==================== tank_motion_controller
Figure 1. Clock distribution (tank_motion_controller).
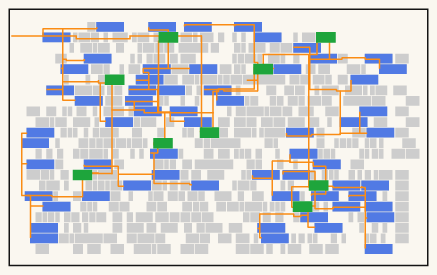

==> config.mk <==
export PLATFORM = sky130hd
export DESIGN_NAME = tank_motion_controller
export DESIGN_NICKNAME = d
export VERILOG_FILES = /design/src/rtl/tank_motion_controller.sv
export SDC_FILE = /design/constraint.sdc
export NUM_CORES = 1
export LEC_CHECK = 0
export ABC_CLOCK_PERIOD_IN_PS = 2500
export CAP_MARGIN = 20
export CORE_ASPECT_RATIO = 0.6
export CORE_MARGIN = 1.5
export CORE_UTILIZATION = 49
export DETAILED_ROUTE_END_ITERATION = 8
export PLACE_DENSITY = 0.72
export SLEW_MARGIN = 20
export SYNTH_ARGS = -nofsm -noshare
export SYNTH_HDL_FRONTEND = slang
export SYNTH_SLANG_ARGS = --single-unit
export TNS_END_PERCENT = 50
==> constraint.sdc <==
create_clock -name CLOCK_50 -period 2.5 [get_ports CLOCK_50]
set_input_delay 0.5 -clock CLOCK_50 [delete_from_list [all_inputs] [get_ports CLOCK_50]]
set_output_delay 0.5 -clock CLOCK_50 [all_outputs]
set_load 0.005 [all_outputs]
==> src/rtl/tank_motion_controller.sv <==
// Tank position/heading stepper driven by a divided movement tick, plus a fire
// FSM that offers one shot at a time and enforces a tick-based cooldown.
module tank_motion_controller #(
  parameter int         TICK_DIV = 833333,
  parameter int         X_MAX    = 152,
  parameter int         Y_MAX    = 112,
  parameter int         X_INIT   = 8,
  parameter int         Y_INIT   = 56,
  parameter logic [1:0] H_INIT   = 2'b01,
  parameter int         COOLDOWN = 30
) (
  input  logic       CLOCK_50,
  input  logic       reset,
  input  logic       up,
  input  logic       down,
  input  logic       left,
  input  logic       right,
  input  logic       fire,
  input  logic       shot_ack,
  output logic [7:0] tank_x,
  output logic [6:0] tank_y,
  output logic [1:0] heading,
  output logic       moving,
  output logic       shot_req,
  output logic [7:0] shot_x,
  output logic [6:0] shot_y,
  output logic [1:0] shot_dir
);

  localparam int TW = (TICK_DIV > 1) ? $clog2(TICK_DIV) : 1;
  localparam int CW = (COOLDOWN > 0) ? $clog2(COOLDOWN + 1) : 1;
  localparam logic [TW-1:0] TICK_LAST = TW'(TICK_DIV - 1);
  localparam logic [7:0] X_LIM = 8'(X_MAX);
  localparam logic [6:0] Y_LIM = 7'(Y_MAX);
  localparam logic [1:0] H_UP = 2'b00, H_RIGHT = 2'b01, H_DOWN = 2'b10, H_LEFT = 2'b11;

  typedef enum logic [1:0] {ST_READY, ST_REQ, ST_COOL} fire_state_e;

  logic [TW-1:0] tick_cnt_q, tick_cnt_d;
  logic          tick;
  logic [7:0]    x_q, x_d;
  logic [6:0]    y_q, y_d;
  logic [1:0]    h_q, h_d;
  logic          mv_q, mv_d;
  fire_state_e   state_q, state_d;
  logic [CW-1:0] cd_q, cd_d;
  logic [7:0]    sx_q, sx_d;
  logic [6:0]    sy_q, sy_d;
  logic [1:0]    sd_q, sd_d;

  assign tick = (tick_cnt_q == TICK_LAST);

  always_comb begin
    tick_cnt_d = tick ? '0 : tick_cnt_q + TW'(1);
  end

  // Heading follows the chosen key even when the step itself is blocked at an edge.
  always_comb begin
    x_d  = x_q;
    y_d  = y_q;
    h_d  = h_q;
    mv_d = mv_q;
    if (tick) begin
      mv_d = 1'b0;
      if (up) begin
        h_d = H_UP;
        if (y_q != 7'd0) begin
          y_d  = y_q - 7'd1;
          mv_d = 1'b1;
        end
      end else if (down) begin
        h_d = H_DOWN;
        if (y_q < Y_LIM) begin
          y_d  = y_q + 7'd1;
          mv_d = 1'b1;
        end
      end else if (left) begin
        h_d = H_LEFT;
        if (x_q != 8'd0) begin
          x_d  = x_q - 8'd1;
          mv_d = 1'b1;
        end
      end else if (right) begin
        h_d = H_RIGHT;
        if (x_q < X_LIM) begin
          x_d  = x_q + 8'd1;
          mv_d = 1'b1;
        end
      end
    end
  end

  always_comb begin
    state_d  = state_q;
    cd_d     = cd_q;
    sx_d     = sx_q;
    sy_d     = sy_q;
    sd_d     = sd_q;
    shot_req = 1'b0;
    case (state_q)
      ST_READY: begin
        // Capture uses the pre-tick position so the shot matches what was on screen.
        if (fire) begin
          sx_d    = x_q;
          sy_d    = y_q;
          sd_d    = h_q;
          state_d = ST_REQ;
        end
      end
      ST_REQ: begin
        shot_req = 1'b1;
        if (shot_ack) begin
          cd_d    = CW'(COOLDOWN);
          state_d = (COOLDOWN == 0) ? ST_READY : ST_COOL;
        end
      end
      ST_COOL: begin
        if (tick) begin
          if (cd_q <= CW'(1)) begin
            cd_d    = '0;
            state_d = ST_READY;
          end else begin
            cd_d = cd_q - CW'(1);
          end
        end
      end
      default: state_d = ST_READY;
    endcase
  end

  always_ff @(posedge CLOCK_50) begin
    if (reset) begin
      tick_cnt_q <= '0;
      x_q        <= 8'(X_INIT);
      y_q        <= 7'(Y_INIT);
      h_q        <= H_INIT;
      mv_q       <= 1'b0;
      state_q    <= ST_READY;
      cd_q       <= '0;
      sx_q       <= 8'd0;
      sy_q       <= 7'd0;
      sd_q       <= 2'd0;
    end else begin
      tick_cnt_q <= tick_cnt_d;
      x_q        <= x_d;
      y_q        <= y_d;
      h_q        <= h_d;
      mv_q       <= mv_d;
      state_q    <= state_d;
      cd_q       <= cd_d;
      sx_q       <= sx_d;
      sy_q       <= sy_d;
      sd_q       <= sd_d;
    end
  end

  assign tank_x   = x_q;
  assign tank_y   = y_q;
  assign heading  = h_q;
  assign moving   = mv_q;
  assign shot_x   = sx_q;
  assign shot_y   = sy_q;
  assign shot_dir = sd_q;

endmodule

==================== spi_cmd_engine
--- src/rtl/spi_cmd_pkg.sv ---
// Shared types for the SPI command engine: command codes, FSM states, draw entry and status layout.
// Latency: n/a (types and constants only).
// Backpressure: n/a.
package spi_cmd_pkg;

  localparam logic [7:0] CMD_DRAW   = 8'h01;
  localparam logic [7:0] CMD_LOAD   = 8'h02;
  localparam logic [7:0] CMD_FLUSH  = 8'h03;
  localparam logic [7:0] CMD_STATUS = 8'h04;

  // Payload bytes following a DRAW command: id, x_hi, x_lo, y_hi, y_lo, scale
  localparam int DRAW_BYTES = 6;

  typedef enum logic [2:0] {
    ST_IDLE,
    ST_CMD,
    ST_DRAW,
    ST_LOAD_ID,
    ST_LOAD_DATA,
    ST_STATUS,
    ST_DISCARD
  } state_t;

  typedef struct packed {
    logic [7:0]  id;
    logic [15:0] x;
    logic [15:0] y;
    logic [7:0]  scale;
  } draw_entry_t;

  // Byte returned on MISO after a STATUS command, MSB first
  typedef struct packed {
    logic       empty;
    logic       full;
    logic [5:0] ovf;
  } status_t;

endpackage

--- src/rtl/sprite_fifo.sv ---
// First-word-fall-through draw queue with flush; head is zero whenever the queue is empty.
// Latency: a push is visible at the head on the following cycle; flush empties on the next cycle.
// Backpressure: none; a push while full without a pop is dropped and flagged on o_drop.
module sprite_fifo
  import spi_cmd_pkg::*;
#(
  parameter int  DEPTH = 16,
  parameter type T     = draw_entry_t
) (
  input  logic clk,
  input  logic rst_n,
  input  logic i_flush,
  input  logic i_push,
  input  T     i_dat,
  input  logic i_pop,
  output T     o_dat,
  output logic o_empty,
  output logic o_full,
  output logic o_drop
);

  localparam int AW = $clog2(DEPTH);
  localparam logic [AW:0] FULL_CNT = (AW+1)'(DEPTH);

  T              r_mem [DEPTH];
  logic [AW-1:0] r_wr_ptr;
  logic [AW-1:0] r_rd_ptr;
  logic [AW:0]   r_count;
  logic          w_do_pop;
  logic          w_do_push;

  assign o_empty   = (r_count == '0);
  assign o_full    = (r_count == FULL_CNT);
  // A pop frees the head slot in the same cycle, so a full queue still accepts a push
  assign w_do_pop  = i_pop & ~o_empty;
  assign w_do_push = i_push & (~o_full | w_do_pop);
  assign o_drop    = i_push & o_full & ~i_pop & ~i_flush;

  // Storage write; contents are don't-care until pointed at by a valid count
  always_ff @(posedge clk) begin
    if (w_do_push && !i_flush) r_mem[r_wr_ptr] <= i_dat;
  end

  // Pointer and occupancy tracking; flush wins over any same-cycle push or pop
  always_ff @(posedge clk or negedge rst_n) begin
    if (!rst_n) begin
      r_wr_ptr <= '0;
      r_rd_ptr <= '0;
      r_count  <= '0;
    end else if (i_flush) begin
      r_wr_ptr <= '0;
      r_rd_ptr <= '0;
      r_count  <= '0;
    end else begin
      if (w_do_push) r_wr_ptr <= r_wr_ptr + 1'b1;
      if (w_do_pop)  r_rd_ptr <= r_rd_ptr + 1'b1;
      case ({w_do_push, w_do_pop})
        2'b10:   r_count <= r_count + 1'b1;
        2'b01:   r_count <= r_count - 1'b1;
        default: r_count <= r_count;
      endcase
    end
  end

  // Head presented combinationally, forced to zero when nothing is queued
  always_comb begin
    o_dat = '0;
    if (!o_empty) o_dat = r_mem[r_rd_ptr];
  end

endmodule

--- src/rtl/spi_cmd_engine.sv ---
// SPI mode-0 slave decoding DRAW/LOAD/FLUSH/STATUS commands into a draw queue and sprite storage writes.
// Latency: sync depth + 2 cycles from sck rise to the byte's action (enqueue, write strobe, status load).
// Backpressure: none toward SPI; draws arriving at a full queue are dropped and counted in overflow_count.
module spi_cmd_engine
  import spi_cmd_pkg::*;
#(
  parameter int QUEUE_DEPTH   = 16,
  parameter int SPRITE_NUM    = 64,
  parameter int SPRITE_ADDR_W = 12,
  parameter int SYNC_STAGES   = 2
) (
  input  logic                          sys_clock,
  input  logic                          sys_reset_n,
  input  logic                          spi_sck,
  input  logic                          spi_cs,
  input  logic                          spi_mosi,
  output logic                          spi_miso,
  output logic [$clog2(SPRITE_NUM)-1:0] sprite_select,
  output logic                          sprite_w_en,
  output logic [SPRITE_ADDR_W-1:0]      sprite_w_addr,
  output logic [7:0]                    sprite_w_data,
  input  logic                          dequeue,
  output logic                          is_empty,
  output logic                          is_full,
  output logic [7:0]                    sprite_id,
  output logic [15:0]                   sprite_x,
  output logic [15:0]                   sprite_y,
  output logic [7:0]                    sprite_scale,
  output logic [7:0]                    overflow_count
);

  localparam int SEL_W = $clog2(SPRITE_NUM);

  // {sck, cs, mosi} per synchroniser stage
  logic [2:0]               r_sync [SYNC_STAGES];
  logic                     r_sck_d;
  logic                     r_cs_d;
  logic                     w_sck_s, w_cs_s, w_mosi_s;
  logic                     w_sck_rise, w_sck_fall, w_cs_fall;

  logic [2:0]               r_bit_cnt;
  logic [7:0]               r_shift;
  logic                     r_byte_vld;

  state_t                   r_state, w_state_nxt;
  logic                     w_enq, w_flush, w_status_ld, w_wr, w_sel_ld;

  logic [2:0]               r_draw_idx;
  logic [39:0]              r_draw_sr;
  logic [SEL_W-1:0]         r_sel;
  logic [SPRITE_ADDR_W-1:0] r_addr;
  logic                     r_w_en;
  logic [SPRITE_ADDR_W-1:0] r_w_addr;
  logic [7:0]               r_w_data;
  logic [7:0]               r_ovf;
  logic                     r_miso;
  logic [6:0]               r_miso_sr;

  draw_entry_t              w_entry, w_head;
  status_t                  w_status;
  logic                     w_empty, w_full, w_drop;

  assign w_sck_s    = r_sync[SYNC_STAGES-1][2];
  assign w_cs_s     = r_sync[SYNC_STAGES-1][1];
  assign w_mosi_s   = r_sync[SYNC_STAGES-1][0];
  assign w_sck_rise = w_sck_s & ~r_sck_d;
  assign w_sck_fall = ~w_sck_s & r_sck_d;
  assign w_cs_fall  = ~w_cs_s & r_cs_d;

  // Bring the three SPI pins into the system clock domain and keep one-cycle-old copies for edge detection
  always_ff @(posedge sys_clock or negedge sys_reset_n) begin
    if (!sys_reset_n) begin
      for (int i = 0; i < SYNC_STAGES; i++) r_sync[i] <= '0;
      r_sck_d <= 1'b0;
      r_cs_d  <= 1'b0;
    end else begin
      r_sync[0] <= {spi_sck, spi_cs, spi_mosi};
      for (int i = 1; i < SYNC_STAGES; i++) r_sync[i] <= r_sync[i-1];
      r_sck_d <= w_sck_s;
      r_cs_d  <= w_cs_s;
    end
  end

  // MSB-first shifter; the byte strobe follows the 8th rise and cs high discards any partial byte
  always_ff @(posedge sys_clock or negedge sys_reset_n) begin
    if (!sys_reset_n) begin
      r_bit_cnt  <= '0;
      r_shift    <= '0;
      r_byte_vld <= 1'b0;
    end else if (w_cs_s) begin
      r_bit_cnt  <= '0;
      r_byte_vld <= 1'b0;
    end else begin
      r_byte_vld <= 1'b0;
      if (w_sck_rise) begin
        r_shift   <= {r_shift[6:0], w_mosi_s};
        r_bit_cnt <= r_bit_cnt + 1'b1;
        if (r_bit_cnt == 3'd7) r_byte_vld <= 1'b1;
      end
    end
  end

  // FSM state register
  always_ff @(posedge sys_clock or negedge sys_reset_n) begin
    if (!sys_reset_n) r_state <= ST_IDLE;
    else              r_state <= w_state_nxt;
  end

  // Command decode: next state plus single-cycle action strobes for the datapath
  always_comb begin
    w_state_nxt = r_state;
    w_enq       = 1'b0;
    w_flush     = 1'b0;
    w_status_ld = 1'b0;
    w_wr        = 1'b0;
    w_sel_ld    = 1'b0;
    if (w_cs_s) begin
      w_state_nxt = ST_IDLE;
    end else begin
      case (r_state)
        ST_IDLE: if (w_cs_fall) w_state_nxt = ST_CMD;
        ST_CMD: begin
          if (r_byte_vld) begin
            case (r_shift)
              CMD_DRAW:   w_state_nxt = ST_DRAW;
              CMD_LOAD:   w_state_nxt = ST_LOAD_ID;
              CMD_FLUSH:  w_flush     = 1'b1;
              CMD_STATUS: begin
                w_status_ld = 1'b1;
                w_state_nxt = ST_STATUS;
              end
              default:    w_state_nxt = ST_DISCARD;
            endcase
          end
        end
        ST_DRAW: begin
          if (r_byte_vld && r_draw_idx == 3'(DRAW_BYTES - 1)) begin
            w_enq       = 1'b1;
            w_state_nxt = ST_CMD;
          end
        end
        ST_LOAD_ID: begin
          if (r_byte_vld) begin
            if ({24'd0, r_shift} < SPRITE_NUM) begin
              w_sel_ld    = 1'b1;
              w_state_nxt = ST_LOAD_DATA;
            end else begin
              w_state_nxt = ST_DISCARD;
            end
          end
        end
        ST_LOAD_DATA: if (r_byte_vld) w_wr = 1'b1;
        ST_STATUS:    if (r_byte_vld) w_state_nxt = ST_CMD;
        ST_DISCARD:   w_state_nxt = ST_DISCARD;
        default:      w_state_nxt = ST_IDLE;
      endcase
    end
  end

  // DRAW payload collection; the index restarts whenever the FSM leaves DRAW
  always_ff @(posedge sys_clock or negedge sys_reset_n) begin
    if (!sys_reset_n) begin
      r_draw_idx <= '0;
      r_draw_sr  <= '0;
    end else if (r_state != ST_DRAW) begin
      r_draw_idx <= '0;
    end else if (r_byte_vld) begin
      r_draw_idx <= r_draw_idx + 1'b1;
      r_draw_sr  <= {r_draw_sr[31:0], r_shift};
    end
  end

  // Sprite storage port: slot select, auto-incrementing byte address and one-cycle write strobe
  always_ff @(posedge sys_clock or negedge sys_reset_n) begin
    if (!sys_reset_n) begin
      r_sel    <= '0;
      r_addr   <= '0;
      r_w_en   <= 1'b0;
      r_w_addr <= '0;
      r_w_data <= '0;
    end else begin
      r_w_en <= w_wr;
      if (w_sel_ld) begin
        r_sel  <= r_shift[SEL_W-1:0];
        r_addr <= '0;
      end
      if (w_wr) begin
        r_w_addr <= r_addr;
        r_w_data <= r_shift;
        r_addr   <= r_addr + 1'b1;
      end
    end
  end

  // Dropped-draw counter, saturating
  always_ff @(posedge sys_clock or negedge sys_reset_n) begin
    if (!sys_reset_n)                r_ovf <= '0;
    else if (w_drop && r_ovf != 8'hFF) r_ovf <= r_ovf + 1'b1;
  end

  // Status readback: bit 7 is presented as soon as the command lands; the command byte's own
  // trailing fall (bit count 0) must not shift, so only falls inside the status byte advance MISO
  always_ff @(posedge sys_clock or negedge sys_reset_n) begin
    if (!sys_reset_n) begin
      r_miso    <= 1'b0;
      r_miso_sr <= '0;
    end else if (w_status_ld) begin
      r_miso    <= w_status.empty;
      r_miso_sr <= {w_status.full, w_status.ovf};
    end else if (r_state == ST_STATUS && !w_cs_s) begin
      if (w_sck_fall && r_bit_cnt != 3'd0) begin
        r_miso    <= r_miso_sr[6];
        r_miso_sr <= {r_miso_sr[5:0], 1'b0};
      end
    end else begin
      r_miso <= 1'b0;
    end
  end

  assign w_entry  = {r_draw_sr, r_shift};
  assign w_status = {w_empty, w_full, r_ovf[5:0]};

  sprite_fifo #(
    .DEPTH (QUEUE_DEPTH),
    .T     (draw_entry_t)
  ) u_queue (
    .clk     (sys_clock),
    .rst_n   (sys_reset_n),
    .i_flush (w_flush),
    .i_push  (w_enq),
    .i_dat   (w_entry),
    .i_pop   (dequeue),
    .o_dat   (w_head),
    .o_empty (w_empty),
    .o_full  (w_full),
    .o_drop  (w_drop)
  );

  assign spi_miso       = r_miso;
  assign sprite_select  = r_sel;
  assign sprite_w_en    = r_w_en;
  assign sprite_w_addr  = r_w_addr;
  assign sprite_w_data  = r_w_data;
  assign is_empty       = w_empty;
  assign is_full        = w_full;
  assign sprite_id      = w_head.id;
  assign sprite_x       = w_head.x;
  assign sprite_y       = w_head.y;
  assign sprite_scale   = w_head.scale;
  assign overflow_count = r_ovf;

endmodule

--- config.mk ---
export PLATFORM = sky130hd
export DESIGN_NAME = spi_cmd_engine
export DESIGN_NICKNAME = d
export VERILOG_FILES = /design/src/rtl/spi_cmd_pkg.sv /design/src/rtl/sprite_fifo.sv /design/src/rtl/spi_cmd_engine.sv
export SDC_FILE = /design/constraint.sdc
export NUM_CORES = 1
export LEC_CHECK = 0
export CORE_MARGIN = 4
export CORE_UTILIZATION = 25
export DETAILED_ROUTE_END_ITERATION = 16
export GPL_ROUTABILITY_DRIVEN = 0
export PLACE_DENSITY = 0.47
export SETUP_SLACK_MARGIN = 0.2
export SYNTH_ARGS = -nofsm -noshare
export SYNTH_HDL_FRONTEND = slang
export SYNTH_SLANG_ARGS = --single-unit
--- constraint.sdc ---
create_clock -name sys_clock -period 6.5 [get_ports sys_clock]
set_clock_uncertainty 0.15 [all_clocks]
set_input_delay 1.625 -clock sys_clock [delete_from_list [all_inputs] [get_ports sys_clock]]
set_output_delay 1.625 -clock sys_clock [all_outputs]
set_load 0.01 [all_outputs]
==================== mc_sequencer
<file path="src/rtl/mc_sequencer.sv">
// Main control FSM of the multi-cycle MIPS core: phase sequencing, datapath
// strobes and the PC next-address selection.
module mc_sequencer #(
  parameter int ADDR_W = 6
) (
  input  logic              clk,
  input  logic              rst,
  input  logic [5:0]        opcode,
  input  logic              zero,
  input  logic [ADDR_W-1:0] imm,
  input  logic [ADDR_W-1:0] jtarget,
  input  logic [ADDR_W-1:0] pc_addr,
  input  logic              mem_ready,
  output logic [ADDR_W-1:0] next_addr,
  output logic              pc_write,
  output logic              ir_write,
  output logic              mem_read,
  output logic              mem_write,
  output logic              reg_write,
  output logic              reg_dst,
  output logic              mem_to_reg,
  output logic              alu_src,
  output logic [1:0]        alu_op,
  output logic              halted,
  output logic [3:0]        state
);

  typedef enum logic [3:0] {
    S_FETCH   = 4'd0,
    S_DECODE  = 4'd1,
    S_EXEC_R  = 4'd2,
    S_EXEC_I  = 4'd3,
    S_ADDR    = 4'd4,
    S_MEM_RD  = 4'd5,
    S_MEM_WR  = 4'd6,
    S_EXEC_BR = 4'd7,
    S_WB_R    = 4'd8,
    S_WB_I    = 4'd9,
    S_WB_MEM  = 4'd10,
    S_HALT    = 4'd11
  } state_t;

  localparam logic [5:0] OP_RTYPE = 6'b000000;
  localparam logic [5:0] OP_ADDI  = 6'b001000;
  localparam logic [5:0] OP_LW    = 6'b100011;
  localparam logic [5:0] OP_SW    = 6'b101011;
  localparam logic [5:0] OP_BEQ   = 6'b000100;
  localparam logic [5:0] OP_J     = 6'b000010;
  localparam logic [5:0] OP_HALT  = 6'b111111;

  localparam logic [ADDR_W-1:0] ADDR_ONE = ADDR_W'(1);

  state_t cur_state;

  // State register; codes 12-15 fall back to FETCH through the default arm.
  always_ff @(posedge clk or posedge rst) begin
    if (rst) begin
      cur_state <= S_FETCH;
    end else begin
      case (cur_state)
        S_FETCH:   cur_state <= mem_ready ? S_DECODE : S_FETCH;
        S_DECODE: begin
          case (opcode)
            OP_RTYPE:      cur_state <= S_EXEC_R;
            OP_ADDI:       cur_state <= S_EXEC_I;
            OP_LW, OP_SW:  cur_state <= S_ADDR;
            OP_BEQ:        cur_state <= S_EXEC_BR;
            OP_HALT:       cur_state <= S_HALT;
            default:       cur_state <= S_FETCH;
          endcase
        end
        S_EXEC_R:  cur_state <= S_WB_R;
        S_EXEC_I:  cur_state <= S_WB_I;
        S_ADDR:    cur_state <= (opcode == OP_LW) ? S_MEM_RD : S_MEM_WR;
        S_MEM_RD:  cur_state <= mem_ready ? S_WB_MEM : S_MEM_RD;
        S_MEM_WR:  cur_state <= mem_ready ? S_FETCH : S_MEM_WR;
        S_EXEC_BR: cur_state <= S_FETCH;
        S_WB_R:    cur_state <= S_FETCH;
        S_WB_I:    cur_state <= S_FETCH;
        S_WB_MEM:  cur_state <= S_FETCH;
        S_HALT:    cur_state <= S_HALT;
        default:   cur_state <= S_FETCH;
      endcase
    end
  end

  assign state = cur_state;

  // Strobe decode; gated by rst so a reset mid-access drops requests at once.
  always_comb begin
    next_addr  = pc_addr;
    pc_write   = 1'b0;
    ir_write   = 1'b0;
    mem_read   = 1'b0;
    mem_write  = 1'b0;
    reg_write  = 1'b0;
    reg_dst    = 1'b0;
    mem_to_reg = 1'b0;
    alu_src    = 1'b0;
    alu_op     = 2'b00;
    halted     = 1'b0;
    if (rst) begin
      next_addr = '0;
    end else begin
      case (cur_state)
        S_FETCH: begin
          mem_read = 1'b1;
          if (mem_ready) begin
            ir_write  = 1'b1;
            pc_write  = 1'b1;
            next_addr = pc_addr + ADDR_ONE;
          end else begin
            next_addr = pc_addr;
          end
        end
        S_DECODE: begin
          if (opcode == OP_J) begin
            pc_write  = 1'b1;
            next_addr = jtarget;
          end else begin
            next_addr = pc_addr;
          end
        end
        S_EXEC_R: alu_op = 2'b10;
        S_EXEC_I, S_ADDR: begin
          alu_src = 1'b1;
          alu_op  = 2'b00;
        end
        S_MEM_RD: mem_read = 1'b1;
        S_MEM_WR: mem_write = 1'b1;
        S_EXEC_BR: begin
          alu_op = 2'b01;
          // pc_addr already points past the beq, so the offset applies directly.
          if (zero) begin
            pc_write  = 1'b1;
            next_addr = pc_addr + imm;
          end else begin
            next_addr = pc_addr;
          end
        end
        S_WB_R: begin
          reg_write = 1'b1;
          reg_dst   = 1'b1;
        end
        S_WB_I: reg_write = 1'b1;
        S_WB_MEM: begin
          reg_write  = 1'b1;
          mem_to_reg = 1'b1;
        end
        S_HALT:  halted = 1'b1;
        default: next_addr = pc_addr;
      endcase
    end
  end

endmodule

</file>
<file path="config.mk">
export PLATFORM = sky130hd
export DESIGN_NAME = mc_sequencer
export DESIGN_NICKNAME = d
export VERILOG_FILES = /design/src/rtl/mc_sequencer.sv
export SDC_FILE = /design/constraint.sdc
export NUM_CORES = 1
export LEC_CHECK = 0
export CAP_MARGIN = 25
export CORE_AREA = 2 2 57 59
export DETAILED_ROUTE_END_ITERATION = 8
export DIE_AREA = 0 0 59 61
export MAX_ROUTING_LAYER = met4
export PLACE_DENSITY = 0.87
export RECOVER_POWER = 25
export SETUP_SLACK_MARGIN = 0.5
export SLEW_MARGIN = 10
export SYNTH_ARGS = -nofsm -noshare
export SYNTH_HDL_FRONTEND = slang
export SYNTH_SLANG_ARGS = --single-unit
</file>
<file path="constraint.sdc">
create_clock -name clk -period 1.9 [get_ports clk]
set_clock_uncertainty 0.1 [all_clocks]
set_input_delay 0.285 -clock clk [delete_from_list [all_inputs] [get_ports clk]]
set_output_delay 0.285 -clock clk [all_outputs]
set_load 0.02 [all_outputs]
</file>

==> gallery <==
Routing congestion map.
Plate I
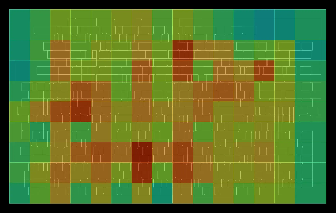
Plate II
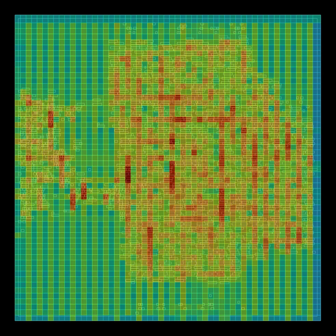
Plate III
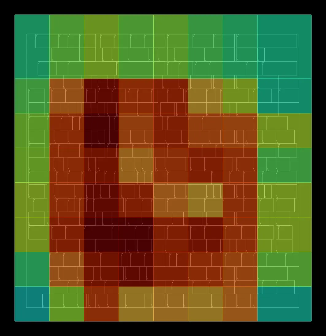
mc_sequencer is Plate III.
tank_motion_controller is Plate I.
spi_cmd_engine is Plate II.
- lowest track usage: Plate II
- least wire per cell: Plate I

Figure 2. Metal 1 (tank_motion_controller).
The bar under the picture is 20 um long. Supply wires on this layer in grey.
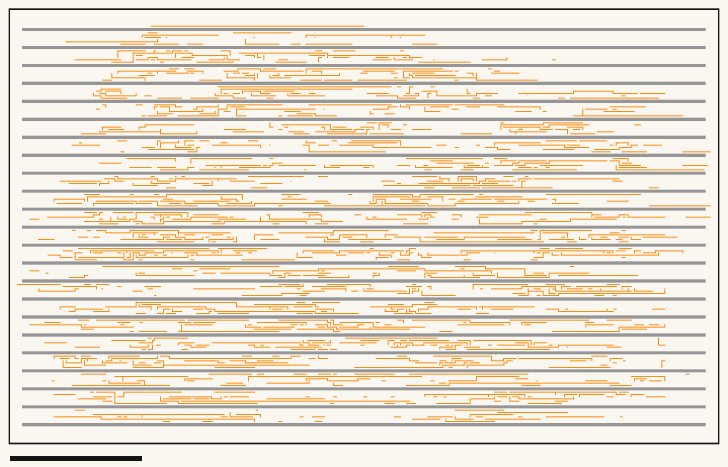
nets with wire on the layer: 437
main direction: horizontal
wire length on this layer: 3970 um
share of all routed wire: 51%

## Picture notes: Figure 1
legend:
  orange:
    item: clock wires
    length: 810 um
  blue:
    item: flip-flops
    count: 62
  green:
    item: clock-net drivers
    count: 9
routed clock nets: 10

==> flow_metrics.env, tank_motion_controller <==
# source this file to load flow results
export IMPL_via_per_inst=5.36
export IMPL_layout_nets=474
export IMPL_ys_area_um2=3190
export IMPL_finalPower_uw=2080
export IMPL_status="finished, final reports clean"
export IMPL_critPathCaptureType="flip-flop"
export IMPL_n_tap_cell=84
export IMPL_met2_length_mm=3.16
export IMPL_worstSetupPathType="primary input to flip-flop"
export IMPL_ys_ff=62
export IMPL_largest_cell_class="multi-input combinational cells"
export IMPL_logic_gates=294
export IMPL_synth_area_top_cells="dfxtp_1 (39%), nand2_1 (6.9%), ha_1 (5.9%), nor2_1 (5.4%), a21oi_1 (4.9%)"
export IMPL_synthCells=379
export IMPL_seq_area_frac=0.304
export IMPL_final_core_util=0.659
export IMPL_grt_usage=0.245
export IMPL_rows=22
export IMPL_hold_viol_final=0
export IMPL_portBuffers=43
export IMPL_grt_util_met3=0.0813
export IMPL_worstRegToRegCells=7
-- tank_motion_controller: cells in the final DEF, fill, tap and decap left out, drive strengths merged, types with 5 or more instances in the layout --
cell	n
xor2	13
dfxtp	62
a21oi	31
nor3	11
ha	15
mux2i	5
clkdlybuf4s50	42
inv	11
nand2	59
xnor2	12
buf	28
clkbuf	11
nand4	5
nand3	13
o21ai	10
nor2b	5
nor2	47
a211oi	6
and3	6
-- tank_motion_controller: how the worst max path moves through the flow --
stage / slack [ps] / to / from
finish: 280 / tank_y[6] / up
global route: 120 / tick_cnt_q[14] / tick_cnt_q[0]
CTS: 120 / tank_x[7] / left
detailed placement: -240 / tank_x[7] / left
global placement: -160 / tank_x[7] / left
floorplan: 470 / tank_x[7] / left
-- tank_motion_controller: registers in the layout, summed over array words and instances (netlist names) --
name and cells:
shot_x 8, tank_x 8, state_q 2, cd_q 5, shot_dir 2, tick_cnt_q 20, tank_y 7, moving 1
shot_y 7, heading 2
-- tank_motion_controller: cell families after synthesis --
family                   synth area share
XOR/XNOR                           0.0686
AND-OR/OR-AND                       0.154
buffers and inverters              0.0278
flip-flops                          0.389
multiplexers                       0.0204
AND/OR/NAND/NOR                     0.269
adder cells (fa/ha/maj)            0.0713
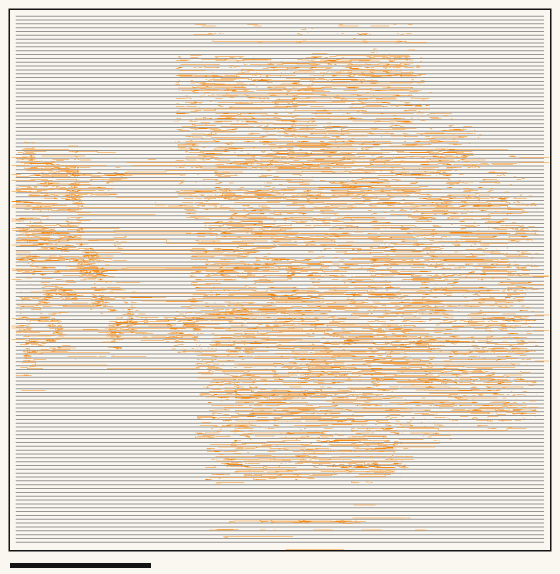
Figure 3: spi_cmd_engine, metal 1.
The bar under the picture is 100 um long. Supply wires on this layer in grey.
wire length on this layer: 39.8 mm
longest straight run: 137 um
nets with wire on the layer: 1746
share of all routed wire: 46%

==> flow_metrics.env, spi_cmd_engine <==
# source this file to load flow results
export IMPL_status="finished, final reports clean"
export IMPL_powerSeq_uw=6480
export IMPL_setup_slack_ps=999
export IMPL_ys_flop_type="edfxtp_1"
export IMPL_yosys_area_share_aoi=0.0134
export IMPL_wl_per_cell_um=23.0
export IMPL_finalSetupViolCount=0
export IMPL_crit_end="sprite_y[1]"
export IMPL_core_um2=139000
export IMPL_tritoncts="built"
export IMPL_grt_util_met3=0.0228
export IMPL_worstSetupStartpointType="flip-flop"
export IMPL_place_ws_ps=1670
export IMPL_drt_pass1_iterations=5
export IMPL_insertedDiodeCount=1
export IMPL_ys_area_um2=35000
export IMPL_antenna_found_initial=2
export IMPL_worstSetupPathType="flip-flop to output port"
export IMPL_final_core_util=0.300
export IMPL_clk_path_buf_depth=3
export IMPL_max_freq_ghz=0.182
export IMPL_path_depth=5
export IMPL_clockRootBuffer="clkbuf_16"
export IMPL_finalPower_uw=12300
export IMPL_xor_share=0.00475
export IMPL_dpl_cell_count=3574
export IMPL_grt_pass1_wl_mm=127
export IMPL_instances_no_fill=3755
export IMPL_seqCellArea_um2=26400
export IMPL_seq_area_frac=0.632
export IMPL_hold_slack_ps=198
## spi_cmd_engine: cell usage after synthesis, types with 2 or more instances
master,count,share of area
xnor2_1,10,0.0025
buf_4,9,0.0019
ha_1,16,0.0057
nor3_1,5,0.00071
mux2i_1,8,0.0023
a211o_1,2,0.00050
a22o_1,6,0.0015
buf_6,2,0.00064
or3_1,4,0.00071
nor2b_1,57,0.010
a21o_1,6,0.0013
nor4_1,6,0.0011
mux2_2,55,0.018
o31ai_1,3,0.00064
nor2_1,30,0.0032
nand2_1,92,0.0099
inv_1,13,0.0014
nand2b_1,3,0.00054
a31oi_1,7,0.0012
nand3_1,5,0.00071
nand4_1,6,0.0011
nor3b_1,2,0.00043
clkbuf_1,44,0.0047
and2_1,6,0.0011
a21oi_1,7,0.0010
mux4_2,240,0.15
and3_1,10,0.0018
o21ai_1,11,0.0016
o21ai_0,20,0.0029
nand3b_1,3,0.00064
buf_2,22,0.0031
and4_1,2,0.00050
xor2_1,9,0.0022
edfxtp_1,768,0.66
dfrtp_1,134,0.096
buf_1,10,0.0011
Figure 4. Metal 2 (mc_sequencer).
The bar under the picture is 20 um long.
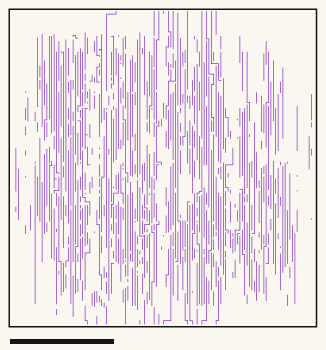
nets with wire on the layer: 298
main direction: vertical
share of all routed wire: 47%

==> flow_metrics.env, mc_sequencer <==
# source this file to load flow results
export IMPL_buf_share=0.439
export IMPL_met3_length_um=578
export IMPL_grt_busiest_layer="met2"
export IMPL_first_iter_violations=236
export IMPL_path_clk_slew_ps=50
export IMPL_ys_area_um2=1080
export IMPL_instances_no_fill=311
export IMPL_die_w_um=59
export IMPL_ff_count=4
export IMPL_logic_family="simple AND/OR/NAND/NOR gates"
export IMPL_syn_to_final_growth_pct=137
export IMPL_finalSetupViolCount=17
export IMPL_use_met1=0.388
export IMPL_largest_reg_flops=4
export IMPL_violations="setup timing"
export IMPL_status="complete, but fails checks"
export IMPL_clkbuf_count=3
export IMPL_setup_slack_ps=-601
export IMPL_finalClockPeriodUsage=1.32
export IMPL_clockRootBuffer="clkbuf_4"
export IMPL_place_congestion=0.932
export IMPL_largest_cell_class="multi-input combinational cells"
export IMPL_grtUsageMet2=0.586
## mc_sequencer: critical path, stage by stage, from the launching register on
cell,delay (ps)
dfrtp_2,440
buf_12,150
buf_4,150
or4_1,570
o21ai_1,170
a221oi_2,90
nor2_1,130
buf_4,160
## mc_sequencer: cell usage in the layout, fill, tap and decap left out, drive strengths merged, types with 4 or more instances in the layout
| cell type | instances |
|---|---|
| a21oi | 19 |
| buf | 94 |
| clkbuf | 5 |
| clkdlybuf4s50 | 10 |
| dfrtp | 4 |
| dlygate4sd2 | 13 |
| ha | 6 |
| inv | 5 |
| mux2 | 5 |
| nand2 | 14 |
| nand3 | 8 |
| nand4 | 4 |
| nor2 | 16 |
| nor2b | 5 |
| nor3 | 7 |
| o21ai | 11 |
| or4 | 4 |
| xor2 | 4 |
## mc_sequencer: final timing paths
check                           from           end  depth (start not counted)
hold reg to reg             state[3]      state[2]                          3
min in group clk           opcode[4]      state[2]                          5
hold / removal                   rst      state[2]                          4
setup reg to reg            state[3]      state[1]                          7
max in group asynchronous        rst      state[3]                          4
setup / recovery            state[1]  next_addr[1]                          7
## mc_sequencer: where the power goes
part           switching (uW)  internal (uW)
clock network            44.2           71.3
registers                48.0            127
logic                    1620           1580
total                    1710           1780

==================== adder_operand_sequencer
`src/rtl/adder_io_pkg.sv`:
```
// Shared widths, sequencer state encoding and the reference sum used by the
// adder operand sequencer.
package adder_io_pkg;

  localparam int OP_W  = 4;
  localparam int SUM_W = OP_W + 1;

  // Encoding is fixed because it drives the board status LEDs directly.
  typedef enum logic [1:0] {
    WAIT_A = 2'b00,
    WAIT_B = 2'b01,
    SETTLE = 2'b10,
    SHOW   = 2'b11
  } seq_state_t;

  // Behavioural reference: unsigned zero-extended add, cannot overflow SUM_W.
  function automatic logic [SUM_W-1:0] ref_sum(input logic [OP_W-1:0] a,
                                               input logic [OP_W-1:0] b);
    return {1'b0, a} + {1'b0, b};
  endfunction

endpackage

```
`src/rtl/btn_debounce.sv`:
```
// Push-button conditioner: two-flop synchronizer, debounce counter that
// restarts whenever the synced level returns to the accepted level, and a
// one-cycle press pulse on the accepted 0->1 transition. Release is silent.
// Raw edge to press pulse latency is 2 + DEBOUNCE_CYCLES clock cycles.
module btn_debounce #(
  parameter int DEBOUNCE_CYCLES = 4
) (
  input  logic clk,
  input  logic rst_n,
  input  logic btn_raw,
  output logic press
);

  localparam int CNT_W = (DEBOUNCE_CYCLES > 1) ? $clog2(DEBOUNCE_CYCLES) : 1;
  localparam logic [CNT_W-1:0] DEB_LAST = CNT_W'(DEBOUNCE_CYCLES - 1);

  logic [1:0]       sync_q;
  logic             synced;
  logic             level;
  logic [CNT_W-1:0] cnt;

  assign synced = sync_q[1];

  // Bring the asynchronous button into the clock domain.
  // NOTE: state registers use non-blocking assignments so every flop samples
  // pre-edge values; blocking here would collapse the two synchronizer stages.
  always_ff @(posedge clk or negedge rst_n) begin
    if (!rst_n) begin
      sync_q <= '0;
    end else begin
      sync_q <= {sync_q[0], btn_raw};
    end
  end

  // Accept a new level only after it has differed from the accepted level
  // for DEBOUNCE_CYCLES consecutive cycles; emit a pulse on accepted rise.
  always_ff @(posedge clk or negedge rst_n) begin
    if (!rst_n) begin
      level <= 1'b0;
      cnt   <= '0;
      press <= 1'b0;
    end else begin
      press <= 1'b0;
      if (synced == level) begin
        cnt <= '0;
      end else if (cnt == DEB_LAST) begin
        level <= synced;
        cnt   <= '0;
        press <= synced;
      end else begin
        cnt <= cnt + 1'b1;
      end
    end
  end

endmodule

```
`src/rtl/adder_operand_sequencer.sv`:
```
// Operand front-end and result stage for the lab-board 4-bit adder.
// Captures A then B from the switches on debounced presses, holds them on
// the adder inputs, waits SETTLE_CYCLES, then registers the adder's SUM and
// flags any disagreement with the reference sum. All outputs are registered.
module adder_operand_sequencer
  import adder_io_pkg::*;
#(
  parameter int DEBOUNCE_CYCLES = 4,
  parameter int SETTLE_CYCLES   = 2
) (
  input  logic             clk,
  input  logic             rst_n,
  input  logic [OP_W-1:0]  sw,
  input  logic             btn_load,
  input  logic             clr,
  input  logic [SUM_W-1:0] sum_in,
  output logic [OP_W-1:0]  op_a,
  output logic [OP_W-1:0]  op_b,
  output logic [SUM_W-1:0] result,
  output logic             result_valid,
  output logic             sum_mismatch,
  output logic [1:0]       state_o
);

  localparam int CNT_W = (SETTLE_CYCLES > 1) ? $clog2(SETTLE_CYCLES) : 1;
  localparam logic [CNT_W-1:0] SETTLE_LAST = CNT_W'(SETTLE_CYCLES - 1);

  seq_state_t       state;
  logic [CNT_W-1:0] settle_cnt;
  logic             press;

  btn_debounce #(
    .DEBOUNCE_CYCLES(DEBOUNCE_CYCLES)
  ) u_debounce (
    .clk    (clk),
    .rst_n  (rst_n),
    .btn_raw(btn_load),
    .press  (press)
  );

  // state is itself a register, so the LED status output stays registered.
  assign state_o = state;

  // Sequencer: operand capture, settle wait, result sampling; clr overrides
  // everything and discards a coincident press.
  // NOTE: every register here, settle counter included, is cleared by the
  // async reset so the board comes up in a known state without a clock.
  always_ff @(posedge clk or negedge rst_n) begin
    if (!rst_n) begin
      state        <= WAIT_A;
      settle_cnt   <= '0;
      op_a         <= '0;
      op_b         <= '0;
      result       <= '0;
      result_valid <= 1'b0;
      sum_mismatch <= 1'b0;
    end else if (clr) begin
      // result deliberately keeps its last value for the display.
      state        <= WAIT_A;
      settle_cnt   <= '0;
      op_a         <= '0;
      op_b         <= '0;
      result_valid <= 1'b0;
      sum_mismatch <= 1'b0;
    end else begin
      case (state)
        WAIT_A: begin
          if (press) begin
            op_a  <= sw;
            state <= WAIT_B;
          end
        end
        WAIT_B: begin
          if (press) begin
            op_b       <= sw;
            settle_cnt <= '0;
            state      <= SETTLE;
          end
        end
        SETTLE: begin
          // Presses are ignored while the adder settles.
          if (settle_cnt == SETTLE_LAST) begin
            result       <= sum_in;
            sum_mismatch <= (sum_in != ref_sum(op_a, op_b));
            result_valid <= 1'b1;
            state        <= SHOW;
          end else begin
            settle_cnt <= settle_cnt + 1'b1;
          end
        end
        SHOW: begin
          // Chained operation: new A, old B stays on the adder until recaptured.
          if (press) begin
            result_valid <= 1'b0;
            sum_mismatch <= 1'b0;
            op_a         <= sw;
            state        <= WAIT_B;
          end
        end
        default: state <= WAIT_A;
      endcase
    end
  end

endmodule
```
`config.mk`:
```
export PLATFORM = sky130hd
export DESIGN_NAME = adder_operand_sequencer
export DESIGN_NICKNAME = d
export VERILOG_FILES = /design/src/rtl/adder_io_pkg.sv /design/src/rtl/btn_debounce.sv /design/src/rtl/adder_operand_sequencer.sv
export SDC_FILE = /design/constraint.sdc
export NUM_CORES = 1
export LEC_CHECK = 0
export CAP_MARGIN = 20
export CORE_ASPECT_RATIO = 1.4
export CORE_UTILIZATION = 41
export CTS_BUF_LIST = sky130_fd_sc_hd__clkbuf_8
export CTS_CLUSTER_DIAMETER = 30
export CTS_CLUSTER_SIZE = 8
export DETAILED_ROUTE_END_ITERATION = 12
export GPL_TIMING_DRIVEN = 0
export PLACE_DENSITY = 0.69
export SETUP_SLACK_MARGIN = 0.02
export SLEW_MARGIN = 20
export SYNTH_ARGS = -nofsm -noshare
export SYNTH_HDL_FRONTEND = slang
export SYNTH_SLANG_ARGS = --single-unit
```
`constraint.sdc`:
```
create_clock -name clk -period 3.7 [get_ports clk]
set_input_delay 0.555 -clock clk [delete_from_list [all_inputs] [get_ports clk]]
set_output_delay 0.555 -clock clk [all_outputs]
set_load 0.01 [all_outputs]
```
==================== operand_entry_ctrl
===== config.mk =====
export PLATFORM = sky130hd
export DESIGN_NAME = operand_entry_ctrl
export DESIGN_NICKNAME = d
export VERILOG_FILES = /design/src/rtl/operand_entry_ctrl.sv
export SDC_FILE = /design/constraint.sdc
export NUM_CORES = 1
export LEC_CHECK = 0
export CORE_ASPECT_RATIO = 0.8
export CORE_MARGIN = 2
export CORE_UTILIZATION = 52
export CTS_BUF_LIST = sky130_fd_sc_hd__clkbuf_2 sky130_fd_sc_hd__clkbuf_4 sky130_fd_sc_hd__clkbuf_8
export DETAILED_ROUTE_END_ITERATION = 10
export GPL_TIMING_DRIVEN = 0
export MAX_ROUTING_LAYER = met4
export PLACE_DENSITY_LB_ADDON = 0.1
export SLEW_MARGIN = 20
export SYNTH_ARGS = -nofsm -noshare
export SYNTH_HDL_FRONTEND = slang
export SYNTH_SLANG_ARGS = --single-unit

===== constraint.sdc =====
create_clock -name clk -period 2.9 [get_ports clk]
set_input_delay 0.725 -clock clk [delete_from_list [all_inputs] [get_ports clk]]
set_output_delay 0.725 -clock clk [all_outputs]
set_load 0.1 [all_outputs]

===== src/rtl/operand_entry_ctrl.sv =====
// Keypad operand-entry controller: collects BCD digits with backspace/clear/enter,
// auto-commits when full, then converts to binary one digit per cycle.
module operand_entry_ctrl #(
    parameter int unsigned N_DIGITS = 4,
    parameter int unsigned VAL_W    = 14,
    parameter int unsigned CNT_W    = $clog2(N_DIGITS + 1)
) (
    input  logic                  clk,
    input  logic                  reset,
    input  logic                  key_valid,
    input  logic [3:0]            key_code,
    output logic [4*N_DIGITS-1:0] digits,
    output logic [CNT_W-1:0]      digit_count,
    output logic                  display_en,
    output logic [VAL_W-1:0]      operand,
    output logic                  operand_valid,
    output logic                  busy
);

    localparam int unsigned DW = 4 * N_DIGITS;

    typedef enum logic [2:0] {
        StIdle    = 3'd0,
        StPress   = 3'd1,
        StHold    = 3'd2,
        StConvert = 3'd3,
        StDone    = 3'd4
    } state_e;

    state_e             state_q;
    logic [3:0]         code_q;
    logic               commit_q;
    logic [VAL_W-1:0]   acc_q;
    logic [CNT_W-1:0]   idx_q;

    logic [DW-1:0]      sel_digits;
    logic [VAL_W-1:0]   acc_next;
    logic               count_full;
    logic               count_zero;

    always_comb begin
        sel_digits = digits >> {idx_q, 2'b00};
        acc_next   = acc_q * VAL_W'(10) + VAL_W'(sel_digits[3:0]);
        count_full = (digit_count == CNT_W'(N_DIGITS));
        count_zero = (digit_count == '0);
    end

    always_ff @(posedge clk or negedge reset) begin
        if (!reset) begin
            state_q       <= StIdle;
            code_q        <= '0;
            commit_q      <= 1'b0;
            acc_q         <= '0;
            idx_q         <= '0;
            digits        <= '0;
            digit_count   <= '0;
            display_en    <= 1'b0;
            operand       <= '0;
            operand_valid <= 1'b0;
            busy          <= 1'b0;
        end else begin
            display_en    <= 1'b0;
            operand_valid <= 1'b0;
            case (state_q)
                StIdle: begin
                    if (key_valid) begin
                        code_q  <= key_code;
                        state_q <= StPress;
                    end
                end
                StPress: begin
                    if (code_q <= 4'd9) begin
                        if (!count_full) begin
                            digits      <= (digits << 4) | DW'(code_q);
                            digit_count <= digit_count + CNT_W'(1);
                            display_en  <= 1'b1;
                        end
                    end else if (code_q == 4'hB) begin
                        if (!count_zero) begin
                            digits      <= digits >> 4;
                            digit_count <= digit_count - CNT_W'(1);
                            display_en  <= 1'b1;
                        end
                    end else if (code_q == 4'hC) begin
                        digits      <= '0;
                        digit_count <= '0;
                        display_en  <= 1'b1;
                    end else if (code_q == 4'hA) begin
                        if (!count_zero) commit_q <= 1'b1;
                    end
                    state_q <= StHold;
                end
                StHold: begin
                    if (!key_valid) begin
                        if (commit_q || count_full) begin
                            acc_q   <= '0;
                            idx_q   <= digit_count - CNT_W'(1);
                            busy    <= 1'b1;
                            state_q <= StConvert;
                        end else begin
                            state_q <= StIdle;
                        end
                    end
                end
                StConvert: begin
                    acc_q <= acc_next;
                    // Last digit: the DONE-cycle outputs are registered on this edge.
                    if (idx_q == '0) begin
                        operand       <= acc_next;
                        operand_valid <= 1'b1;
                        digits        <= '0;
                        digit_count   <= '0;
                        display_en    <= 1'b1;
                        commit_q      <= 1'b0;
                        state_q       <= StDone;
                    end else begin
                        idx_q <= idx_q - CNT_W'(1);
                    end
                end
                StDone: begin
                    busy    <= 1'b0;
                    state_q <= key_valid ? StHold : StIdle;
                end
                default: begin
                    busy    <= 1'b0;
                    state_q <= StIdle;
                end
            endcase
        end
    end

endmodule


==================== cc_miss_request_unit_flat
--- config.mk ---
export PLATFORM = sky130hd
export DESIGN_NAME = cc_miss_request_unit_flat
export DESIGN_NICKNAME = d
export VERILOG_FILES = /design/src/rtl/cc_miss_request_unit_if.sv /design/src/rtl/cc_miss_request_unit.sv /design/src/flat_wrapper.sv
export SDC_FILE = /design/constraint.sdc
export NUM_CORES = 1
export LEC_CHECK = 0
export CORE_MARGIN = 3
export CORE_UTILIZATION = 25
export CTS_CLUSTER_SIZE = 16
export DETAILED_ROUTE_END_ITERATION = 7
export GPL_ROUTABILITY_DRIVEN = 0
export PLACE_DENSITY = 0.73
export SLEW_MARGIN = 25
export SYNTH_ARGS = -nofsm -noshare
export SYNTH_HDL_FRONTEND = slang
export SYNTH_SLANG_ARGS = --single-unit
--- constraint.sdc ---
create_clock -name clk -period 2.49 [get_ports clk]
set_input_delay 0.249 -clock clk [delete_from_list [all_inputs] [get_ports clk]]
set_output_delay 0.249 -clock clk [all_outputs]
set_load 0.05 [all_outputs]
--- src/rtl/cc_miss_request_unit_if.sv ---
// Miss-request, miss-address-FIFO and AXI read-channel signals of the
// cache-controller miss request unit. The unit side uses the master modport;
// the tag-compare stage, FIFO and memory side use the slave modport.
interface cc_miss_request_unit_if;
    // Miss request from tag compare
    logic        miss_req_valid;
    logic [31:0] miss_req_addr;
    logic        miss_req_ready;
    // Miss address FIFO push side
    logic        miss_addr_fifo_full;
    logic        miss_addr_fifo_wren;
    logic [31:0] miss_addr_fifo_wdata;
    // AXI read address channel
    logic        mem_arvalid;
    logic        mem_arready;
    logic [31:0] mem_araddr;
    logic [3:0]  mem_arlen;
    logic [2:0]  mem_arsize;
    logic [1:0]  mem_arburst;
    // AXI read data channel (monitored only)
    logic        mem_rvalid;
    logic        mem_rready;
    logic        mem_rlast;

    modport master (
        input  miss_req_valid, miss_req_addr,
        output miss_req_ready,
        input  miss_addr_fifo_full,
        output miss_addr_fifo_wren, miss_addr_fifo_wdata,
        output mem_arvalid,
        input  mem_arready,
        output mem_araddr, mem_arlen, mem_arsize, mem_arburst,
        input  mem_rvalid, mem_rready, mem_rlast
    );

    modport slave (
        output miss_req_valid, miss_req_addr,
        input  miss_req_ready,
        output miss_addr_fifo_full,
        input  miss_addr_fifo_wren, miss_addr_fifo_wdata,
        input  mem_arvalid,
        output mem_arready,
        input  mem_araddr, mem_arlen, mem_arsize, mem_arburst,
        output mem_rvalid, mem_rready, mem_rlast
    );
endinterface

--- src/rtl/cc_miss_request_unit.sv ---
// Cache-controller miss request unit: accepts one miss at a time, pushes the
// line address into the miss address FIFO in the accept cycle, then issues a
// critical-word-first 8 x 64-bit WRAP read burst. Counts line fills whose R
// burst has not yet delivered rlast and stops accepting at MAX_OUTSTANDING.
module cc_miss_request_unit #(
    parameter int unsigned MAX_OUTSTANDING = 2
) (
    input  logic                  clk,
    input  logic                  rst_n,
    cc_miss_request_unit_if.master bus,
    output logic [2:0]            outstanding,
    output logic                  err
);
    localparam logic [2:0] MAX_OUT = 3'(MAX_OUTSTANDING);

    typedef enum logic {IDLE, ARREQ} state_t;

    state_t      state_q, state_d;
    logic [31:0] araddr_q;
    logic [2:0]  count_q, count_d;
    logic        err_q, err_d;
    logic        ready;
    logic        accept;
    logic        rlast_hs;
    logic [31:0] line_addr;

    // Critical word first: the burst starts at the 64-bit word that missed.
    assign line_addr = {bus.miss_req_addr[31:3], 3'b000};
    assign rlast_hs  = bus.mem_rvalid && bus.mem_rready && bus.mem_rlast;

    // Request FSM: accept in IDLE, hold AR in ARREQ until the slave takes it.
    always_comb begin
        // NOTE: every output of this block is defaulted first so that no path
        // leaves a signal unassigned and infers a latch.
        state_d = state_q;
        ready   = 1'b0;
        accept  = 1'b0;
        case (state_q)
            IDLE: begin
                ready  = !bus.miss_addr_fifo_full && (count_q < MAX_OUT);
                accept = bus.miss_req_valid && ready;
                if (accept) state_d = ARREQ;
            end
            ARREQ: begin
                if (bus.mem_arready) state_d = IDLE;
            end
            default: state_d = IDLE;
        endcase
    end

    // Outstanding-fill bookkeeping; an rlast with nothing outstanding is an error.
    always_comb begin
        count_d = count_q;
        err_d   = err_q;
        if (rlast_hs && (count_q == 3'd0)) err_d = 1'b1;
        if (accept && !rlast_hs) begin
            count_d = count_q + 3'd1;
        end else if (!accept && rlast_hs && (count_q != 3'd0)) begin
            count_d = count_q - 3'd1;
        end
    end

    // State, AR address, counter and error flag registers.
    always_ff @(posedge clk or negedge rst_n) begin
        // NOTE: registers use non-blocking assignments so every flop samples
        // the pre-edge values regardless of statement order.
        if (!rst_n) begin
            state_q  <= IDLE;
            araddr_q <= 32'd0;
            count_q  <= 3'd0;
            err_q    <= 1'b0;
        end else begin
            state_q <= state_d;
            count_q <= count_d;
            err_q   <= err_d;
            if (accept) araddr_q <= line_addr;
        end
    end

    // Push happens in the accept cycle, so it always precedes the AR.
    assign bus.miss_req_ready       = ready;
    assign bus.miss_addr_fifo_wren  = accept;
    assign bus.miss_addr_fifo_wdata = line_addr;

    assign bus.mem_arvalid = (state_q == ARREQ);
    assign bus.mem_araddr  = araddr_q;
    assign bus.mem_arlen   = 4'd7;
    assign bus.mem_arsize  = 3'b011;
    assign bus.mem_arburst = 2'b10;

    assign outstanding = count_q;
    assign err         = err_q;
endmodule

--- src/flat_wrapper.sv ---
// flat-port wrapper written by rule: the top's interface ports become plain ports
module cc_miss_request_unit_flat 
#(
    parameter int unsigned MAX_OUTSTANDING = 2
)
  (clk, rst_n, outstanding, err, bus_miss_req_valid, bus_miss_req_addr, bus_miss_req_ready, bus_miss_addr_fifo_full, bus_miss_addr_fifo_wren, bus_miss_addr_fifo_wdata, bus_mem_arvalid, bus_mem_arready, bus_mem_araddr, bus_mem_arlen, bus_mem_arsize, bus_mem_arburst, bus_mem_rvalid, bus_mem_rready, bus_mem_rlast);
  cc_miss_request_unit_if bus_i ();
  input  logic clk;
  input  logic rst_n;
  output logic [2:0] outstanding;
  output logic err;
  input wire logic [$bits(bus_i.miss_req_valid)-1:0] bus_miss_req_valid;
  input wire logic [$bits(bus_i.miss_req_addr)-1:0] bus_miss_req_addr;
  output wire logic [$bits(bus_i.miss_req_ready)-1:0] bus_miss_req_ready;
  input wire logic [$bits(bus_i.miss_addr_fifo_full)-1:0] bus_miss_addr_fifo_full;
  output wire logic [$bits(bus_i.miss_addr_fifo_wren)-1:0] bus_miss_addr_fifo_wren;
  output wire logic [$bits(bus_i.miss_addr_fifo_wdata)-1:0] bus_miss_addr_fifo_wdata;
  output wire logic [$bits(bus_i.mem_arvalid)-1:0] bus_mem_arvalid;
  input wire logic [$bits(bus_i.mem_arready)-1:0] bus_mem_arready;
  output wire logic [$bits(bus_i.mem_araddr)-1:0] bus_mem_araddr;
  output wire logic [$bits(bus_i.mem_arlen)-1:0] bus_mem_arlen;
  output wire logic [$bits(bus_i.mem_arsize)-1:0] bus_mem_arsize;
  output wire logic [$bits(bus_i.mem_arburst)-1:0] bus_mem_arburst;
  input wire logic [$bits(bus_i.mem_rvalid)-1:0] bus_mem_rvalid;
  input wire logic [$bits(bus_i.mem_rready)-1:0] bus_mem_rready;
  input wire logic [$bits(bus_i.mem_rlast)-1:0] bus_mem_rlast;
  assign bus_i.miss_req_valid = bus_miss_req_valid;
  assign bus_i.miss_req_addr = bus_miss_req_addr;
  assign bus_miss_req_ready = bus_i.miss_req_ready;
  assign bus_i.miss_addr_fifo_full = bus_miss_addr_fifo_full;
  assign bus_miss_addr_fifo_wren = bus_i.miss_addr_fifo_wren;
  assign bus_miss_addr_fifo_wdata = bus_i.miss_addr_fifo_wdata;
  assign bus_mem_arvalid = bus_i.mem_arvalid;
  assign bus_i.mem_arready = bus_mem_arready;
  assign bus_mem_araddr = bus_i.mem_araddr;
  assign bus_mem_arlen = bus_i.mem_arlen;
  assign bus_mem_arsize = bus_i.mem_arsize;
  assign bus_mem_arburst = bus_i.mem_arburst;
  assign bus_i.mem_rvalid = bus_mem_rvalid;
  assign bus_i.mem_rready = bus_mem_rready;
  assign bus_i.mem_rlast = bus_mem_rlast;
  cc_miss_request_unit #(.MAX_OUTSTANDING(MAX_OUTSTANDING)) u_core (.clk(clk), .rst_n(rst_n), .bus(bus_i), .outstanding(outstanding), .err(err));
endmodule
Figure 5. Metal 2 (operand_entry_ctrl).
The bar under the picture is 20 um long.
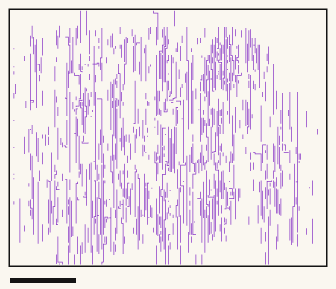
wire length on this layer: 3530 um
share of all routed wire: 40%
nets with wire on the layer: 384
longest straight run: 42.5 um
main direction: vertical

==> flow_metrics.env, operand_entry_ctrl <==
# source this file to load flow results
export IMPL_tns_ps=0
export IMPL_tritoncts="built"
export IMPL_status="finished, final reports clean"
export IMPL_totalWireLength_mm=8.91
export IMPL_hold_viol_final=0
export IMPL_dpl_cell_area_um2=4070
export IMPL_ys_types=47
export IMPL_cts_buffers_inserted=9
export IMPL_die_w_um=95.8
export IMPL_max_freq_ghz=0.361
export IMPL_cts_sinks=60
export IMPL_cts_resized=9
export IMPL_yosys_cells=369
export IMPL_yosysMostFrequentCell="nand2_1"
-- operand_entry_ctrl: registers in the layout, summed over array words and instances, names as in the netlist --
register and cells:
operand_valid 1, acc_q 13, digit_count 3, commit_q 1, operand 14, display_en 1, idx_q 3, busy 1
digits 16, state_q 3, code_q 4
-- operand_entry_ctrl: cell type report --
type	instances	area (um2)	share of cell area
buffer	12	46.3	0.0105
clock buffer	9	124	0.0281
clock inverter	7	76.3	0.0173
inverter	12	45.0	0.0102
multi-input combinational	284	2010	0.456
sequential	60	1520	0.345
tap	84	105	0.0239
timing repair buffer	48	483	0.110
-- operand_entry_ctrl: path summary, 6_finish.rpt --
check	depth (start not counted)	slack, ps	to	from
min	1	220	code_q[1]	reset
min reg2reg	2	490	operand[5]	operand[5]
max	10	130	operand[12]	acc_q[4]
max in group asynchronous	2	2180	digits[13]	reset
min in group clk	2	490	operand[5]	operand[5]
max reg2reg	10	130	operand[12]	acc_q[4]
Figure 6. Clock distribution (cc_miss_request_unit_flat).
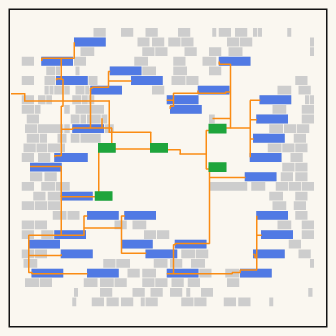
legend:
  green:
    item: clock-net drivers
    count: 5
  orange:
    item: clock wires
    length: 519 um
  blue:
    item: flip-flops
    count: 34
routed clock nets: 6
flops lie: all over the die

Figure 7. Metal 1 (cc_miss_request_unit_flat).
The bar under the picture is 20 um long. Supply wires on this layer in grey.
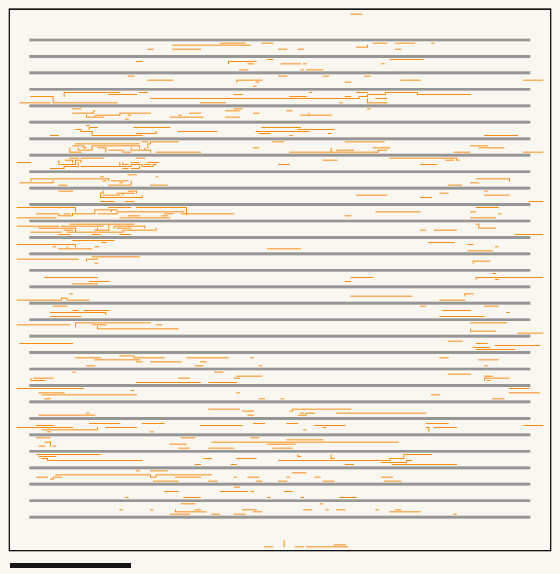
share of all routed wire: 38%
wire length on this layer: 1460 um

==> flow_metrics.env, cc_miss_request_unit_flat <==
# source this file to load flow results
export IMPL_top_area_cell="dfrtp_1"
export IMPL_status="finished, final reports clean"
export IMPL_synth_edff_count=0
export IMPL_portBuffers=101
export IMPL_critPathTopFamily="simple AND/OR/NAND/NOR gates"
export IMPL_cts_sinks=34
export IMPL_syn_to_final_growth_pct=53.5
export IMPL_warning_count=30
export IMPL_grt_pass1_vias=1285
export IMPL_path_clk_slew_ps=80
export IMPL_cp_slowest_cell="or3b_1"
export IMPL_drtAntennaViolNets=0
export IMPL_slew_headroom=0.496
export IMPL_hpwl_mm=2.91
export IMPL_adder_share=0.0115
export IMPL_logic_family="buffers and inverters"
-- cc_miss_request_unit_flat: layer usage --
metal	track usage	wire length, um	up-vias
met3	0.0406	375	2
met1	0.110	1460	610
met2	0.169	1990	68
met4	0.0244	8	0
li1	-	-	567
met5	0	0	-
-- cc_miss_request_unit_flat: flip-flops by register name, indices dropped and copies added (netlist names) --
register and count:
u_core.bus.mem_araddr 29, u_core.bus.mem_arvalid 1, u_core.err 1, u_core.outstanding 3
-- cc_miss_request_unit_flat: through the flow --
| step | setup WS [ps] | instances | setup TNS [ps] | util | hold WS (ps) |
|---|---|---|---|---|---|
| floorplan | -49.6 | 153 | -49.6 | - | -46.6 |
| global placement | 175 | 285 | 0 | 0.391 | 381 |
| detailed placement | 170 | 285 | 0 | 0.391 | 380 |
| CTS | 189 | 293 | 0 | 0.407 | 66.5 |
| global route | 132 | 293 | 0 | 0.407 | 90.8 |
| finish | 233 | 293 | 0 | 0.407 | 32.0 |
-- cc_miss_request_unit_flat: layout make-up --
type,instances,area [um2]
Clock buffer,5,68.8
Timing Repair Buffer,103,1030
Fill cell,630,3870
Multi-Input combinational cell,70,569
Sequential cell,34,852
Tap cell,77,96.3
Clock inverter,3,40.0
Inverter,1,3.75
Figure 8. Metal 2 (adder_operand_sequencer).
The bar under the picture is 10 um long.
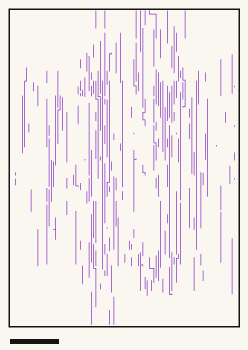
share of all routed wire: 53%
wire length on this layer: 1200 um
main direction: vertical
longest straight run: 38.8 um

==> flow_metrics.env, adder_operand_sequencer <==
# source this file to load flow results
export IMPL_yosys_cells=110
export IMPL_insertedDiodeCount=0
export IMPL_path_max_fanout=4
export IMPL_post_route_drc_count=0
export IMPL_core_um2=2670
export IMPL_drt_pass1_iterations=4
export IMPL_wl_per_cell_um=12.6
export IMPL_path_depth=1
export IMPL_status="finished, final reports clean"
export IMPL_crit_path_start="op_a[1]"
export IMPL_synthesis_nets=132
export IMPL_synth_area_top_cells="dfrtp_1 (51%), ha_1 (8.6%), a21oi_1 (5.6%), mux2_2 (4.8%), nand2_1 (4.5%)"
export IMPL_portBuffers=29
export IMPL_synth_cellmix_simpleShare=0.131
export IMPL_synth_edff_count=0
==> adder_operand_sequencer: registers in the layout, summed over array words and instances (netlist names) <==
| register | count |
|---|---|
| result | 5 |
| op_b | 4 |
| u_debounce.cnt | 2 |
| settle_cnt | 1 |
| u_debounce.press | 1 |
| op_a | 4 |
| sum_mismatch | 1 |
| u_debounce.sync_q | 2 |
| u_debounce.level | 1 |
| state_o | 2 |
| result_valid | 1 |
==> adder_operand_sequencer: layer usage <==
layer | track usage | wire length [um]
met5 | 0 | 0
met2 | 0.313 | 1200
met4 | 0.107 | 53
met3 | 0.0495 | 114
met1 | 0.184 | 881
==> adder_operand_sequencer: per-stage QoR <==
stage / worst slack [ps]
after floorplan: 2070
after global routing: 1820
after global placement: 1790
after CTS: 1870
after detailed placement: 1770
final: 1890
==> adder_operand_sequencer: final cells by class <==
class,instances,area (um2)
Sequential cell,24,601
Multi-Input combinational cell,79,538
Clock buffer,4,55.1
Tap cell,36,45.0
Buffer,3,13.8
Inverter,4,15.0
Fill cell,246,1120
Timing Repair Buffer,29,285

==================== instr_fetch_unit
Figure 9. Metal 2 (instr_fetch_unit).
The bar under the picture is 20 um long.
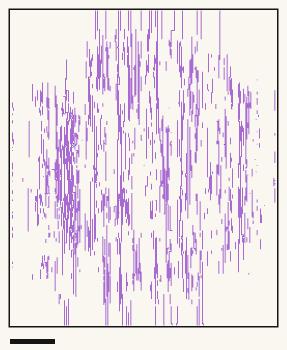

==> config.mk <==
export PLATFORM = sky130hd
export DESIGN_NAME = instr_fetch_unit
export DESIGN_NICKNAME = d
export VERILOG_FILES = /design/src/rtl/instr_fetch_unit_pkg.sv /design/src/rtl/instr_fetch_unit_fetch_buffer.sv /design/src/rtl/instr_fetch_unit.sv
export SDC_FILE = /design/constraint.sdc
export NUM_CORES = 1
export LEC_CHECK = 0
export CORE_ASPECT_RATIO = 1.2
export CORE_MARGIN = 5
export CORE_UTILIZATION = 35
export DETAILED_ROUTE_END_ITERATION = 8
export GPL_TIMING_DRIVEN = 0
export MAX_ROUTING_LAYER = met4
export PLACE_DENSITY = 0.56
export SLEW_MARGIN = 20
export SYNTH_ARGS = -nofsm -noshare
export SYNTH_HDL_FRONTEND = slang
export SYNTH_HIERARCHICAL = 1
export SYNTH_SLANG_ARGS = --single-unit
==> constraint.sdc <==
create_clock -name clk -period 4.4 [get_ports clk]
set_clock_uncertainty 0.05 [all_clocks]
set_input_delay 0.66 -clock clk [delete_from_list [all_inputs] [get_ports clk]]
set_output_delay 0.66 -clock clk [all_outputs]
set_load 0.01 [all_outputs]
==> src/rtl/instr_fetch_unit_pkg.sv <==
`default_nettype none
// ============================================================================
// Module   : instr_fetch_unit_pkg
// Brief    : Shared widths, reset PC and fetch state encodings for the fetch stage.
// Revision : 1.0
// ============================================================================
package instr_fetch_unit_pkg;

   localparam int unsigned DEF_ADDR_W    = 16;
   localparam int unsigned DEF_INSTR_W   = 16;
   localparam logic [15:0] DEF_RESET_PC  = 16'h0000;
   localparam int unsigned DEF_BUF_DEPTH = 2;

   typedef logic [1:0] fetch_state_t;

   localparam fetch_state_t ST_IDLE   = 2'b00;
   localparam fetch_state_t ST_FETCH  = 2'b01;
   localparam fetch_state_t ST_HALTED = 2'b10;

endpackage
`default_nettype wire

==> src/rtl/instr_fetch_unit_fetch_buffer.sv <==
`default_nettype none
// ============================================================================
// Module   : instr_fetch_unit_fetch_buffer
// Brief    : Small FIFO of {pc, instr} entries with flush; push+pop in one cycle.
// Revision : 1.0
// ============================================================================
module instr_fetch_unit_fetch_buffer #(
   parameter  int unsigned WIDTH = 32,
   parameter  int unsigned DEPTH = 2,
   localparam int unsigned PTR_W = (DEPTH > 1) ? $clog2(DEPTH) : 1,
   localparam int unsigned CNT_W = $clog2(DEPTH) + 1
) (
   input  logic             clk,
   input  logic             rst_n,
   input  logic             push,
   input  logic             pop,
   input  logic             flush,
   input  logic [WIDTH-1:0] push_data,
   output logic [WIDTH-1:0] head_data,
   output logic [CNT_W-1:0] count,
   output logic             empty,
   output logic             full
);

   logic [WIDTH-1:0] mem_q [DEPTH];
   logic [WIDTH-1:0] mem_d [DEPTH];
   logic [PTR_W-1:0] rd_ptr_q, rd_ptr_d;
   logic [PTR_W-1:0] wr_ptr_q, wr_ptr_d;
   logic [CNT_W-1:0] count_q, count_d;

   // DEPTH is a power of two, so the pointers wrap by plain overflow.
   always_comb begin
      mem_d    = mem_q;
      rd_ptr_d = rd_ptr_q;
      wr_ptr_d = wr_ptr_q;
      count_d  = count_q;
      if (flush) begin
         rd_ptr_d = '0;
         wr_ptr_d = '0;
         count_d  = '0;
      end else begin
         if (push) begin
            mem_d[wr_ptr_q] = push_data;
            wr_ptr_d        = wr_ptr_q + 1'b1;
         end
         if (pop) begin
            rd_ptr_d = rd_ptr_q + 1'b1;
         end
         case ({push, pop})
            2'b10:   count_d = count_q + 1'b1;
            2'b01:   count_d = count_q - 1'b1;
            default: count_d = count_q;
         endcase
      end
   end

   always_ff @(posedge clk or negedge rst_n) begin
      if (!rst_n) begin
         for (int i = 0; i < DEPTH; i++) begin
            mem_q[i] <= '0;
         end
         rd_ptr_q <= '0;
         wr_ptr_q <= '0;
         count_q  <= '0;
      end else begin
         mem_q    <= mem_d;
         rd_ptr_q <= rd_ptr_d;
         wr_ptr_q <= wr_ptr_d;
         count_q  <= count_d;
      end
   end

   assign head_data = mem_q[rd_ptr_q];
   assign count     = count_q;
   assign empty     = (count_q == '0);
   assign full      = (count_q == CNT_W'(DEPTH));

endmodule
`default_nettype wire

==> src/rtl/instr_fetch_unit.sv <==
`default_nettype none
// ============================================================================
// Module   : instr_fetch_unit
// Brief    : Fetch stage: PC, RAM read issue, prefetch capture and decode handshake.
// Revision : 1.0
// ============================================================================
module instr_fetch_unit
   import instr_fetch_unit_pkg::*;
#(
   parameter int unsigned       ADDR_W    = DEF_ADDR_W,
   parameter int unsigned       INSTR_W   = DEF_INSTR_W,
   parameter logic [ADDR_W-1:0] RESET_PC  = ADDR_W'(DEF_RESET_PC),
   parameter int unsigned       BUF_DEPTH = DEF_BUF_DEPTH
) (
   input  logic               clk,
   input  logic               rst_n,
   input  logic               start,
   input  logic               halt,
   input  logic               redirect_valid,
   input  logic [ADDR_W-1:0]  redirect_pc,
   output logic [ADDR_W-1:0]  mem_addr,
   output logic               mem_rd,
   input  logic [INSTR_W-1:0] mem_data,
   output logic               instr_valid,
   output logic [INSTR_W-1:0] instr_data,
   output logic [ADDR_W-1:0]  instr_pc,
   input  logic               instr_ready,
   output logic               busy
);

   localparam int unsigned CNT_W   = $clog2(BUF_DEPTH) + 1;
   localparam int unsigned OCC_W   = CNT_W + 1;
   localparam int unsigned ENTRY_W = ADDR_W + INSTR_W;
   localparam logic [OCC_W-1:0] C_DEPTH = OCC_W'(BUF_DEPTH);

   fetch_state_t        state_q, state_d;
   logic [ADDR_W-1:0]   pc_q, pc_d;
   logic [ADDR_W-1:0]   mem_addr_q, mem_addr_d;
   logic                mem_rd_q, mem_rd_d;

   logic                deq, push, pop, room, issue;
   logic [OCC_W-1:0]    occupancy;
   logic [CNT_W-1:0]    buf_count;
   logic                buf_empty, buf_full;
   logic [ENTRY_W-1:0]  head;

   always_ff @(posedge clk or negedge rst_n) begin
      if (!rst_n) begin
         state_q <= ST_IDLE;
      end else begin
         state_q <= state_d;
      end
   end

   always_comb begin
      state_d = state_q;
      case (state_q)
         ST_IDLE:   if (start && !halt) state_d = ST_FETCH;
         ST_FETCH:  if (halt)           state_d = ST_HALTED;
         ST_HALTED: if (start && !halt) state_d = ST_FETCH;
         default:                       state_d = ST_IDLE;
      endcase
   end

   // Issue is judged against the state being entered, so a start edge already
   // launches the first read; the word lands one edge later. A read is only
   // launched when the buffer is sure to have a slot for it on return.
   always_comb begin
      deq       = !buf_empty && instr_ready;
      pop       = deq && !redirect_valid;
      push      = mem_rd_q && !redirect_valid;
      occupancy = {1'b0, buf_count} + {{CNT_W{1'b0}}, mem_rd_q} - {{CNT_W{1'b0}}, deq};
      room      = !(buf_full && !deq) && (occupancy < C_DEPTH);
      issue     = (state_d == ST_FETCH) && !redirect_valid && room;
      mem_rd_d   = issue;
      mem_addr_d = issue ? pc_q : mem_addr_q;
      if (redirect_valid) begin
         pc_d = redirect_pc;
      end else if (issue) begin
         pc_d = pc_q + 1'b1;
      end else begin
         pc_d = pc_q;
      end
   end

   always_ff @(posedge clk or negedge rst_n) begin
      if (!rst_n) begin
         pc_q       <= RESET_PC;
         mem_addr_q <= RESET_PC;
         mem_rd_q   <= 1'b0;
      end else begin
         pc_q       <= pc_d;
         mem_addr_q <= mem_addr_d;
         mem_rd_q   <= mem_rd_d;
      end
   end

   instr_fetch_unit_fetch_buffer #(
      .WIDTH (ENTRY_W),
      .DEPTH (BUF_DEPTH)
   ) u_buffer (
      .clk       (clk),
      .rst_n     (rst_n),
      .push      (push),
      .pop       (pop),
      .flush     (redirect_valid),
      .push_data ({mem_addr_q, mem_data}),
      .head_data (head),
      .count     (buf_count),
      .empty     (buf_empty),
      .full      (buf_full)
   );

   assign mem_addr    = mem_addr_q;
   assign mem_rd      = mem_rd_q;
   assign instr_valid = !buf_empty;
   assign instr_pc    = buf_empty ? '0 : head[ENTRY_W-1:INSTR_W];
   assign instr_data  = buf_empty ? '0 : head[INSTR_W-1:0];
   assign busy        = (state_q == ST_FETCH) || mem_rd_q;

endmodule
`default_nettype wire

==================== multicycle_controller_flat
**src/rtl/mc_pkg.sv**
```systemverilog
// Shared encodings for the multi-cycle MIPS control sequencer.
// Optional jump support is selected with MC_JUMP_EN.
package mc_pkg;

    typedef enum logic [3:0] {
        S_FETCH    = 4'd0,
        S_DECODE   = 4'd1,
        S_MEMADR   = 4'd2,
        S_MEMREAD  = 4'd3,
        S_MEMWB    = 4'd4,
        S_MEMWRITE = 4'd5,
        S_EXECUTE  = 4'd6,
        S_ALUWB    = 4'd7,
        S_BRANCH   = 4'd8,
        S_ADDIEXEC = 4'd9,
        S_ADDIWB   = 4'd10,
        S_JUMP     = 4'd11
    } state_t;

    localparam logic [5:0] OP_RTYPE = 6'b000000;
    localparam logic [5:0] OP_LW    = 6'b100011;
    localparam logic [5:0] OP_SW    = 6'b101011;
    localparam logic [5:0] OP_BEQ   = 6'b000100;
    localparam logic [5:0] OP_ADDI  = 6'b001000;
    localparam logic [5:0] OP_J     = 6'b000010;

    localparam logic [1:0] SRCB_REG    = 2'b00;
    localparam logic [1:0] SRCB_FOUR   = 2'b01;
    localparam logic [1:0] SRCB_IMM    = 2'b10;
    localparam logic [1:0] SRCB_IMM_SH = 2'b11;

    localparam logic [1:0] ALUOP_ADD   = 2'b00;
    localparam logic [1:0] ALUOP_SUB   = 2'b01;
    localparam logic [1:0] ALUOP_FUNCT = 2'b10;

    localparam logic [1:0] PCSRC_ALU    = 2'b00;
    localparam logic [1:0] PCSRC_ALUOUT = 2'b01;
    localparam logic [1:0] PCSRC_JUMP   = 2'b10;

    typedef struct packed {
        logic       mem_req;
        logic       mem_write;
        logic       iord;
        logic       ir_write;
        logic       reg_dst;
        logic       mem_to_reg;
        logic       reg_write;
        logic       alu_src_a;
        logic [1:0] alu_src_b;
        logic [1:0] alu_op;
        logic [1:0] pc_src;
        logic       pc_en;
    } ctrl_t;

endpackage

```
**src/rtl/mc_if.sv**
```systemverilog
// Controller <-> datapath/memory bundle.
// master = controller, slave = datapath side.
interface mc_if;
    logic [5:0] op;
    logic       zero;
    logic       mem_ready;
    logic       mem_req;
    logic       MemWrite;
    logic       IorD;
    logic       IRWrite;
    logic       RegDst;
    logic       MemtoReg;
    logic       RegWrite;
    logic       ALUSrcA;
    logic [1:0] ALUSrcB;
    logic [1:0] ALUOp;
    logic [1:0] PCSrc;
    logic       pc_en;
    logic       illegal_op;

    modport master (
        input  op, zero, mem_ready,
        output mem_req, MemWrite, IorD, IRWrite, RegDst, MemtoReg,
        output RegWrite, ALUSrcA, ALUSrcB, ALUOp, PCSrc, pc_en, illegal_op
    );

    modport slave (
        output op, zero, mem_ready,
        input  mem_req, MemWrite, IorD, IRWrite, RegDst, MemtoReg,
        input  RegWrite, ALUSrcA, ALUSrcB, ALUOp, PCSrc, pc_en, illegal_op
    );
endinterface

```
**src/rtl/mc_state_outputs.sv**
```systemverilog
// Moore output decode: state (+ready in FETCH, zero in BRANCH) -> controls.
// JUMP outputs exist only when MC_JUMP_EN is defined.
module mc_state_outputs
    import mc_pkg::*;
(
    input  state_t state,
    input  logic   mem_ready,
    input  logic   zero,
    output ctrl_t  ctrl
);

    ctrl_t c;
    logic  pc_write;
    logic  branch;

    // Per-state control values; unlisted states leave everything low
    always_comb begin
        c        = '0;
        pc_write = 1'b0;
        branch   = 1'b0;
        case (state)
            S_FETCH: begin
                c.mem_req   = 1'b1;
                c.alu_src_b = SRCB_FOUR;
                c.ir_write  = mem_ready;
                pc_write    = mem_ready;
            end
            S_DECODE: c.alu_src_b = SRCB_IMM_SH;
            S_MEMADR: begin
                c.alu_src_a = 1'b1;
                c.alu_src_b = SRCB_IMM;
            end
            S_MEMREAD: begin
                c.mem_req = 1'b1;
                c.iord    = 1'b1;
            end
            S_MEMWB: begin
                c.reg_write  = 1'b1;
                c.mem_to_reg = 1'b1;
            end
            S_MEMWRITE: begin
                c.mem_req   = 1'b1;
                c.iord      = 1'b1;
                c.mem_write = 1'b1;
            end
            S_EXECUTE: begin
                c.alu_src_a = 1'b1;
                c.alu_op    = ALUOP_FUNCT;
            end
            S_ALUWB: begin
                c.reg_dst   = 1'b1;
                c.reg_write = 1'b1;
            end
            S_BRANCH: begin
                c.alu_src_a = 1'b1;
                c.alu_op    = ALUOP_SUB;
                c.pc_src    = PCSRC_ALUOUT;
                branch      = 1'b1;
            end
            S_ADDIEXEC: begin
                c.alu_src_a = 1'b1;
                c.alu_src_b = SRCB_IMM;
            end
            S_ADDIWB: c.reg_write = 1'b1;
`ifdef MC_JUMP_EN
            S_JUMP: begin
                c.pc_src = PCSRC_JUMP;
                pc_write = 1'b1;
            end
`endif
            default: ;
        endcase
        c.pc_en = pc_write | (branch & zero);
    end

    // Jump-target select is only reachable with jump support built in
    always_comb begin
        ctrl = c;
`ifndef MC_JUMP_EN
        ctrl.pc_src[1] = 1'b0;
`endif
    end

endmodule

```
**src/rtl/multicycle_controller.sv**
```systemverilog
// Multi-cycle MIPS control FSM: state register and next-state sequencing.
// Define MC_JUMP_EN to build the JUMP state for op 000010.
module multicycle_controller
    import mc_pkg::*;
(
    input  logic clk,
    input  logic reset,
    mc_if.master bus
);

    state_t state;
    state_t state_n;
    logic   illegal;
    logic   fetch_ready;
    ctrl_t  ctrl;

    // State register, synchronous reset to FETCH
    always_ff @(posedge clk) begin
        if (reset) state <= S_FETCH;
        else       state <= state_n;
    end

    // Next-state sequencing with memory stalls; bad encodings go to FETCH
    always_comb begin
        state_n = S_FETCH;
        illegal = 1'b0;
        case (state)
            S_FETCH:
                state_n = bus.mem_ready ? S_DECODE : S_FETCH;
            S_DECODE:
                case (bus.op)
                    OP_LW, OP_SW: state_n = S_MEMADR;
                    OP_RTYPE:     state_n = S_EXECUTE;
                    OP_BEQ:       state_n = S_BRANCH;
                    OP_ADDI:      state_n = S_ADDIEXEC;
`ifdef MC_JUMP_EN
                    OP_J:         state_n = S_JUMP;
`endif
                    default:      illegal = 1'b1;
                endcase
            S_MEMADR:
                state_n = (bus.op == OP_SW) ? S_MEMWRITE : S_MEMREAD;
            S_MEMREAD:
                state_n = bus.mem_ready ? S_MEMWB : S_MEMREAD;
            S_MEMWRITE:
                state_n = bus.mem_ready ? S_FETCH : S_MEMWRITE;
            S_EXECUTE:  state_n = S_ALUWB;
            S_ADDIEXEC: state_n = S_ADDIWB;
            default:    state_n = S_FETCH;
        endcase
    end

    // Fetch write enables stay low while reset is held
    assign fetch_ready = bus.mem_ready & ~reset;

    mc_state_outputs u_outputs (
        .state     (state),
        .mem_ready (fetch_ready),
        .zero      (bus.zero),
        .ctrl      (ctrl)
    );

    assign bus.mem_req    = ctrl.mem_req;
    assign bus.MemWrite   = ctrl.mem_write;
    assign bus.IorD       = ctrl.iord;
    assign bus.IRWrite    = ctrl.ir_write;
    assign bus.RegDst     = ctrl.reg_dst;
    assign bus.MemtoReg   = ctrl.mem_to_reg;
    assign bus.RegWrite   = ctrl.reg_write;
    assign bus.ALUSrcA    = ctrl.alu_src_a;
    assign bus.ALUSrcB    = ctrl.alu_src_b;
    assign bus.ALUOp      = ctrl.alu_op;
    assign bus.PCSrc      = ctrl.pc_src;
    assign bus.pc_en      = ctrl.pc_en;
    assign bus.illegal_op = illegal;

endmodule

```
**src/flat_wrapper.sv**
```systemverilog
// flat-port wrapper written by rule: the top's interface ports become plain ports
module multicycle_controller_flat import mc_pkg::*;
  (clk, reset, bus_op, bus_zero, bus_mem_ready, bus_mem_req, bus_MemWrite, bus_IorD, bus_IRWrite, bus_RegDst, bus_MemtoReg, bus_RegWrite, bus_ALUSrcA, bus_ALUSrcB, bus_ALUOp, bus_PCSrc, bus_pc_en, bus_illegal_op);
  mc_if bus_i ();
  input  logic clk;
  input  logic reset;
  input wire logic [$bits(bus_i.op)-1:0] bus_op;
  input wire logic [$bits(bus_i.zero)-1:0] bus_zero;
  input wire logic [$bits(bus_i.mem_ready)-1:0] bus_mem_ready;
  output wire logic [$bits(bus_i.mem_req)-1:0] bus_mem_req;
  output wire logic [$bits(bus_i.MemWrite)-1:0] bus_MemWrite;
  output wire logic [$bits(bus_i.IorD)-1:0] bus_IorD;
  output wire logic [$bits(bus_i.IRWrite)-1:0] bus_IRWrite;
  output wire logic [$bits(bus_i.RegDst)-1:0] bus_RegDst;
  output wire logic [$bits(bus_i.MemtoReg)-1:0] bus_MemtoReg;
  output wire logic [$bits(bus_i.RegWrite)-1:0] bus_RegWrite;
  output wire logic [$bits(bus_i.ALUSrcA)-1:0] bus_ALUSrcA;
  output wire logic [$bits(bus_i.ALUSrcB)-1:0] bus_ALUSrcB;
  output wire logic [$bits(bus_i.ALUOp)-1:0] bus_ALUOp;
  output wire logic [$bits(bus_i.PCSrc)-1:0] bus_PCSrc;
  output wire logic [$bits(bus_i.pc_en)-1:0] bus_pc_en;
  output wire logic [$bits(bus_i.illegal_op)-1:0] bus_illegal_op;
  assign bus_i.op = bus_op;
  assign bus_i.zero = bus_zero;
  assign bus_i.mem_ready = bus_mem_ready;
  assign bus_mem_req = bus_i.mem_req;
  assign bus_MemWrite = bus_i.MemWrite;
  assign bus_IorD = bus_i.IorD;
  assign bus_IRWrite = bus_i.IRWrite;
  assign bus_RegDst = bus_i.RegDst;
  assign bus_MemtoReg = bus_i.MemtoReg;
  assign bus_RegWrite = bus_i.RegWrite;
  assign bus_ALUSrcA = bus_i.ALUSrcA;
  assign bus_ALUSrcB = bus_i.ALUSrcB;
  assign bus_ALUOp = bus_i.ALUOp;
  assign bus_PCSrc = bus_i.PCSrc;
  assign bus_pc_en = bus_i.pc_en;
  assign bus_illegal_op = bus_i.illegal_op;
  multicycle_controller u_core (.clk(clk), .reset(reset), .bus(bus_i));
endmodule
```
**config.mk**
```make
export PLATFORM = sky130hd
export DESIGN_NAME = multicycle_controller_flat
export DESIGN_NICKNAME = d
export VERILOG_FILES = /design/src/rtl/mc_pkg.sv /design/src/rtl/mc_if.sv /design/src/rtl/mc_state_outputs.sv /design/src/rtl/multicycle_controller.sv /design/src/flat_wrapper.sv
export SDC_FILE = /design/constraint.sdc
export NUM_CORES = 1
export LEC_CHECK = 0
export CAP_MARGIN = 10
export CORE_AREA = 2 2 39 41
export CTS_CLUSTER_SIZE = 10
export DETAILED_ROUTE_END_ITERATION = 10
export DIE_AREA = 0 0 41 43
export MAX_ROUTING_LAYER = met4
export PLACE_DENSITY = 0.88
export SLEW_MARGIN = 20
export SYNTH_ARGS = -nofsm -noshare
export SYNTH_HDL_FRONTEND = slang
export SYNTH_SLANG_ARGS = --single-unit
```
**constraint.sdc**
```tcl
create_clock -name clk -period 3.38 [get_ports clk]
set_clock_uncertainty 0.15 [all_clocks]
set_input_delay 1.014 -clock clk [delete_from_list [all_inputs] [get_ports clk]]
set_output_delay 1.014 -clock clk [all_outputs]
set_load 0.005 [all_outputs]
```

==> layout pictures side by side <==
Routing congestion map.
picture 1
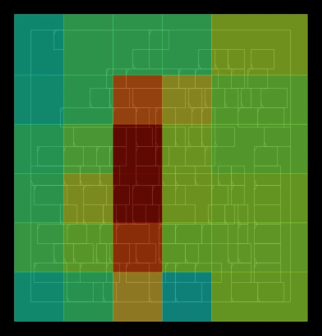
picture 2
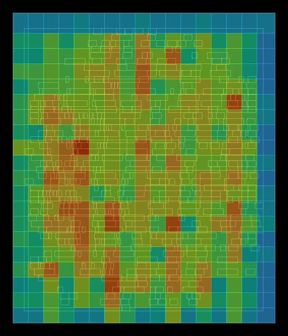
The one with the highest utilization is picture 1.
Picture 2 is instr_fetch_unit.
Picture 1 is multicycle_controller_flat.

Figure 10. Clock distribution (instr_fetch_unit).
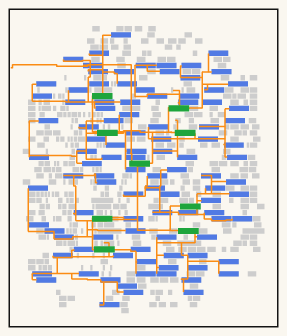
legend:
  orange:
    item: clock wires
    length: 1310 um
  blue:
    item: flip-flops
    count: 103
  green:
    item: clock-net drivers
    count: 9
routed clock nets: 10

Figure 11. Metal 1 (instr_fetch_unit).
The bar under the picture is 20 um long. Supply wires on this layer in grey.
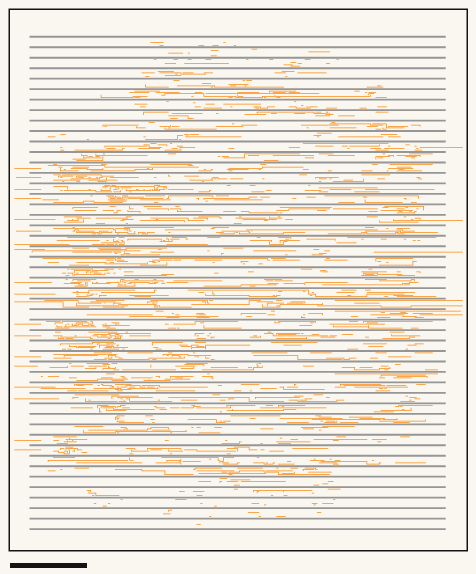
share of all routed wire: 45%
main direction: horizontal

Notes on Figure 9 above:
longest straight run: 56.1 um
main direction: vertical

==> flow_metrics.env, instr_fetch_unit <==
# source this file to load flow results
export IMPL_finalClockPeriodUsage=0.816
export IMPL_ff_count=103
export IMPL_avgSynthCellArea_um2=11.8
export IMPL_cts_sinks=103
export IMPL_finalInstanceArea_um2=6380
export IMPL_required_ps=4580
export IMPL_timing_critical_path_buf_inv=2
export IMPL_clkbuf_count=12
export IMPL_synth_top_area_share=0.521
export IMPL_drtAntennaViolNets=0
export IMPL_antenna_found_initial=0
export IMPL_die_w_um=119
export IMPL_hold_viol_final=0
export IMPL_buffers=111
export IMPL_r2r_end="mem_addr[13]"
export IMPL_ys_flop_type="dfrtp_1"
export IMPL_hold_buffers=0
export IMPL_p_leak_uw=0.00287
export IMPL_fp_dieH_um=140
export IMPL_cts_buffers_inserted=9
export IMPL_logic_gates=283
export IMPL_r2r_start="u_buffer/count[0]"
export IMPL_status="finished, final reports clean"
export IMPL_path_common_cell="nand2_1"
export IMPL_clk_path_buf_depth=2
export IMPL_ys_seq_share=0.521
export IMPL_fillers=1341
export IMPL_seq_area_frac=0.404
export IMPL_dpl_cell_area_um2=6070
export IMPL_synth_edff_count=0
[instr_fetch_unit: cell families (layout without fill, tap and decap cells)]
| logic type | count (synthesis) | count (layout) | synth area share |
|---|---|---|---|
| simple gates | 133 | 133 | 0.141 |
| flops | 103 | 103 | 0.521 |
| mux | 96 | 96 | 0.219 |
| compound gates | 47 | 47 | 0.0690 |
| buf+inv | 32 | 136 | 0.0346 |
| xor+xnor | 5 | 5 | 0.00885 |
| fa+ha+maj | 2 | 2 | 0.00658 |
[instr_fetch_unit: worst min-delay path by stage]
stage | end
finish | u_buffer/mem_q[3]
global placement | u_buffer/mem_q[36]
floorplan | mem_addr[0]
CTS | u_buffer/mem_q[34]
detailed placement | u_buffer/mem_q[34]
global route | u_buffer/mem_q[34]
[instr_fetch_unit: flip-flops by register name, indices dropped and copies added (netlist names)]
name               flops
mem_rd                 1
pc_q                  16
mem_addr              16
u_buffer/wr_ptr_q      1
u_buffer/rd_ptr_q      1
state_q                2
u_buffer/count         2
u_buffer/mem_q        64
Figure 12. Metal 2 (multicycle_controller_flat).
The bar under the picture is 10 um long.
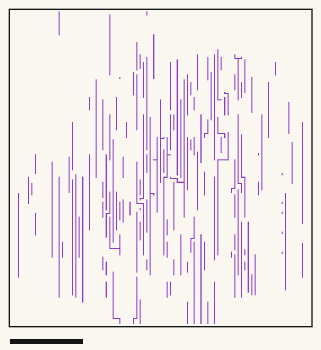
wire length on this layer: 814 um
share of all routed wire: 55%
longest straight run: 21.4 um

==> flow_metrics.env, multicycle_controller_flat <==
# source this file to load flow results
export IMPL_status="finished, final reports clean"
export IMPL_critPathCaptureType="output port"
export IMPL_finalClockPeriodUsage=0.956
export IMPL_warning_count=26
export IMPL_first_iter_violations=7
export IMPL_yosys_area_share_aoi=0.267
export IMPL_clockRootBuffer="clkbuf_4"
export IMPL_drt_pass1_iterations=5
export IMPL_r2r_end="u_core.state[1]"
export IMPL_drive_gt1_frac=0.189
export IMPL_hold_path_class="flip-flop to flip-flop"
export IMPL_clk_latency_ps=230
export IMPL_mux_share=0.0180
export IMPL_nonClockInverterCount=4
export IMPL_vias=672
export IMPL_yosysWarnings=0
export IMPL_cts_resized=6
export IMPL_worstSetupPathType="primary input to output port"
export IMPL_fp_dieH_um=43
export IMPL_instances_no_fill=127
export IMPL_ys_seq_share=0.144
export IMPL_n_tap_cell=16
export IMPL_insertedDiodeCount=0
export IMPL_xor_share=0.0315
export IMPL_lay_top_cells="clkdlybuf4s50_1 (18), buf_4 (10), nor2_1 (9), nor3_1 (6), a21oi_1 (6)"
export IMPL_maxCapViolCount=0
export IMPL_finalPower_uw=154
export IMPL_ys_area_um2=557
export IMPL_gr_total_overflow=0
export IMPL_hold_buffers=0
export IMPL_cts_sinks=4
export IMPL_path_clk_slew_ps=40
export IMPL_buffers=34
export IMPL_top_area_cell="dfxtp_1"
export IMPL_clk_path_buf_depth=2
export IMPL_core_util_floorplan=0.402
export IMPL_cts_htree_levels=1
export IMPL_antenna_found_initial=0
export IMPL_worstRegToRegCells=4
export IMPL_whs_endpoint="u_core.state[0]"
==> multicycle_controller_flat: power by group through the flow <==
stage               registers (uW)  clock network [uW]  logic [uW]
floorplan                     49.7                   0        21.3
global placement              51.3                   0        45.5
detailed placement            51.4                   0        46.1
CTS                           50.6                61.5        46.0
global route                  50.9                66.3        49.8
finish                        50.7                58.2        45.1
==> multicycle_controller_flat: metal layers <==
metal,up-vias,track usage,wire length [um]
li1,349,-,-
met1,301,0.203,591
met2,20,0.341,814
met3,2,0.0314,50
met4,0,0.100,19
met5,-,-,0
==> multicycle_controller_flat: metrics by stage <==
step	utilization	hold slack [ps]	setup TNS (ps)
floorplan	-	445	0
global placement	0.603	460	-549
detailed placement	0.603	476	-568
CTS	0.621	477	0
global route	0.623	522	0
finish	0.623	472	0
==> multicycle_controller_flat: Yosys cell counts (2+ instances only) <==
cell / n
xnor2_1: 2
nand2_1: 3
a22oi_1: 2
o21ai_0: 4
nor2_1: 9
buf_2: 4
inv_1: 4
a21o_1: 4
buf_6: 2
dfxtp_1: 4
nor3_1: 7
nor4_1: 3
o21bai_1: 2
o21ai_1: 2
a31oi_1: 2
and3_1: 2
a21oi_1: 6
buf_4: 2
nand2b_1: 2
nor2b_1: 3

==================== itcm_arb
Figure 13. Metal 1 (itcm_arb).
The bar under the picture is 20 um long. Supply wires on this layer in grey.
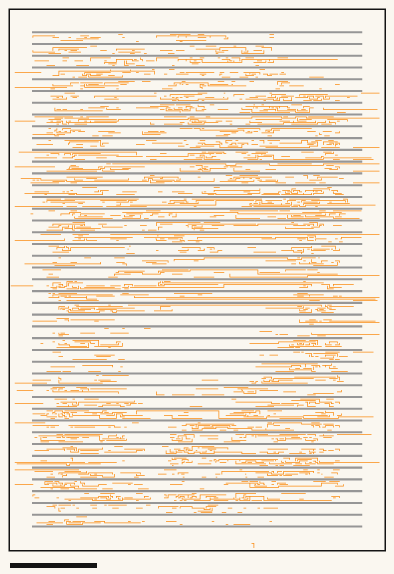

`src/rtl/itcm_arb.sv`:
```
// ITCM arbiter: IFU/LSU share one single-port ITCM RAM, one outstanding transaction, LSU priority.
// Define ITCM_ARB_STARVE_EN to add a counter that forces an IFU grant after STARVE_MAX lost arbitrations.
module itcm_arb #(
  parameter int AW         = 16,
  parameter int RAW        = 14,
  parameter int DW         = 32,
  parameter int MW         = 4,
  parameter int STARVE_MAX = 4
) (
  input  logic           clk,
  input  logic           rst_n,
  input  logic           ifu2itcm_cmd_valid,
  output logic           ifu2itcm_cmd_ready,
  input  logic           ifu2itcm_cmd_read,
  input  logic [AW-1:0]  ifu2itcm_cmd_addr,
  input  logic [MW-1:0]  ifu2itcm_cmd_wmask,
  input  logic [DW-1:0]  ifu2itcm_cmd_wdata,
  output logic           ifu2itcm_rsp_valid,
  input  logic           ifu2itcm_rsp_ready,
  output logic [DW-1:0]  ifu2itcm_rsp_rdata,
  input  logic           lsu2itcm_cmd_valid,
  output logic           lsu2itcm_cmd_ready,
  input  logic           lsu2itcm_cmd_read,
  input  logic [AW-1:0]  lsu2itcm_cmd_addr,
  input  logic [MW-1:0]  lsu2itcm_cmd_wmask,
  input  logic [DW-1:0]  lsu2itcm_cmd_wdata,
  output logic           lsu2itcm_rsp_valid,
  input  logic           lsu2itcm_rsp_ready,
  output logic [DW-1:0]  lsu2itcm_rsp_rdata,
  output logic           itcm_ram_cs,
  output logic           itcm_ram_we,
  output logic [RAW-1:0] itcm_ram_addr,
  output logic [MW-1:0]  itcm_ram_wem,
  output logic [DW-1:0]  itcm_ram_din,
  input  logic [DW-1:0]  itcm_ram_dout
);

  typedef enum logic [1:0] {IDLE = 2'd0, RSP = 2'd1, HOLD = 2'd2} state_t;

  state_t          state_r, state_nxt_s;
  logic            owner_r;   // 1 = LSU owns the pending response
  logic            read_r;
  logic [DW-1:0]   hold_r;
  logic            pending_s, rsp_hs_s, can_accept_s, starve_force_s;
  logic            ifu_acc_s, lsu_acc_s, accept_s, win_read_s;
  logic [DW-1:0]   rsp_data_s;
  logic            unused_s;

  assign pending_s    = (state_r == RSP) || (state_r == HOLD);
  assign rsp_hs_s     = pending_s & (owner_r ? lsu2itcm_rsp_ready : ifu2itcm_rsp_ready);
  // rst_n gating keeps ready/cs low while reset is held
  assign can_accept_s = rst_n & (~pending_s | rsp_hs_s);

`ifdef ITCM_ARB_STARVE_EN
  logic [3:0] starve_cnt_r;

  assign starve_force_s = (starve_cnt_r >= 4'(STARVE_MAX));
  assign unused_s       = ^{ifu2itcm_cmd_addr[1:0], lsu2itcm_cmd_addr[1:0]};

  // Starvation counter: counts IFU losses to LSU, cleared when IFU wins
  always_ff @(posedge clk or negedge rst_n) begin
    if (!rst_n) begin
      starve_cnt_r <= 4'd0;
    end else if (ifu_acc_s) begin
      starve_cnt_r <= 4'd0;
    end else if (ifu2itcm_cmd_valid && lsu_acc_s && (starve_cnt_r != 4'd15)) begin
      starve_cnt_r <= starve_cnt_r + 4'd1;
    end else begin
      starve_cnt_r <= starve_cnt_r;
    end
  end
`else
  assign starve_force_s = 1'b0;
  assign unused_s       = ^{ifu2itcm_cmd_addr[1:0], lsu2itcm_cmd_addr[1:0], 4'(STARVE_MAX)};
`endif

  // Each ready depends only on the other requester's valid, never its own
  assign lsu2itcm_cmd_ready = can_accept_s & ~(starve_force_s & ifu2itcm_cmd_valid);
  assign ifu2itcm_cmd_ready = can_accept_s & (~lsu2itcm_cmd_valid | starve_force_s);
  assign lsu_acc_s          = lsu2itcm_cmd_valid & lsu2itcm_cmd_ready;
  assign ifu_acc_s          = ifu2itcm_cmd_valid & ifu2itcm_cmd_ready;
  assign accept_s           = lsu_acc_s | ifu_acc_s;

  // RAM command mux from the accepted requester
  always_comb begin
    win_read_s    = 1'b1;
    itcm_ram_addr = {RAW{1'b0}};
    itcm_ram_din  = {DW{1'b0}};
    itcm_ram_wem  = {MW{1'b0}};
    if (lsu_acc_s) begin
      win_read_s    = lsu2itcm_cmd_read;
      itcm_ram_addr = lsu2itcm_cmd_addr[AW-1:2];
      itcm_ram_din  = lsu2itcm_cmd_wdata;
      itcm_ram_wem  = lsu2itcm_cmd_read ? {MW{1'b0}} : lsu2itcm_cmd_wmask;
    end else if (ifu_acc_s) begin
      win_read_s    = ifu2itcm_cmd_read;
      itcm_ram_addr = ifu2itcm_cmd_addr[AW-1:2];
      itcm_ram_din  = ifu2itcm_cmd_wdata;
      itcm_ram_wem  = ifu2itcm_cmd_read ? {MW{1'b0}} : ifu2itcm_cmd_wmask;
    end else begin
      win_read_s    = 1'b1;
    end
  end

  assign itcm_ram_cs = accept_s;
  assign itcm_ram_we = accept_s & ~win_read_s;

  // Next-state logic
  always_comb begin
    state_nxt_s = state_r;
    case (state_r)
      IDLE:    state_nxt_s = accept_s ? RSP : IDLE;
      RSP:     state_nxt_s = rsp_hs_s ? (accept_s ? RSP : IDLE) : HOLD;
      HOLD:    state_nxt_s = rsp_hs_s ? (accept_s ? RSP : IDLE) : HOLD;
      default: state_nxt_s = IDLE;
    endcase
  end

  // State, owner and hold register
  always_ff @(posedge clk or negedge rst_n) begin
    if (!rst_n) begin
      state_r <= IDLE;
      owner_r <= 1'b0;
      read_r  <= 1'b0;
      hold_r  <= {DW{1'b0}};
    end else begin
      state_r <= state_nxt_s;
      if (accept_s) begin
        owner_r <= lsu_acc_s;
        read_r  <= win_read_s;
      end else begin
        owner_r <= owner_r;
        read_r  <= read_r;
      end
      if ((state_r == RSP) && !rsp_hs_s) begin
        hold_r <= read_r ? itcm_ram_dout : {DW{1'b0}};
      end else begin
        hold_r <= hold_r;
      end
    end
  end

  // Response routing: data only for reads, zero otherwise
  always_comb begin
    rsp_data_s = {DW{1'b0}};
    case (state_r)
      RSP:     rsp_data_s = read_r ? itcm_ram_dout : {DW{1'b0}};
      HOLD:    rsp_data_s = read_r ? hold_r : {DW{1'b0}};
      default: rsp_data_s = {DW{1'b0}};
    endcase
  end

  assign ifu2itcm_rsp_valid = pending_s & ~owner_r;
  assign lsu2itcm_rsp_valid = pending_s & owner_r;
  assign ifu2itcm_rsp_rdata = ifu2itcm_rsp_valid ? rsp_data_s : {DW{1'b0}};
  assign lsu2itcm_rsp_rdata = lsu2itcm_rsp_valid ? rsp_data_s : {DW{1'b0}};

endmodule

```
`config.mk`:
```
export PLATFORM = sky130hd
export DESIGN_NAME = itcm_arb
export DESIGN_NICKNAME = d
export VERILOG_FILES = /design/src/rtl/itcm_arb.sv
export SDC_FILE = /design/constraint.sdc
export NUM_CORES = 1
export LEC_CHECK = 0
export ABC_AREA = 1
export CORE_ASPECT_RATIO = 1.5
export CORE_MARGIN = 5
export CORE_UTILIZATION = 35
export CTS_CLUSTER_DIAMETER = 40
export DETAILED_ROUTE_END_ITERATION = 10
export PLACE_DENSITY = 0.88
export RECOVER_POWER = 25
export SLEW_MARGIN = 20
export SYNTH_ARGS = -nofsm -noshare
export SYNTH_HDL_FRONTEND = slang
export SYNTH_SLANG_ARGS = --single-unit
export TNS_END_PERCENT = 50
```
`constraint.sdc`:
```
create_clock -name clk -period 2.8 [get_ports clk]
set_input_delay 0.56 -clock clk [delete_from_list [all_inputs] [get_ports clk]]
set_output_delay 0.56 -clock clk [all_outputs]
set_load 0.005 [all_outputs]
```
==================== cla8_seq_adder_ctrl
<file path="src/rtl/cla8_seq_adder_ctrl_pkg.sv">
// Shared definitions for the sequential CLA add/sub controller:
// FSM state encodings and a counter-width helper.
package cla8_seq_adder_ctrl_pkg;

    localparam logic [1:0] ST_IDLE = 2'd0;
    localparam logic [1:0] ST_CALC = 2'd1;
    localparam logic [1:0] ST_DONE = 2'd2;

    // Slice counter width: clog2(n), never below one bit.
    function automatic int cnt_width(input int n);
        return (n > 1) ? $clog2(n) : 1;
    endfunction

endpackage

</file>
<file path="src/rtl/cla8_seq_adder_ctrl_cla.sv">
// Carry_lookahead_adder_8bit: combinational 8-bit carry-lookahead adder.
// Ports: a, b (8-bit operands), cin (carry in), sum (8-bit), cout (carry out).
module Carry_lookahead_adder_8bit (
    input  logic [7:0] a,
    input  logic [7:0] b,
    input  logic       cin,
    output logic [7:0] sum,
    output logic       cout
);

    logic [7:0] g;
    logic [7:0] p;
    logic [8:0] c;

    assign g = a & b;
    assign p = a ^ b;

    // Each carry is a flat sum of products of generate/propagate
    // terms rather than a ripple chain.
    always_comb begin
        logic cc;
        logic pp;
        c    = '0;
        c[0] = cin;
        for (int i = 0; i < 8; i++) begin
            cc = g[i];
            pp = p[i];
            for (int j = i - 1; j >= 0; j--) begin
                cc = cc | (pp & g[j]);
                pp = pp & p[j];
            end
            c[i+1] = cc | (pp & cin);
        end
    end

    assign sum  = p ^ c[7:0];
    assign cout = c[8];

endmodule

</file>
<file path="src/rtl/cla8_seq_adder_ctrl.sv">
// Multi-cycle W-bit add/sub built from one shared 8-bit CLA, one byte per
// cycle LSB first. Ports: clk, rst_n (sync, active-low), in_valid/in_ready,
// a, b, sub, flush, out_valid/out_ready, result, cout, ovf, zero.
module cla8_seq_adder_ctrl
    import cla8_seq_adder_ctrl_pkg::*;
#(
    parameter int NSLICE = 4
) (
    input  logic                  clk,
    input  logic                  rst_n,
    input  logic                  in_valid,
    output logic                  in_ready,
    input  logic [8*NSLICE-1:0]   a,
    input  logic [8*NSLICE-1:0]   b,
    input  logic                  sub,
    input  logic                  flush,
    output logic                  out_valid,
    input  logic                  out_ready,
    output logic [8*NSLICE-1:0]   result,
    output logic                  cout,
    output logic                  ovf,
    output logic                  zero
);

    localparam int W  = 8 * NSLICE;
    localparam int CW = cnt_width(NSLICE);

    logic [1:0]    state;
    logic [CW-1:0] cnt;
    logic [W-1:0]  a_reg;
    logic [W-1:0]  b_eff;
    logic          carry;

    logic [7:0]    a_sl;
    logic [7:0]    b_sl;
    logic [7:0]    sum;
    logic          co;
    logic [W-1:0]  res_nxt;
    logic          last;

    // Select the active byte and build the result as it will look after
    // this edge, so the flags can see the complete word on the last slice.
    always_comb begin
        a_sl    = '0;
        b_sl    = '0;
        res_nxt = result;
        for (int i = 0; i < NSLICE; i++) begin
            if (cnt == CW'(i)) begin
                a_sl               = a_reg[8*i +: 8];
                b_sl               = b_eff[8*i +: 8];
                res_nxt[8*i +: 8]  = sum;
            end
        end
    end

    assign last = (cnt == CW'(NSLICE - 1));

    Carry_lookahead_adder_8bit u_cla (
        .a    (a_sl),
        .b    (b_sl),
        .cin  (carry),
        .sum  (sum),
        .cout (co)
    );

    assign in_ready  = (state == ST_IDLE);
    assign out_valid = (state == ST_DONE);

    always_ff @(posedge clk) begin
        if (!rst_n) begin
            state  <= ST_IDLE;
            cnt    <= '0;
            a_reg  <= '0;
            b_eff  <= '0;
            carry  <= 1'b0;
            result <= '0;
            cout   <= 1'b0;
            ovf    <= 1'b0;
            zero   <= 1'b0;
        end else begin
            case (state)
                ST_IDLE: begin
                    // flush also blocks an accept while idle
                    if (in_valid && !flush) begin
                        a_reg <= a;
                        b_eff <= sub ? ~b : b;
                        carry <= sub;
                        cnt   <= '0;
                        state <= ST_CALC;
                    end
                end
                ST_CALC: begin
                    if (flush) begin
                        state <= ST_IDLE;
                        cnt   <= '0;
                    end else begin
                        result <= res_nxt;
                        carry  <= co;
                        cnt    <= cnt + CW'(1);
                        if (last) begin
                            cnt   <= '0;
                            cout  <= co;
                            zero  <= (res_nxt == '0);
                            ovf   <= (a_reg[W-1] == b_eff[W-1]) &&
                                     (res_nxt[W-1] != a_reg[W-1]);
                            state <= ST_DONE;
                        end
                    end
                end
                ST_DONE: begin
                    if (flush || out_ready) begin
                        state <= ST_IDLE;
                    end
                end
                default: begin
                    state <= ST_IDLE;
                end
            endcase
        end
    end

endmodule

</file>
<file path="config.mk">
export PLATFORM = sky130hd
export DESIGN_NAME = cla8_seq_adder_ctrl
export DESIGN_NICKNAME = d
export VERILOG_FILES = /design/src/rtl/cla8_seq_adder_ctrl_pkg.sv /design/src/rtl/cla8_seq_adder_ctrl_cla.sv /design/src/rtl/cla8_seq_adder_ctrl.sv
export SDC_FILE = /design/constraint.sdc
export NUM_CORES = 1
export LEC_CHECK = 0
export CORE_UTILIZATION = 35
export DETAILED_ROUTE_END_ITERATION = 12
export PLACE_DENSITY_LB_ADDON = 0.12
export SLEW_MARGIN = 20
export SYNTH_ARGS = -nofsm -noshare
export SYNTH_HDL_FRONTEND = slang
export SYNTH_SLANG_ARGS = --single-unit
</file>
<file path="constraint.sdc">
create_clock -name clk -period 4.6 [get_ports clk]
set_clock_uncertainty 0.2 [all_clocks]
set_input_delay 0.92 -clock clk [delete_from_list [all_inputs] [get_ports clk]]
set_output_delay 0.92 -clock clk [all_outputs]
set_load 0.05 [all_outputs]
</file>
==================== muldiv_ctrl
[src/rtl/muldiv_pkg.sv]
// Shared types and constants for the iterative HI/LO multiply/divide unit.
package muldiv_pkg;

   localparam int XLEN_DEFAULT = 32;

   typedef enum logic [1:0] {
      MULT  = 2'b00,
      MULTU = 2'b01,
      DIV   = 2'b10,
      DIVU  = 2'b11
   } muldiv_op_e;

   typedef enum logic [1:0] {
      IDLE = 2'b00,
      CALC = 2'b01,
      FIX  = 2'b10
   } muldiv_state_e;

   function automatic logic op_is_div(input logic [1:0] op);
      return op[1];
   endfunction

   function automatic logic op_is_signed(input logic [1:0] op);
      return ~op[0];
   endfunction

endpackage

[src/rtl/muldiv_datapath.sv]
// Shift-add multiplier / restoring divider working on operand magnitudes, with sign fix-up.
// MULDIV_EARLY_OUT_EN: flag multiplies whose remaining multiplier bits are all zero.
module muldiv_datapath
   import muldiv_pkg::*;
#(
   parameter int XLEN = XLEN_DEFAULT
) (
   input  logic            clk,
   input  logic            rst_n,
   input  logic            load,
   input  logic            step,
   input  logic [1:0]      op,
   input  logic [XLEN-1:0] op_a,
   input  logic [XLEN-1:0] op_b,
   output logic            early_out,
   output logic [XLEN-1:0] res_hi,
   output logic [XLEN-1:0] res_lo
);

   logic [2*XLEN-1:0] acc;
   logic [2*XLEN-1:0] sh;
   logic [XLEN-1:0]   mq;
   logic              div_r;
   logic              sign_a;
   logic              neg_res;
   logic              div_zero;

   logic              sa;
   logic              sb;
   logic [XLEN-1:0]   mag_a;
   logic [XLEN-1:0]   mag_b;
   logic [XLEN:0]     rem_sh;
   logic [XLEN:0]     diff;
   logic [2*XLEN-1:0] prod;
   logic [XLEN-1:0]   quo;
   logic [XLEN-1:0]   rem;

   always_comb begin
      sa     = op_is_signed(op) & op_a[XLEN-1];
      sb     = op_is_signed(op) & op_b[XLEN-1];
      mag_a  = sa ? -op_a : op_a;
      mag_b  = sb ? -op_b : op_b;
      rem_sh = {acc[XLEN-1:0], mq[XLEN-1]};
      diff   = rem_sh - {1'b0, sh[XLEN-1:0]};
   end

   // mult: acc = product, sh = shifted multiplicand, mq = multiplier consumed LSB-first
   // div:  acc = partial remainder, sh = divisor, mq = dividend turning into quotient
   always_ff @(posedge clk or negedge rst_n) begin
      if (!rst_n) begin
         acc      <= '0;
         sh       <= '0;
         mq       <= '0;
         div_r    <= 1'b0;
         sign_a   <= 1'b0;
         neg_res  <= 1'b0;
         div_zero <= 1'b0;
      end else if (load) begin
         div_r    <= op_is_div(op);
         sign_a   <= sa;
         neg_res  <= sa ^ sb;
         div_zero <= (op_b == '0);
         acc      <= '0;
         mq       <= op_is_div(op) ? mag_a : mag_b;
         sh       <= {{XLEN{1'b0}}, (op_is_div(op) ? mag_b : mag_a)};
      end else if (step) begin
         if (div_r) begin
            if (!diff[XLEN]) begin
               acc <= {{(XLEN-1){1'b0}}, diff};
               mq  <= {mq[XLEN-2:0], 1'b1};
            end else begin
               acc <= {{(XLEN-1){1'b0}}, rem_sh};
               mq  <= {mq[XLEN-2:0], 1'b0};
            end
         end else begin
            if (mq[0]) acc <= acc + sh;
            sh <= sh << 1;
            mq <= mq >> 1;
         end
      end
   end

   always_comb begin
      prod = neg_res ? -acc : acc;
      quo  = neg_res ? -mq : mq;
      rem  = sign_a ? -acc[XLEN-1:0] : acc[XLEN-1:0];
      if (div_r) begin
         // remainder of x/0 is |x| re-signed, i.e. the original dividend
         res_hi = rem;
         res_lo = div_zero ? '1 : quo;
      end else begin
         res_hi = prod[2*XLEN-1:XLEN];
         res_lo = prod[XLEN-1:0];
      end
   end

`ifdef MULDIV_EARLY_OUT_EN
   assign early_out = ~div_r & (mq[XLEN-1:1] == '0);
`else
   assign early_out = 1'b0;
`endif

endmodule

[src/rtl/muldiv_ctrl.sv]
// Sequencer for MIPS MULT/MULTU/DIV/DIVU owning HI/LO and the EX stall request.
// MULDIV_EARLY_OUT_EN: multiplies may leave CALC before XLEN iterations.
//
// state | meaning
// IDLE  | waiting for start; MTHI/MTLO write hi/lo here
// CALC  | one shift-add / restoring-divide iteration per cycle
// FIX   | sign-corrected result written to hi/lo, done pulsed
module muldiv_ctrl
   import muldiv_pkg::*;
#(
   parameter int XLEN = XLEN_DEFAULT
) (
   input  logic            clk,
   input  logic            rst_n,
   input  logic            start,
   input  logic [1:0]      op,
   input  logic [XLEN-1:0] op_a,
   input  logic [XLEN-1:0] op_b,
   input  logic            rd_hilo,
   input  logic            wr_hi,
   input  logic            wr_lo,
   input  logic [XLEN-1:0] wr_data,
   output logic [XLEN-1:0] hi,
   output logic [XLEN-1:0] lo,
   output logic            busy,
   output logic            done,
   output logic            stall
);

   localparam int CW = $clog2(XLEN);

   muldiv_state_e   state;
   logic [CW-1:0]   count;
   logic            load;
   logic            step;
   logic            early_out;
   logic            last_iter;
   logic [XLEN-1:0] res_hi;
   logic [XLEN-1:0] res_lo;

   assign busy      = (state != IDLE);
   assign stall     = busy & (start | rd_hilo | wr_hi | wr_lo);
   assign load      = (state == IDLE) & start;
   assign step      = (state == CALC);
   assign last_iter = (count == '0) | early_out;

   muldiv_datapath #(.XLEN(XLEN)) u_datapath (
      .clk       (clk),
      .rst_n     (rst_n),
      .load      (load),
      .step      (step),
      .op        (op),
      .op_a      (op_a),
      .op_b      (op_b),
      .early_out (early_out),
      .res_hi    (res_hi),
      .res_lo    (res_lo)
   );

   always_ff @(posedge clk or negedge rst_n) begin
      if (!rst_n) begin
         state <= IDLE;
         count <= '0;
         hi    <= '0;
         lo    <= '0;
         done  <= 1'b0;
      end else begin
         done <= 1'b0;
         case (state)
            IDLE: begin
               if (start) begin
                  state <= CALC;
                  count <= CW'(XLEN-1);
               end else begin
                  if (wr_hi) hi <= wr_data;
                  if (wr_lo) lo <= wr_data;
               end
            end
            CALC: begin
               if (last_iter) state <= FIX;
               else           count <= count - CW'(1);
            end
            FIX: begin
               hi    <= res_hi;
               lo    <= res_lo;
               done  <= 1'b1;
               count <= '0;
               state <= IDLE;
            end
            default: state <= IDLE;
         endcase
      end
   end

endmodule

[config.mk]
export PLATFORM = sky130hd
export DESIGN_NAME = muldiv_ctrl
export DESIGN_NICKNAME = d
export VERILOG_FILES = /design/src/rtl/muldiv_pkg.sv /design/src/rtl/muldiv_datapath.sv /design/src/rtl/muldiv_ctrl.sv
export SDC_FILE = /design/constraint.sdc
export NUM_CORES = 1
export LEC_CHECK = 0
export CORE_ASPECT_RATIO = 1.75
export CORE_UTILIZATION = 40
export CTS_CLUSTER_DIAMETER = 40
export DETAILED_ROUTE_END_ITERATION = 12
export PLACE_DENSITY = 0.63
export SYNTH_ARGS = -nofsm -noshare
export SYNTH_HDL_FRONTEND = slang
export SYNTH_HIERARCHICAL = 1
export SYNTH_SLANG_ARGS = --single-unit
[constraint.sdc]
create_clock -name clk -period 8.9 [get_ports clk]
set_clock_uncertainty 0.05 [all_clocks]
set_input_delay 1.335 -clock clk [delete_from_list [all_inputs] [get_ports clk]]
set_output_delay 1.335 -clock clk [all_outputs]
set_load 0.005 [all_outputs]
Figure 14. The metal 4 layer (muldiv_ctrl).
The bar under the picture is 50 um long. Supply wires on this layer in grey.
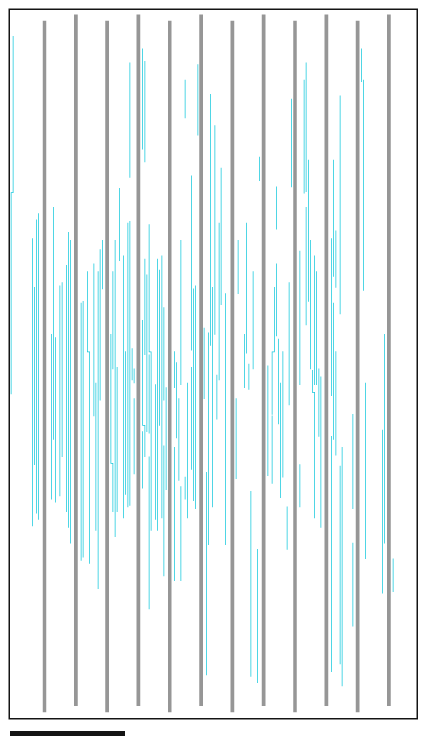
nets with wire on the layer: 105
share of all routed wire: 9.3%
wire length on this layer: 7850 um
main direction: vertical

Figure 15. Metal 2 (muldiv_ctrl).
The bar under the picture is 50 um long.
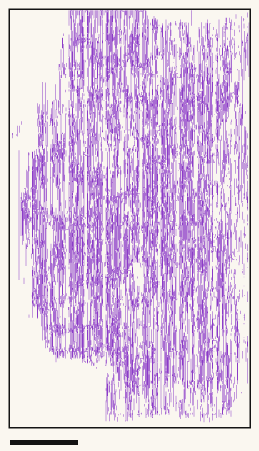
share of all routed wire: 50%
wire length on this layer: 42.2 mm
nets with wire on the layer: 2545

==> flow_metrics.env, muldiv_ctrl <==
# source this file to load flow results
export IMPL_ios=171
export IMPL_ys_types=82
export IMPL_max_freq_ghz=0.197
export IMPL_r2r_start="u_datapath/acc[8]"
export IMPL_synth_area_top_cells="dfrtp_1 (28%), nand2_1 (7.6%), a21oi_1 (7.3%), xnor2_1 (6.1%), o21ai_0 (6.1%)"
export IMPL_clockRootBuffer="clkbuf_16"
export IMPL_cts_htree_levels=2
export IMPL_drt_pass1_iterations=5
export IMPL_place_ws_ps=3790
export IMPL_grt_busiest_layer="met2"
export IMPL_via_per_inst=6.04
export IMPL_status="finished, final reports clean"
export IMPL_xor_share=0.110
export IMPL_grt_usage=0.309
export IMPL_post_route_drc_count=0
export IMPL_final_comb_area_um2=14200
export IMPL_hold_viol_final=0
export IMPL_critPathTopFamily="AND-OR/OR-AND gates"
export IMPL_cts_buffers_inserted=36
export IMPL_core_util_floorplan=0.406
export IMPL_first_iter_violations=1725
export IMPL_portBuffers=170
export IMPL_hold_path_startpoint="lo[4]"
export IMPL_worstSetupPathType="flip-flop to flip-flop"
export IMPL_fillers=5215
export IMPL_cp_slowest_cell="o32ai_1"
export IMPL_cts_sinks=236
export IMPL_worstSetupStartpointType="flip-flop"
export IMPL_avgSynthCellArea_um2=7.57
export IMPL_wl_per_cell_um=23.8
export IMPL_grt_setup_unrepaired="false"
export IMPL_hpwl_mm=65.3
export IMPL_whs_path_depth=2
==> muldiv_ctrl: metrics by stage <==
step                std cells  power [uW]
floorplan                2807        5480
global placement         3486        7480
detailed placement       3486        7530
CTS                      3550        9010
global route             3550        9630
finish                   3550        9110
==> muldiv_ctrl: power by group <==
group / leakage (uW) / internal (uW) / switching [uW] / total, uW
Combinational: 0.00659 / 2090 / 3500 / 5600
Clock: 0.000597 / 875 / 570 / 1450
Sequential: 0.00302 / 1440 / 624 / 2070
==> muldiv_ctrl: area by class of cell <==
| type | count | share of cell area |
|---|---|---|
| tap | 678 | 0.0348 |
| multi-input combinational | 2296 | 0.583 |
| timing repair buffer | 200 | 0.0791 |
| inverter | 76 | 0.0117 |
| clock buffer | 45 | 0.0412 |
| sequential | 236 | 0.242 |
| clock inverter | 19 | 0.00831 |
==> muldiv_ctrl: flip-flops by register name, summed over array words and instances, names as in the netlist <==
register / flops
u_datapath/sh: 64
u_datapath/div_zero: 1
u_datapath/neg_res: 1
state: 2
u_datapath/acc: 64
hi: 32
count: 5
u_datapath/div_r: 1
u_datapath/sign_a: 1
lo: 32
done: 1
u_datapath/mq: 32
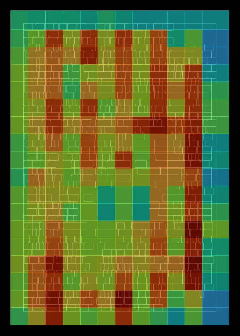
Figure 16: itcm_arb, routing congestion map.
Tot GR Track Use: 0.253
fin util: 0.713

About Figure 13:
wire length on this layer: 5190 um
share of all routed wire: 35%
main direction: horizontal
nets with wire on the layer: 799

==> flow_metrics.env, itcm_arb <==
# source this file to load flow results
export IMPL_r2r_start="state_r[0]"
export IMPL_yosys_cells=522
export IMPL_max_freq_ghz=0.359
export IMPL_top_register="hold_r"
export IMPL_finalInstanceArea_um2=6220
export IMPL_p_clk_frac=0.142
export IMPL_worstSetupPathType="primary input to output port"
export IMPL_post_route_drc_count=0
export IMPL_dpl_cell_area_um2=5800
export IMPL_grt_setup_unrepaired="true"
export IMPL_status="finished, final reports clean"
export IMPL_core_um2=8720
export IMPL_maxPowerGroup="combinational cells"
export IMPL_avgSynthCellArea_um2=5.89
export IMPL_synthTopCellsByCount="nand2_1 (170), nand3_1 (79), nor2_1 (66), o21ai_0 (66), inv_1 (44)"
export IMPL_clk_power_uw=545
export IMPL_yosys_area_share_aoi=0.120
export IMPL_place_congestion=0.873
export IMPL_highest_layer="met5"
itcm_arb: logic make-up after synthesis:
group | count (synthesis)
buf+inv | 88
fa+ha+maj | 4
compound gates | 72
flops | 36
simple gates | 322
itcm_arb: what timing repair did:
action / 4_1_cts / 5_1_grt
gates cloned: 0 / 3
gates resized: 29 / 45
buffers inserted: 0 / 13
setup endpoints to repair: 68 / 77
itcm_arb: critical path: stages:
cell             delay [ps]
clkdlybuf4s50_1         490
nand2_2                  80
nand3_4                 120
buf_4                   140
nand3_4                 110
o22ai_2                 170
clkdlybuf4s50_1         560
itcm_arb: metrics by stage:
stage,setup TNS (ps),setup WS [ps],std cells,utilization
after CTS,-739,-51.7,877,0.681
after detailed placement,-1600,-88.6,869,0.665
final,0,12.8,895,0.713
after floorplan,0,819,522,-
after global placement,-718,-64.3,869,0.665
after global routing,-436,-64.1,893,0.713
itcm_arb: per-layer routing:
| metal | GRT usage | vias up |
|---|---|---|
| met5 | 0 | - |
| met4 | 0.0954 | 8 |
| met3 | 0.108 | 38 |
| met2 | 0.433 | 235 |
| met1 | 0.271 | 2003 |
| li1 | - | 2172 |
Figure 17. The metal 4 layer (cla8_seq_adder_ctrl).
The bar under the picture is 50 um long. Supply wires on this layer in grey.
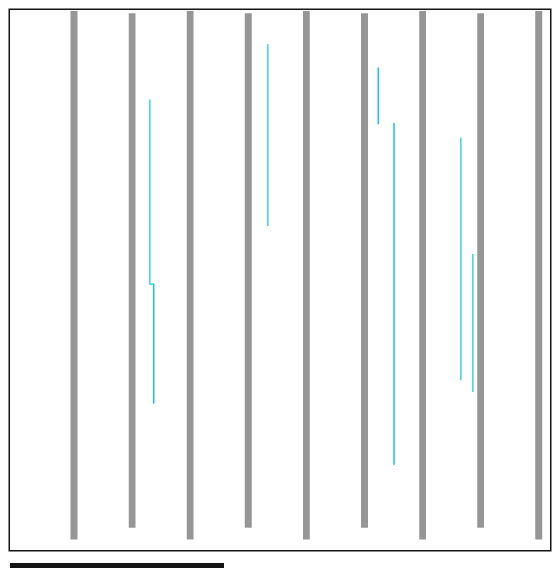
share of all routed wire: 2.0%
nets with wire on the layer: 4
longest straight run: 79.6 um
main direction: vertical
wire length on this layer: 295 um

==> flow_metrics.env, cla8_seq_adder_ctrl <==
# source this file to load flow results
export IMPL_synth_top_area_share=0.386
export IMPL_core_um2=15100
export IMPL_r2r_start="cnt[0]"
export IMPL_top_area_cell="dfxtp_1"
export IMPL_warning_count=29
export IMPL_slew_headroom=0.394
export IMPL_totalWireLength_mm=14.6
export IMPL_synth_edff_count=0
export IMPL_yosysMostFrequentCell="nand2_1"
export IMPL_ios=107
export IMPL_ys_types=53
export IMPL_syn_area_um2=5390
export IMPL_ys_flop_type="dfxtp_1"
export IMPL_required_ps=4640
export IMPL_mux_share=0.00186
export IMPL_synthesis_nets=765
export IMPL_clk_latency_ps=350
export IMPL_worstPathCellList="inv_1 -> ha_1 -> nand2_1 -> nor2_1 -> a21oi_1 -> nor2_1 -> a21oi_1 -> o21ai_0 -> ha_1 -> a211oi_2 -> o21ai_1 -> o211a_1 -> a211oi_2 -> nand3b_1 -> a31oi_1"
export IMPL_antenna_found_initial=0
export IMPL_yosysWarnings=0
export IMPL_critPathCaptureType="flip-flop"
export IMPL_critPathTopFamily="AND-OR/OR-AND gates"
export IMPL_whs_path_depth=2
export IMPL_path_clk_slew_ps=70
export IMPL_maxCapViolCount=0
export IMPL_irDropWorstVdd_uv=182
export IMPL_status="finished, final reports clean"
export IMPL_hpwl_mm=10.7
[cla8_seq_adder_ctrl: report_power, final]
part / switching (uW) / internal, uW
clock network: 348 / 423
logic: 179 / 163
registers: 24.5 / 937
total: 552 / 1520
[cla8_seq_adder_ctrl: stage by stage]
stage          cell area (um2)  hold WS [ps]  total power (uW)  cells  utilization
6_report                  6890           255              2080    954        0.455
2_1_floorplan             5390           244              1190    682            -
5_1_grt                   6890           285              2170    954        0.455
3_5_place_dp              6600           254              1330    938        0.436
4_1_cts                   6890           263              2100    954        0.455
3_3_place_gp              6600           250              1330    938        0.436
[cla8_seq_adder_ctrl: metal layers]
metal / vias to the layer above / wire length, um / global-route usage
met5: - / 0 / 0
met4: 0 / 294 / 0.0773
met3: 16 / 413 / 0.0246
met2: 78 / 6900 / 0.316
met1: 2230 / 6960 / 0.247
li1: 2473 / - / -
[cla8_seq_adder_ctrl: area by class of cell]
type                       count  area, um2
clock buffer                  11        233
clock inverter                 5       56.3
fill                        1528       8260
inverter                       8       30.0
multi-input combinational    520       3090
sequential                   104       2080
tap                          188        235
timing repair buffer         118       1170

==> screenshots <==
The metal 3 layer.
Cells faint in the background.
panel A
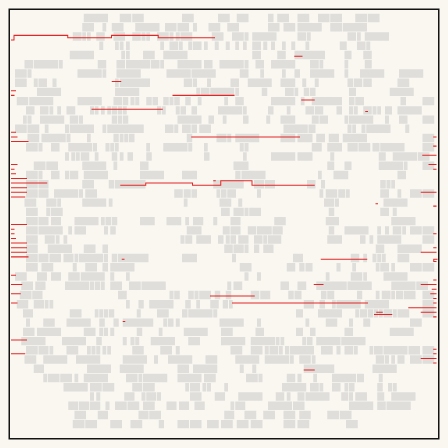
panel B
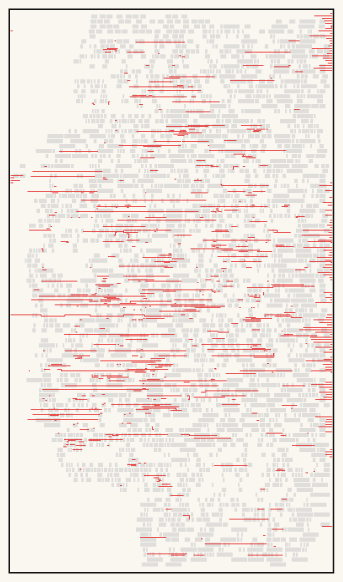
panel C
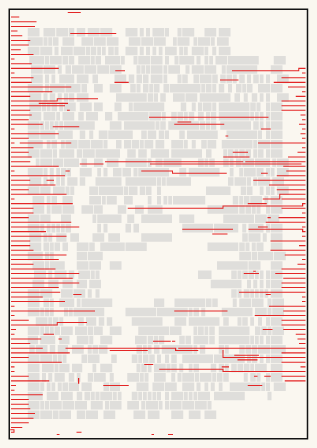
Panel C comes from itcm_arb.
Panel B comes from muldiv_ctrl.
Panel A comes from cla8_seq_adder_ctrl.

Key to panel B:
share of all routed wire: 5.4%
nets with wire on the layer: 376
main direction: horizontal



==> screenshots <==
Routing congestion map.
shot_01.png
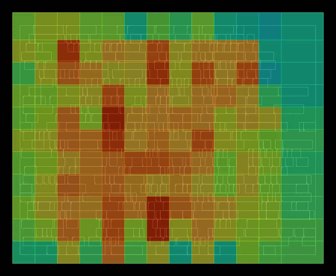
shot_02.png
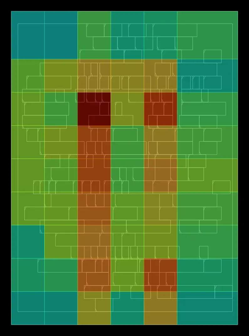
shot_03.png
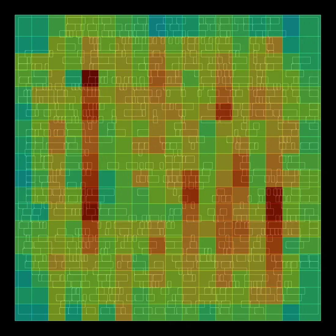
shot_04.png
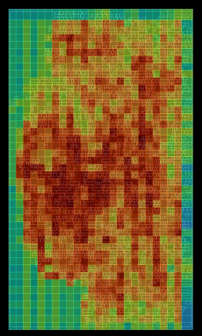
shot_05.png
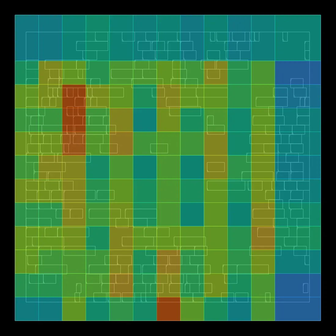
cc_miss_request_unit_flat is shot_05.png.
adder_operand_sequencer is shot_02.png.
operand_entry_ctrl is shot_01.png.
muldiv_ctrl is shot_04.png.
cla8_seq_adder_ctrl is shot_03.png.
The one with the most wire per cell is shot_04.png.
The one with the highest utilization is shot_01.png.


==> gallery <==
Metal 2.
(a)
The bar under the picture is 20 um long.
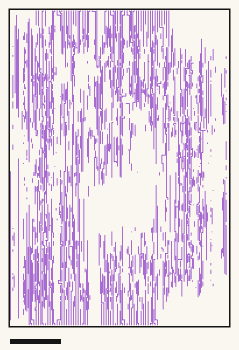
(b)
The bar under the picture is 50 um long.
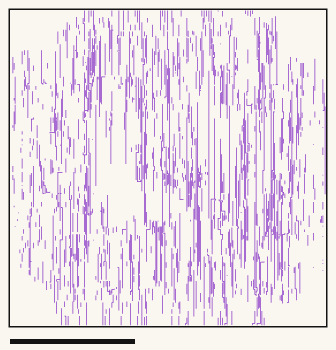
(c)
The bar under the picture is 20 um long.
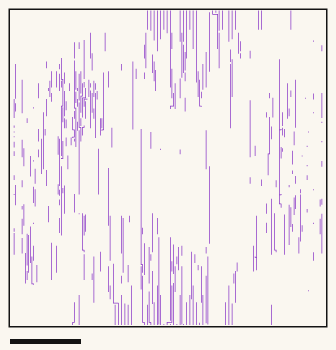
(d)
The bar under the picture is 100 um long.
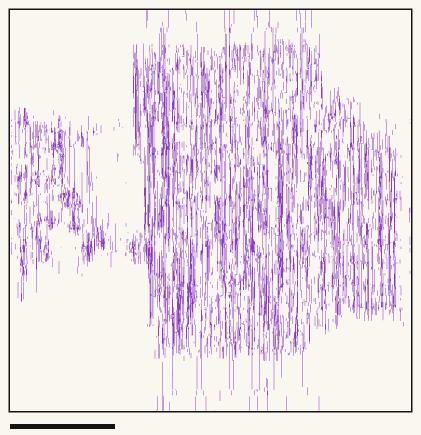
(e)
The bar under the picture is 20 um long.
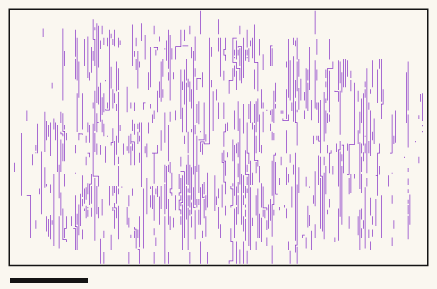
(d) -> spi_cmd_engine
(a) -> itcm_arb
(c) -> cc_miss_request_unit_flat
(e) -> tank_motion_controller
(b) -> cla8_seq_adder_ctrl

Power and IR drop assume default switching activity.
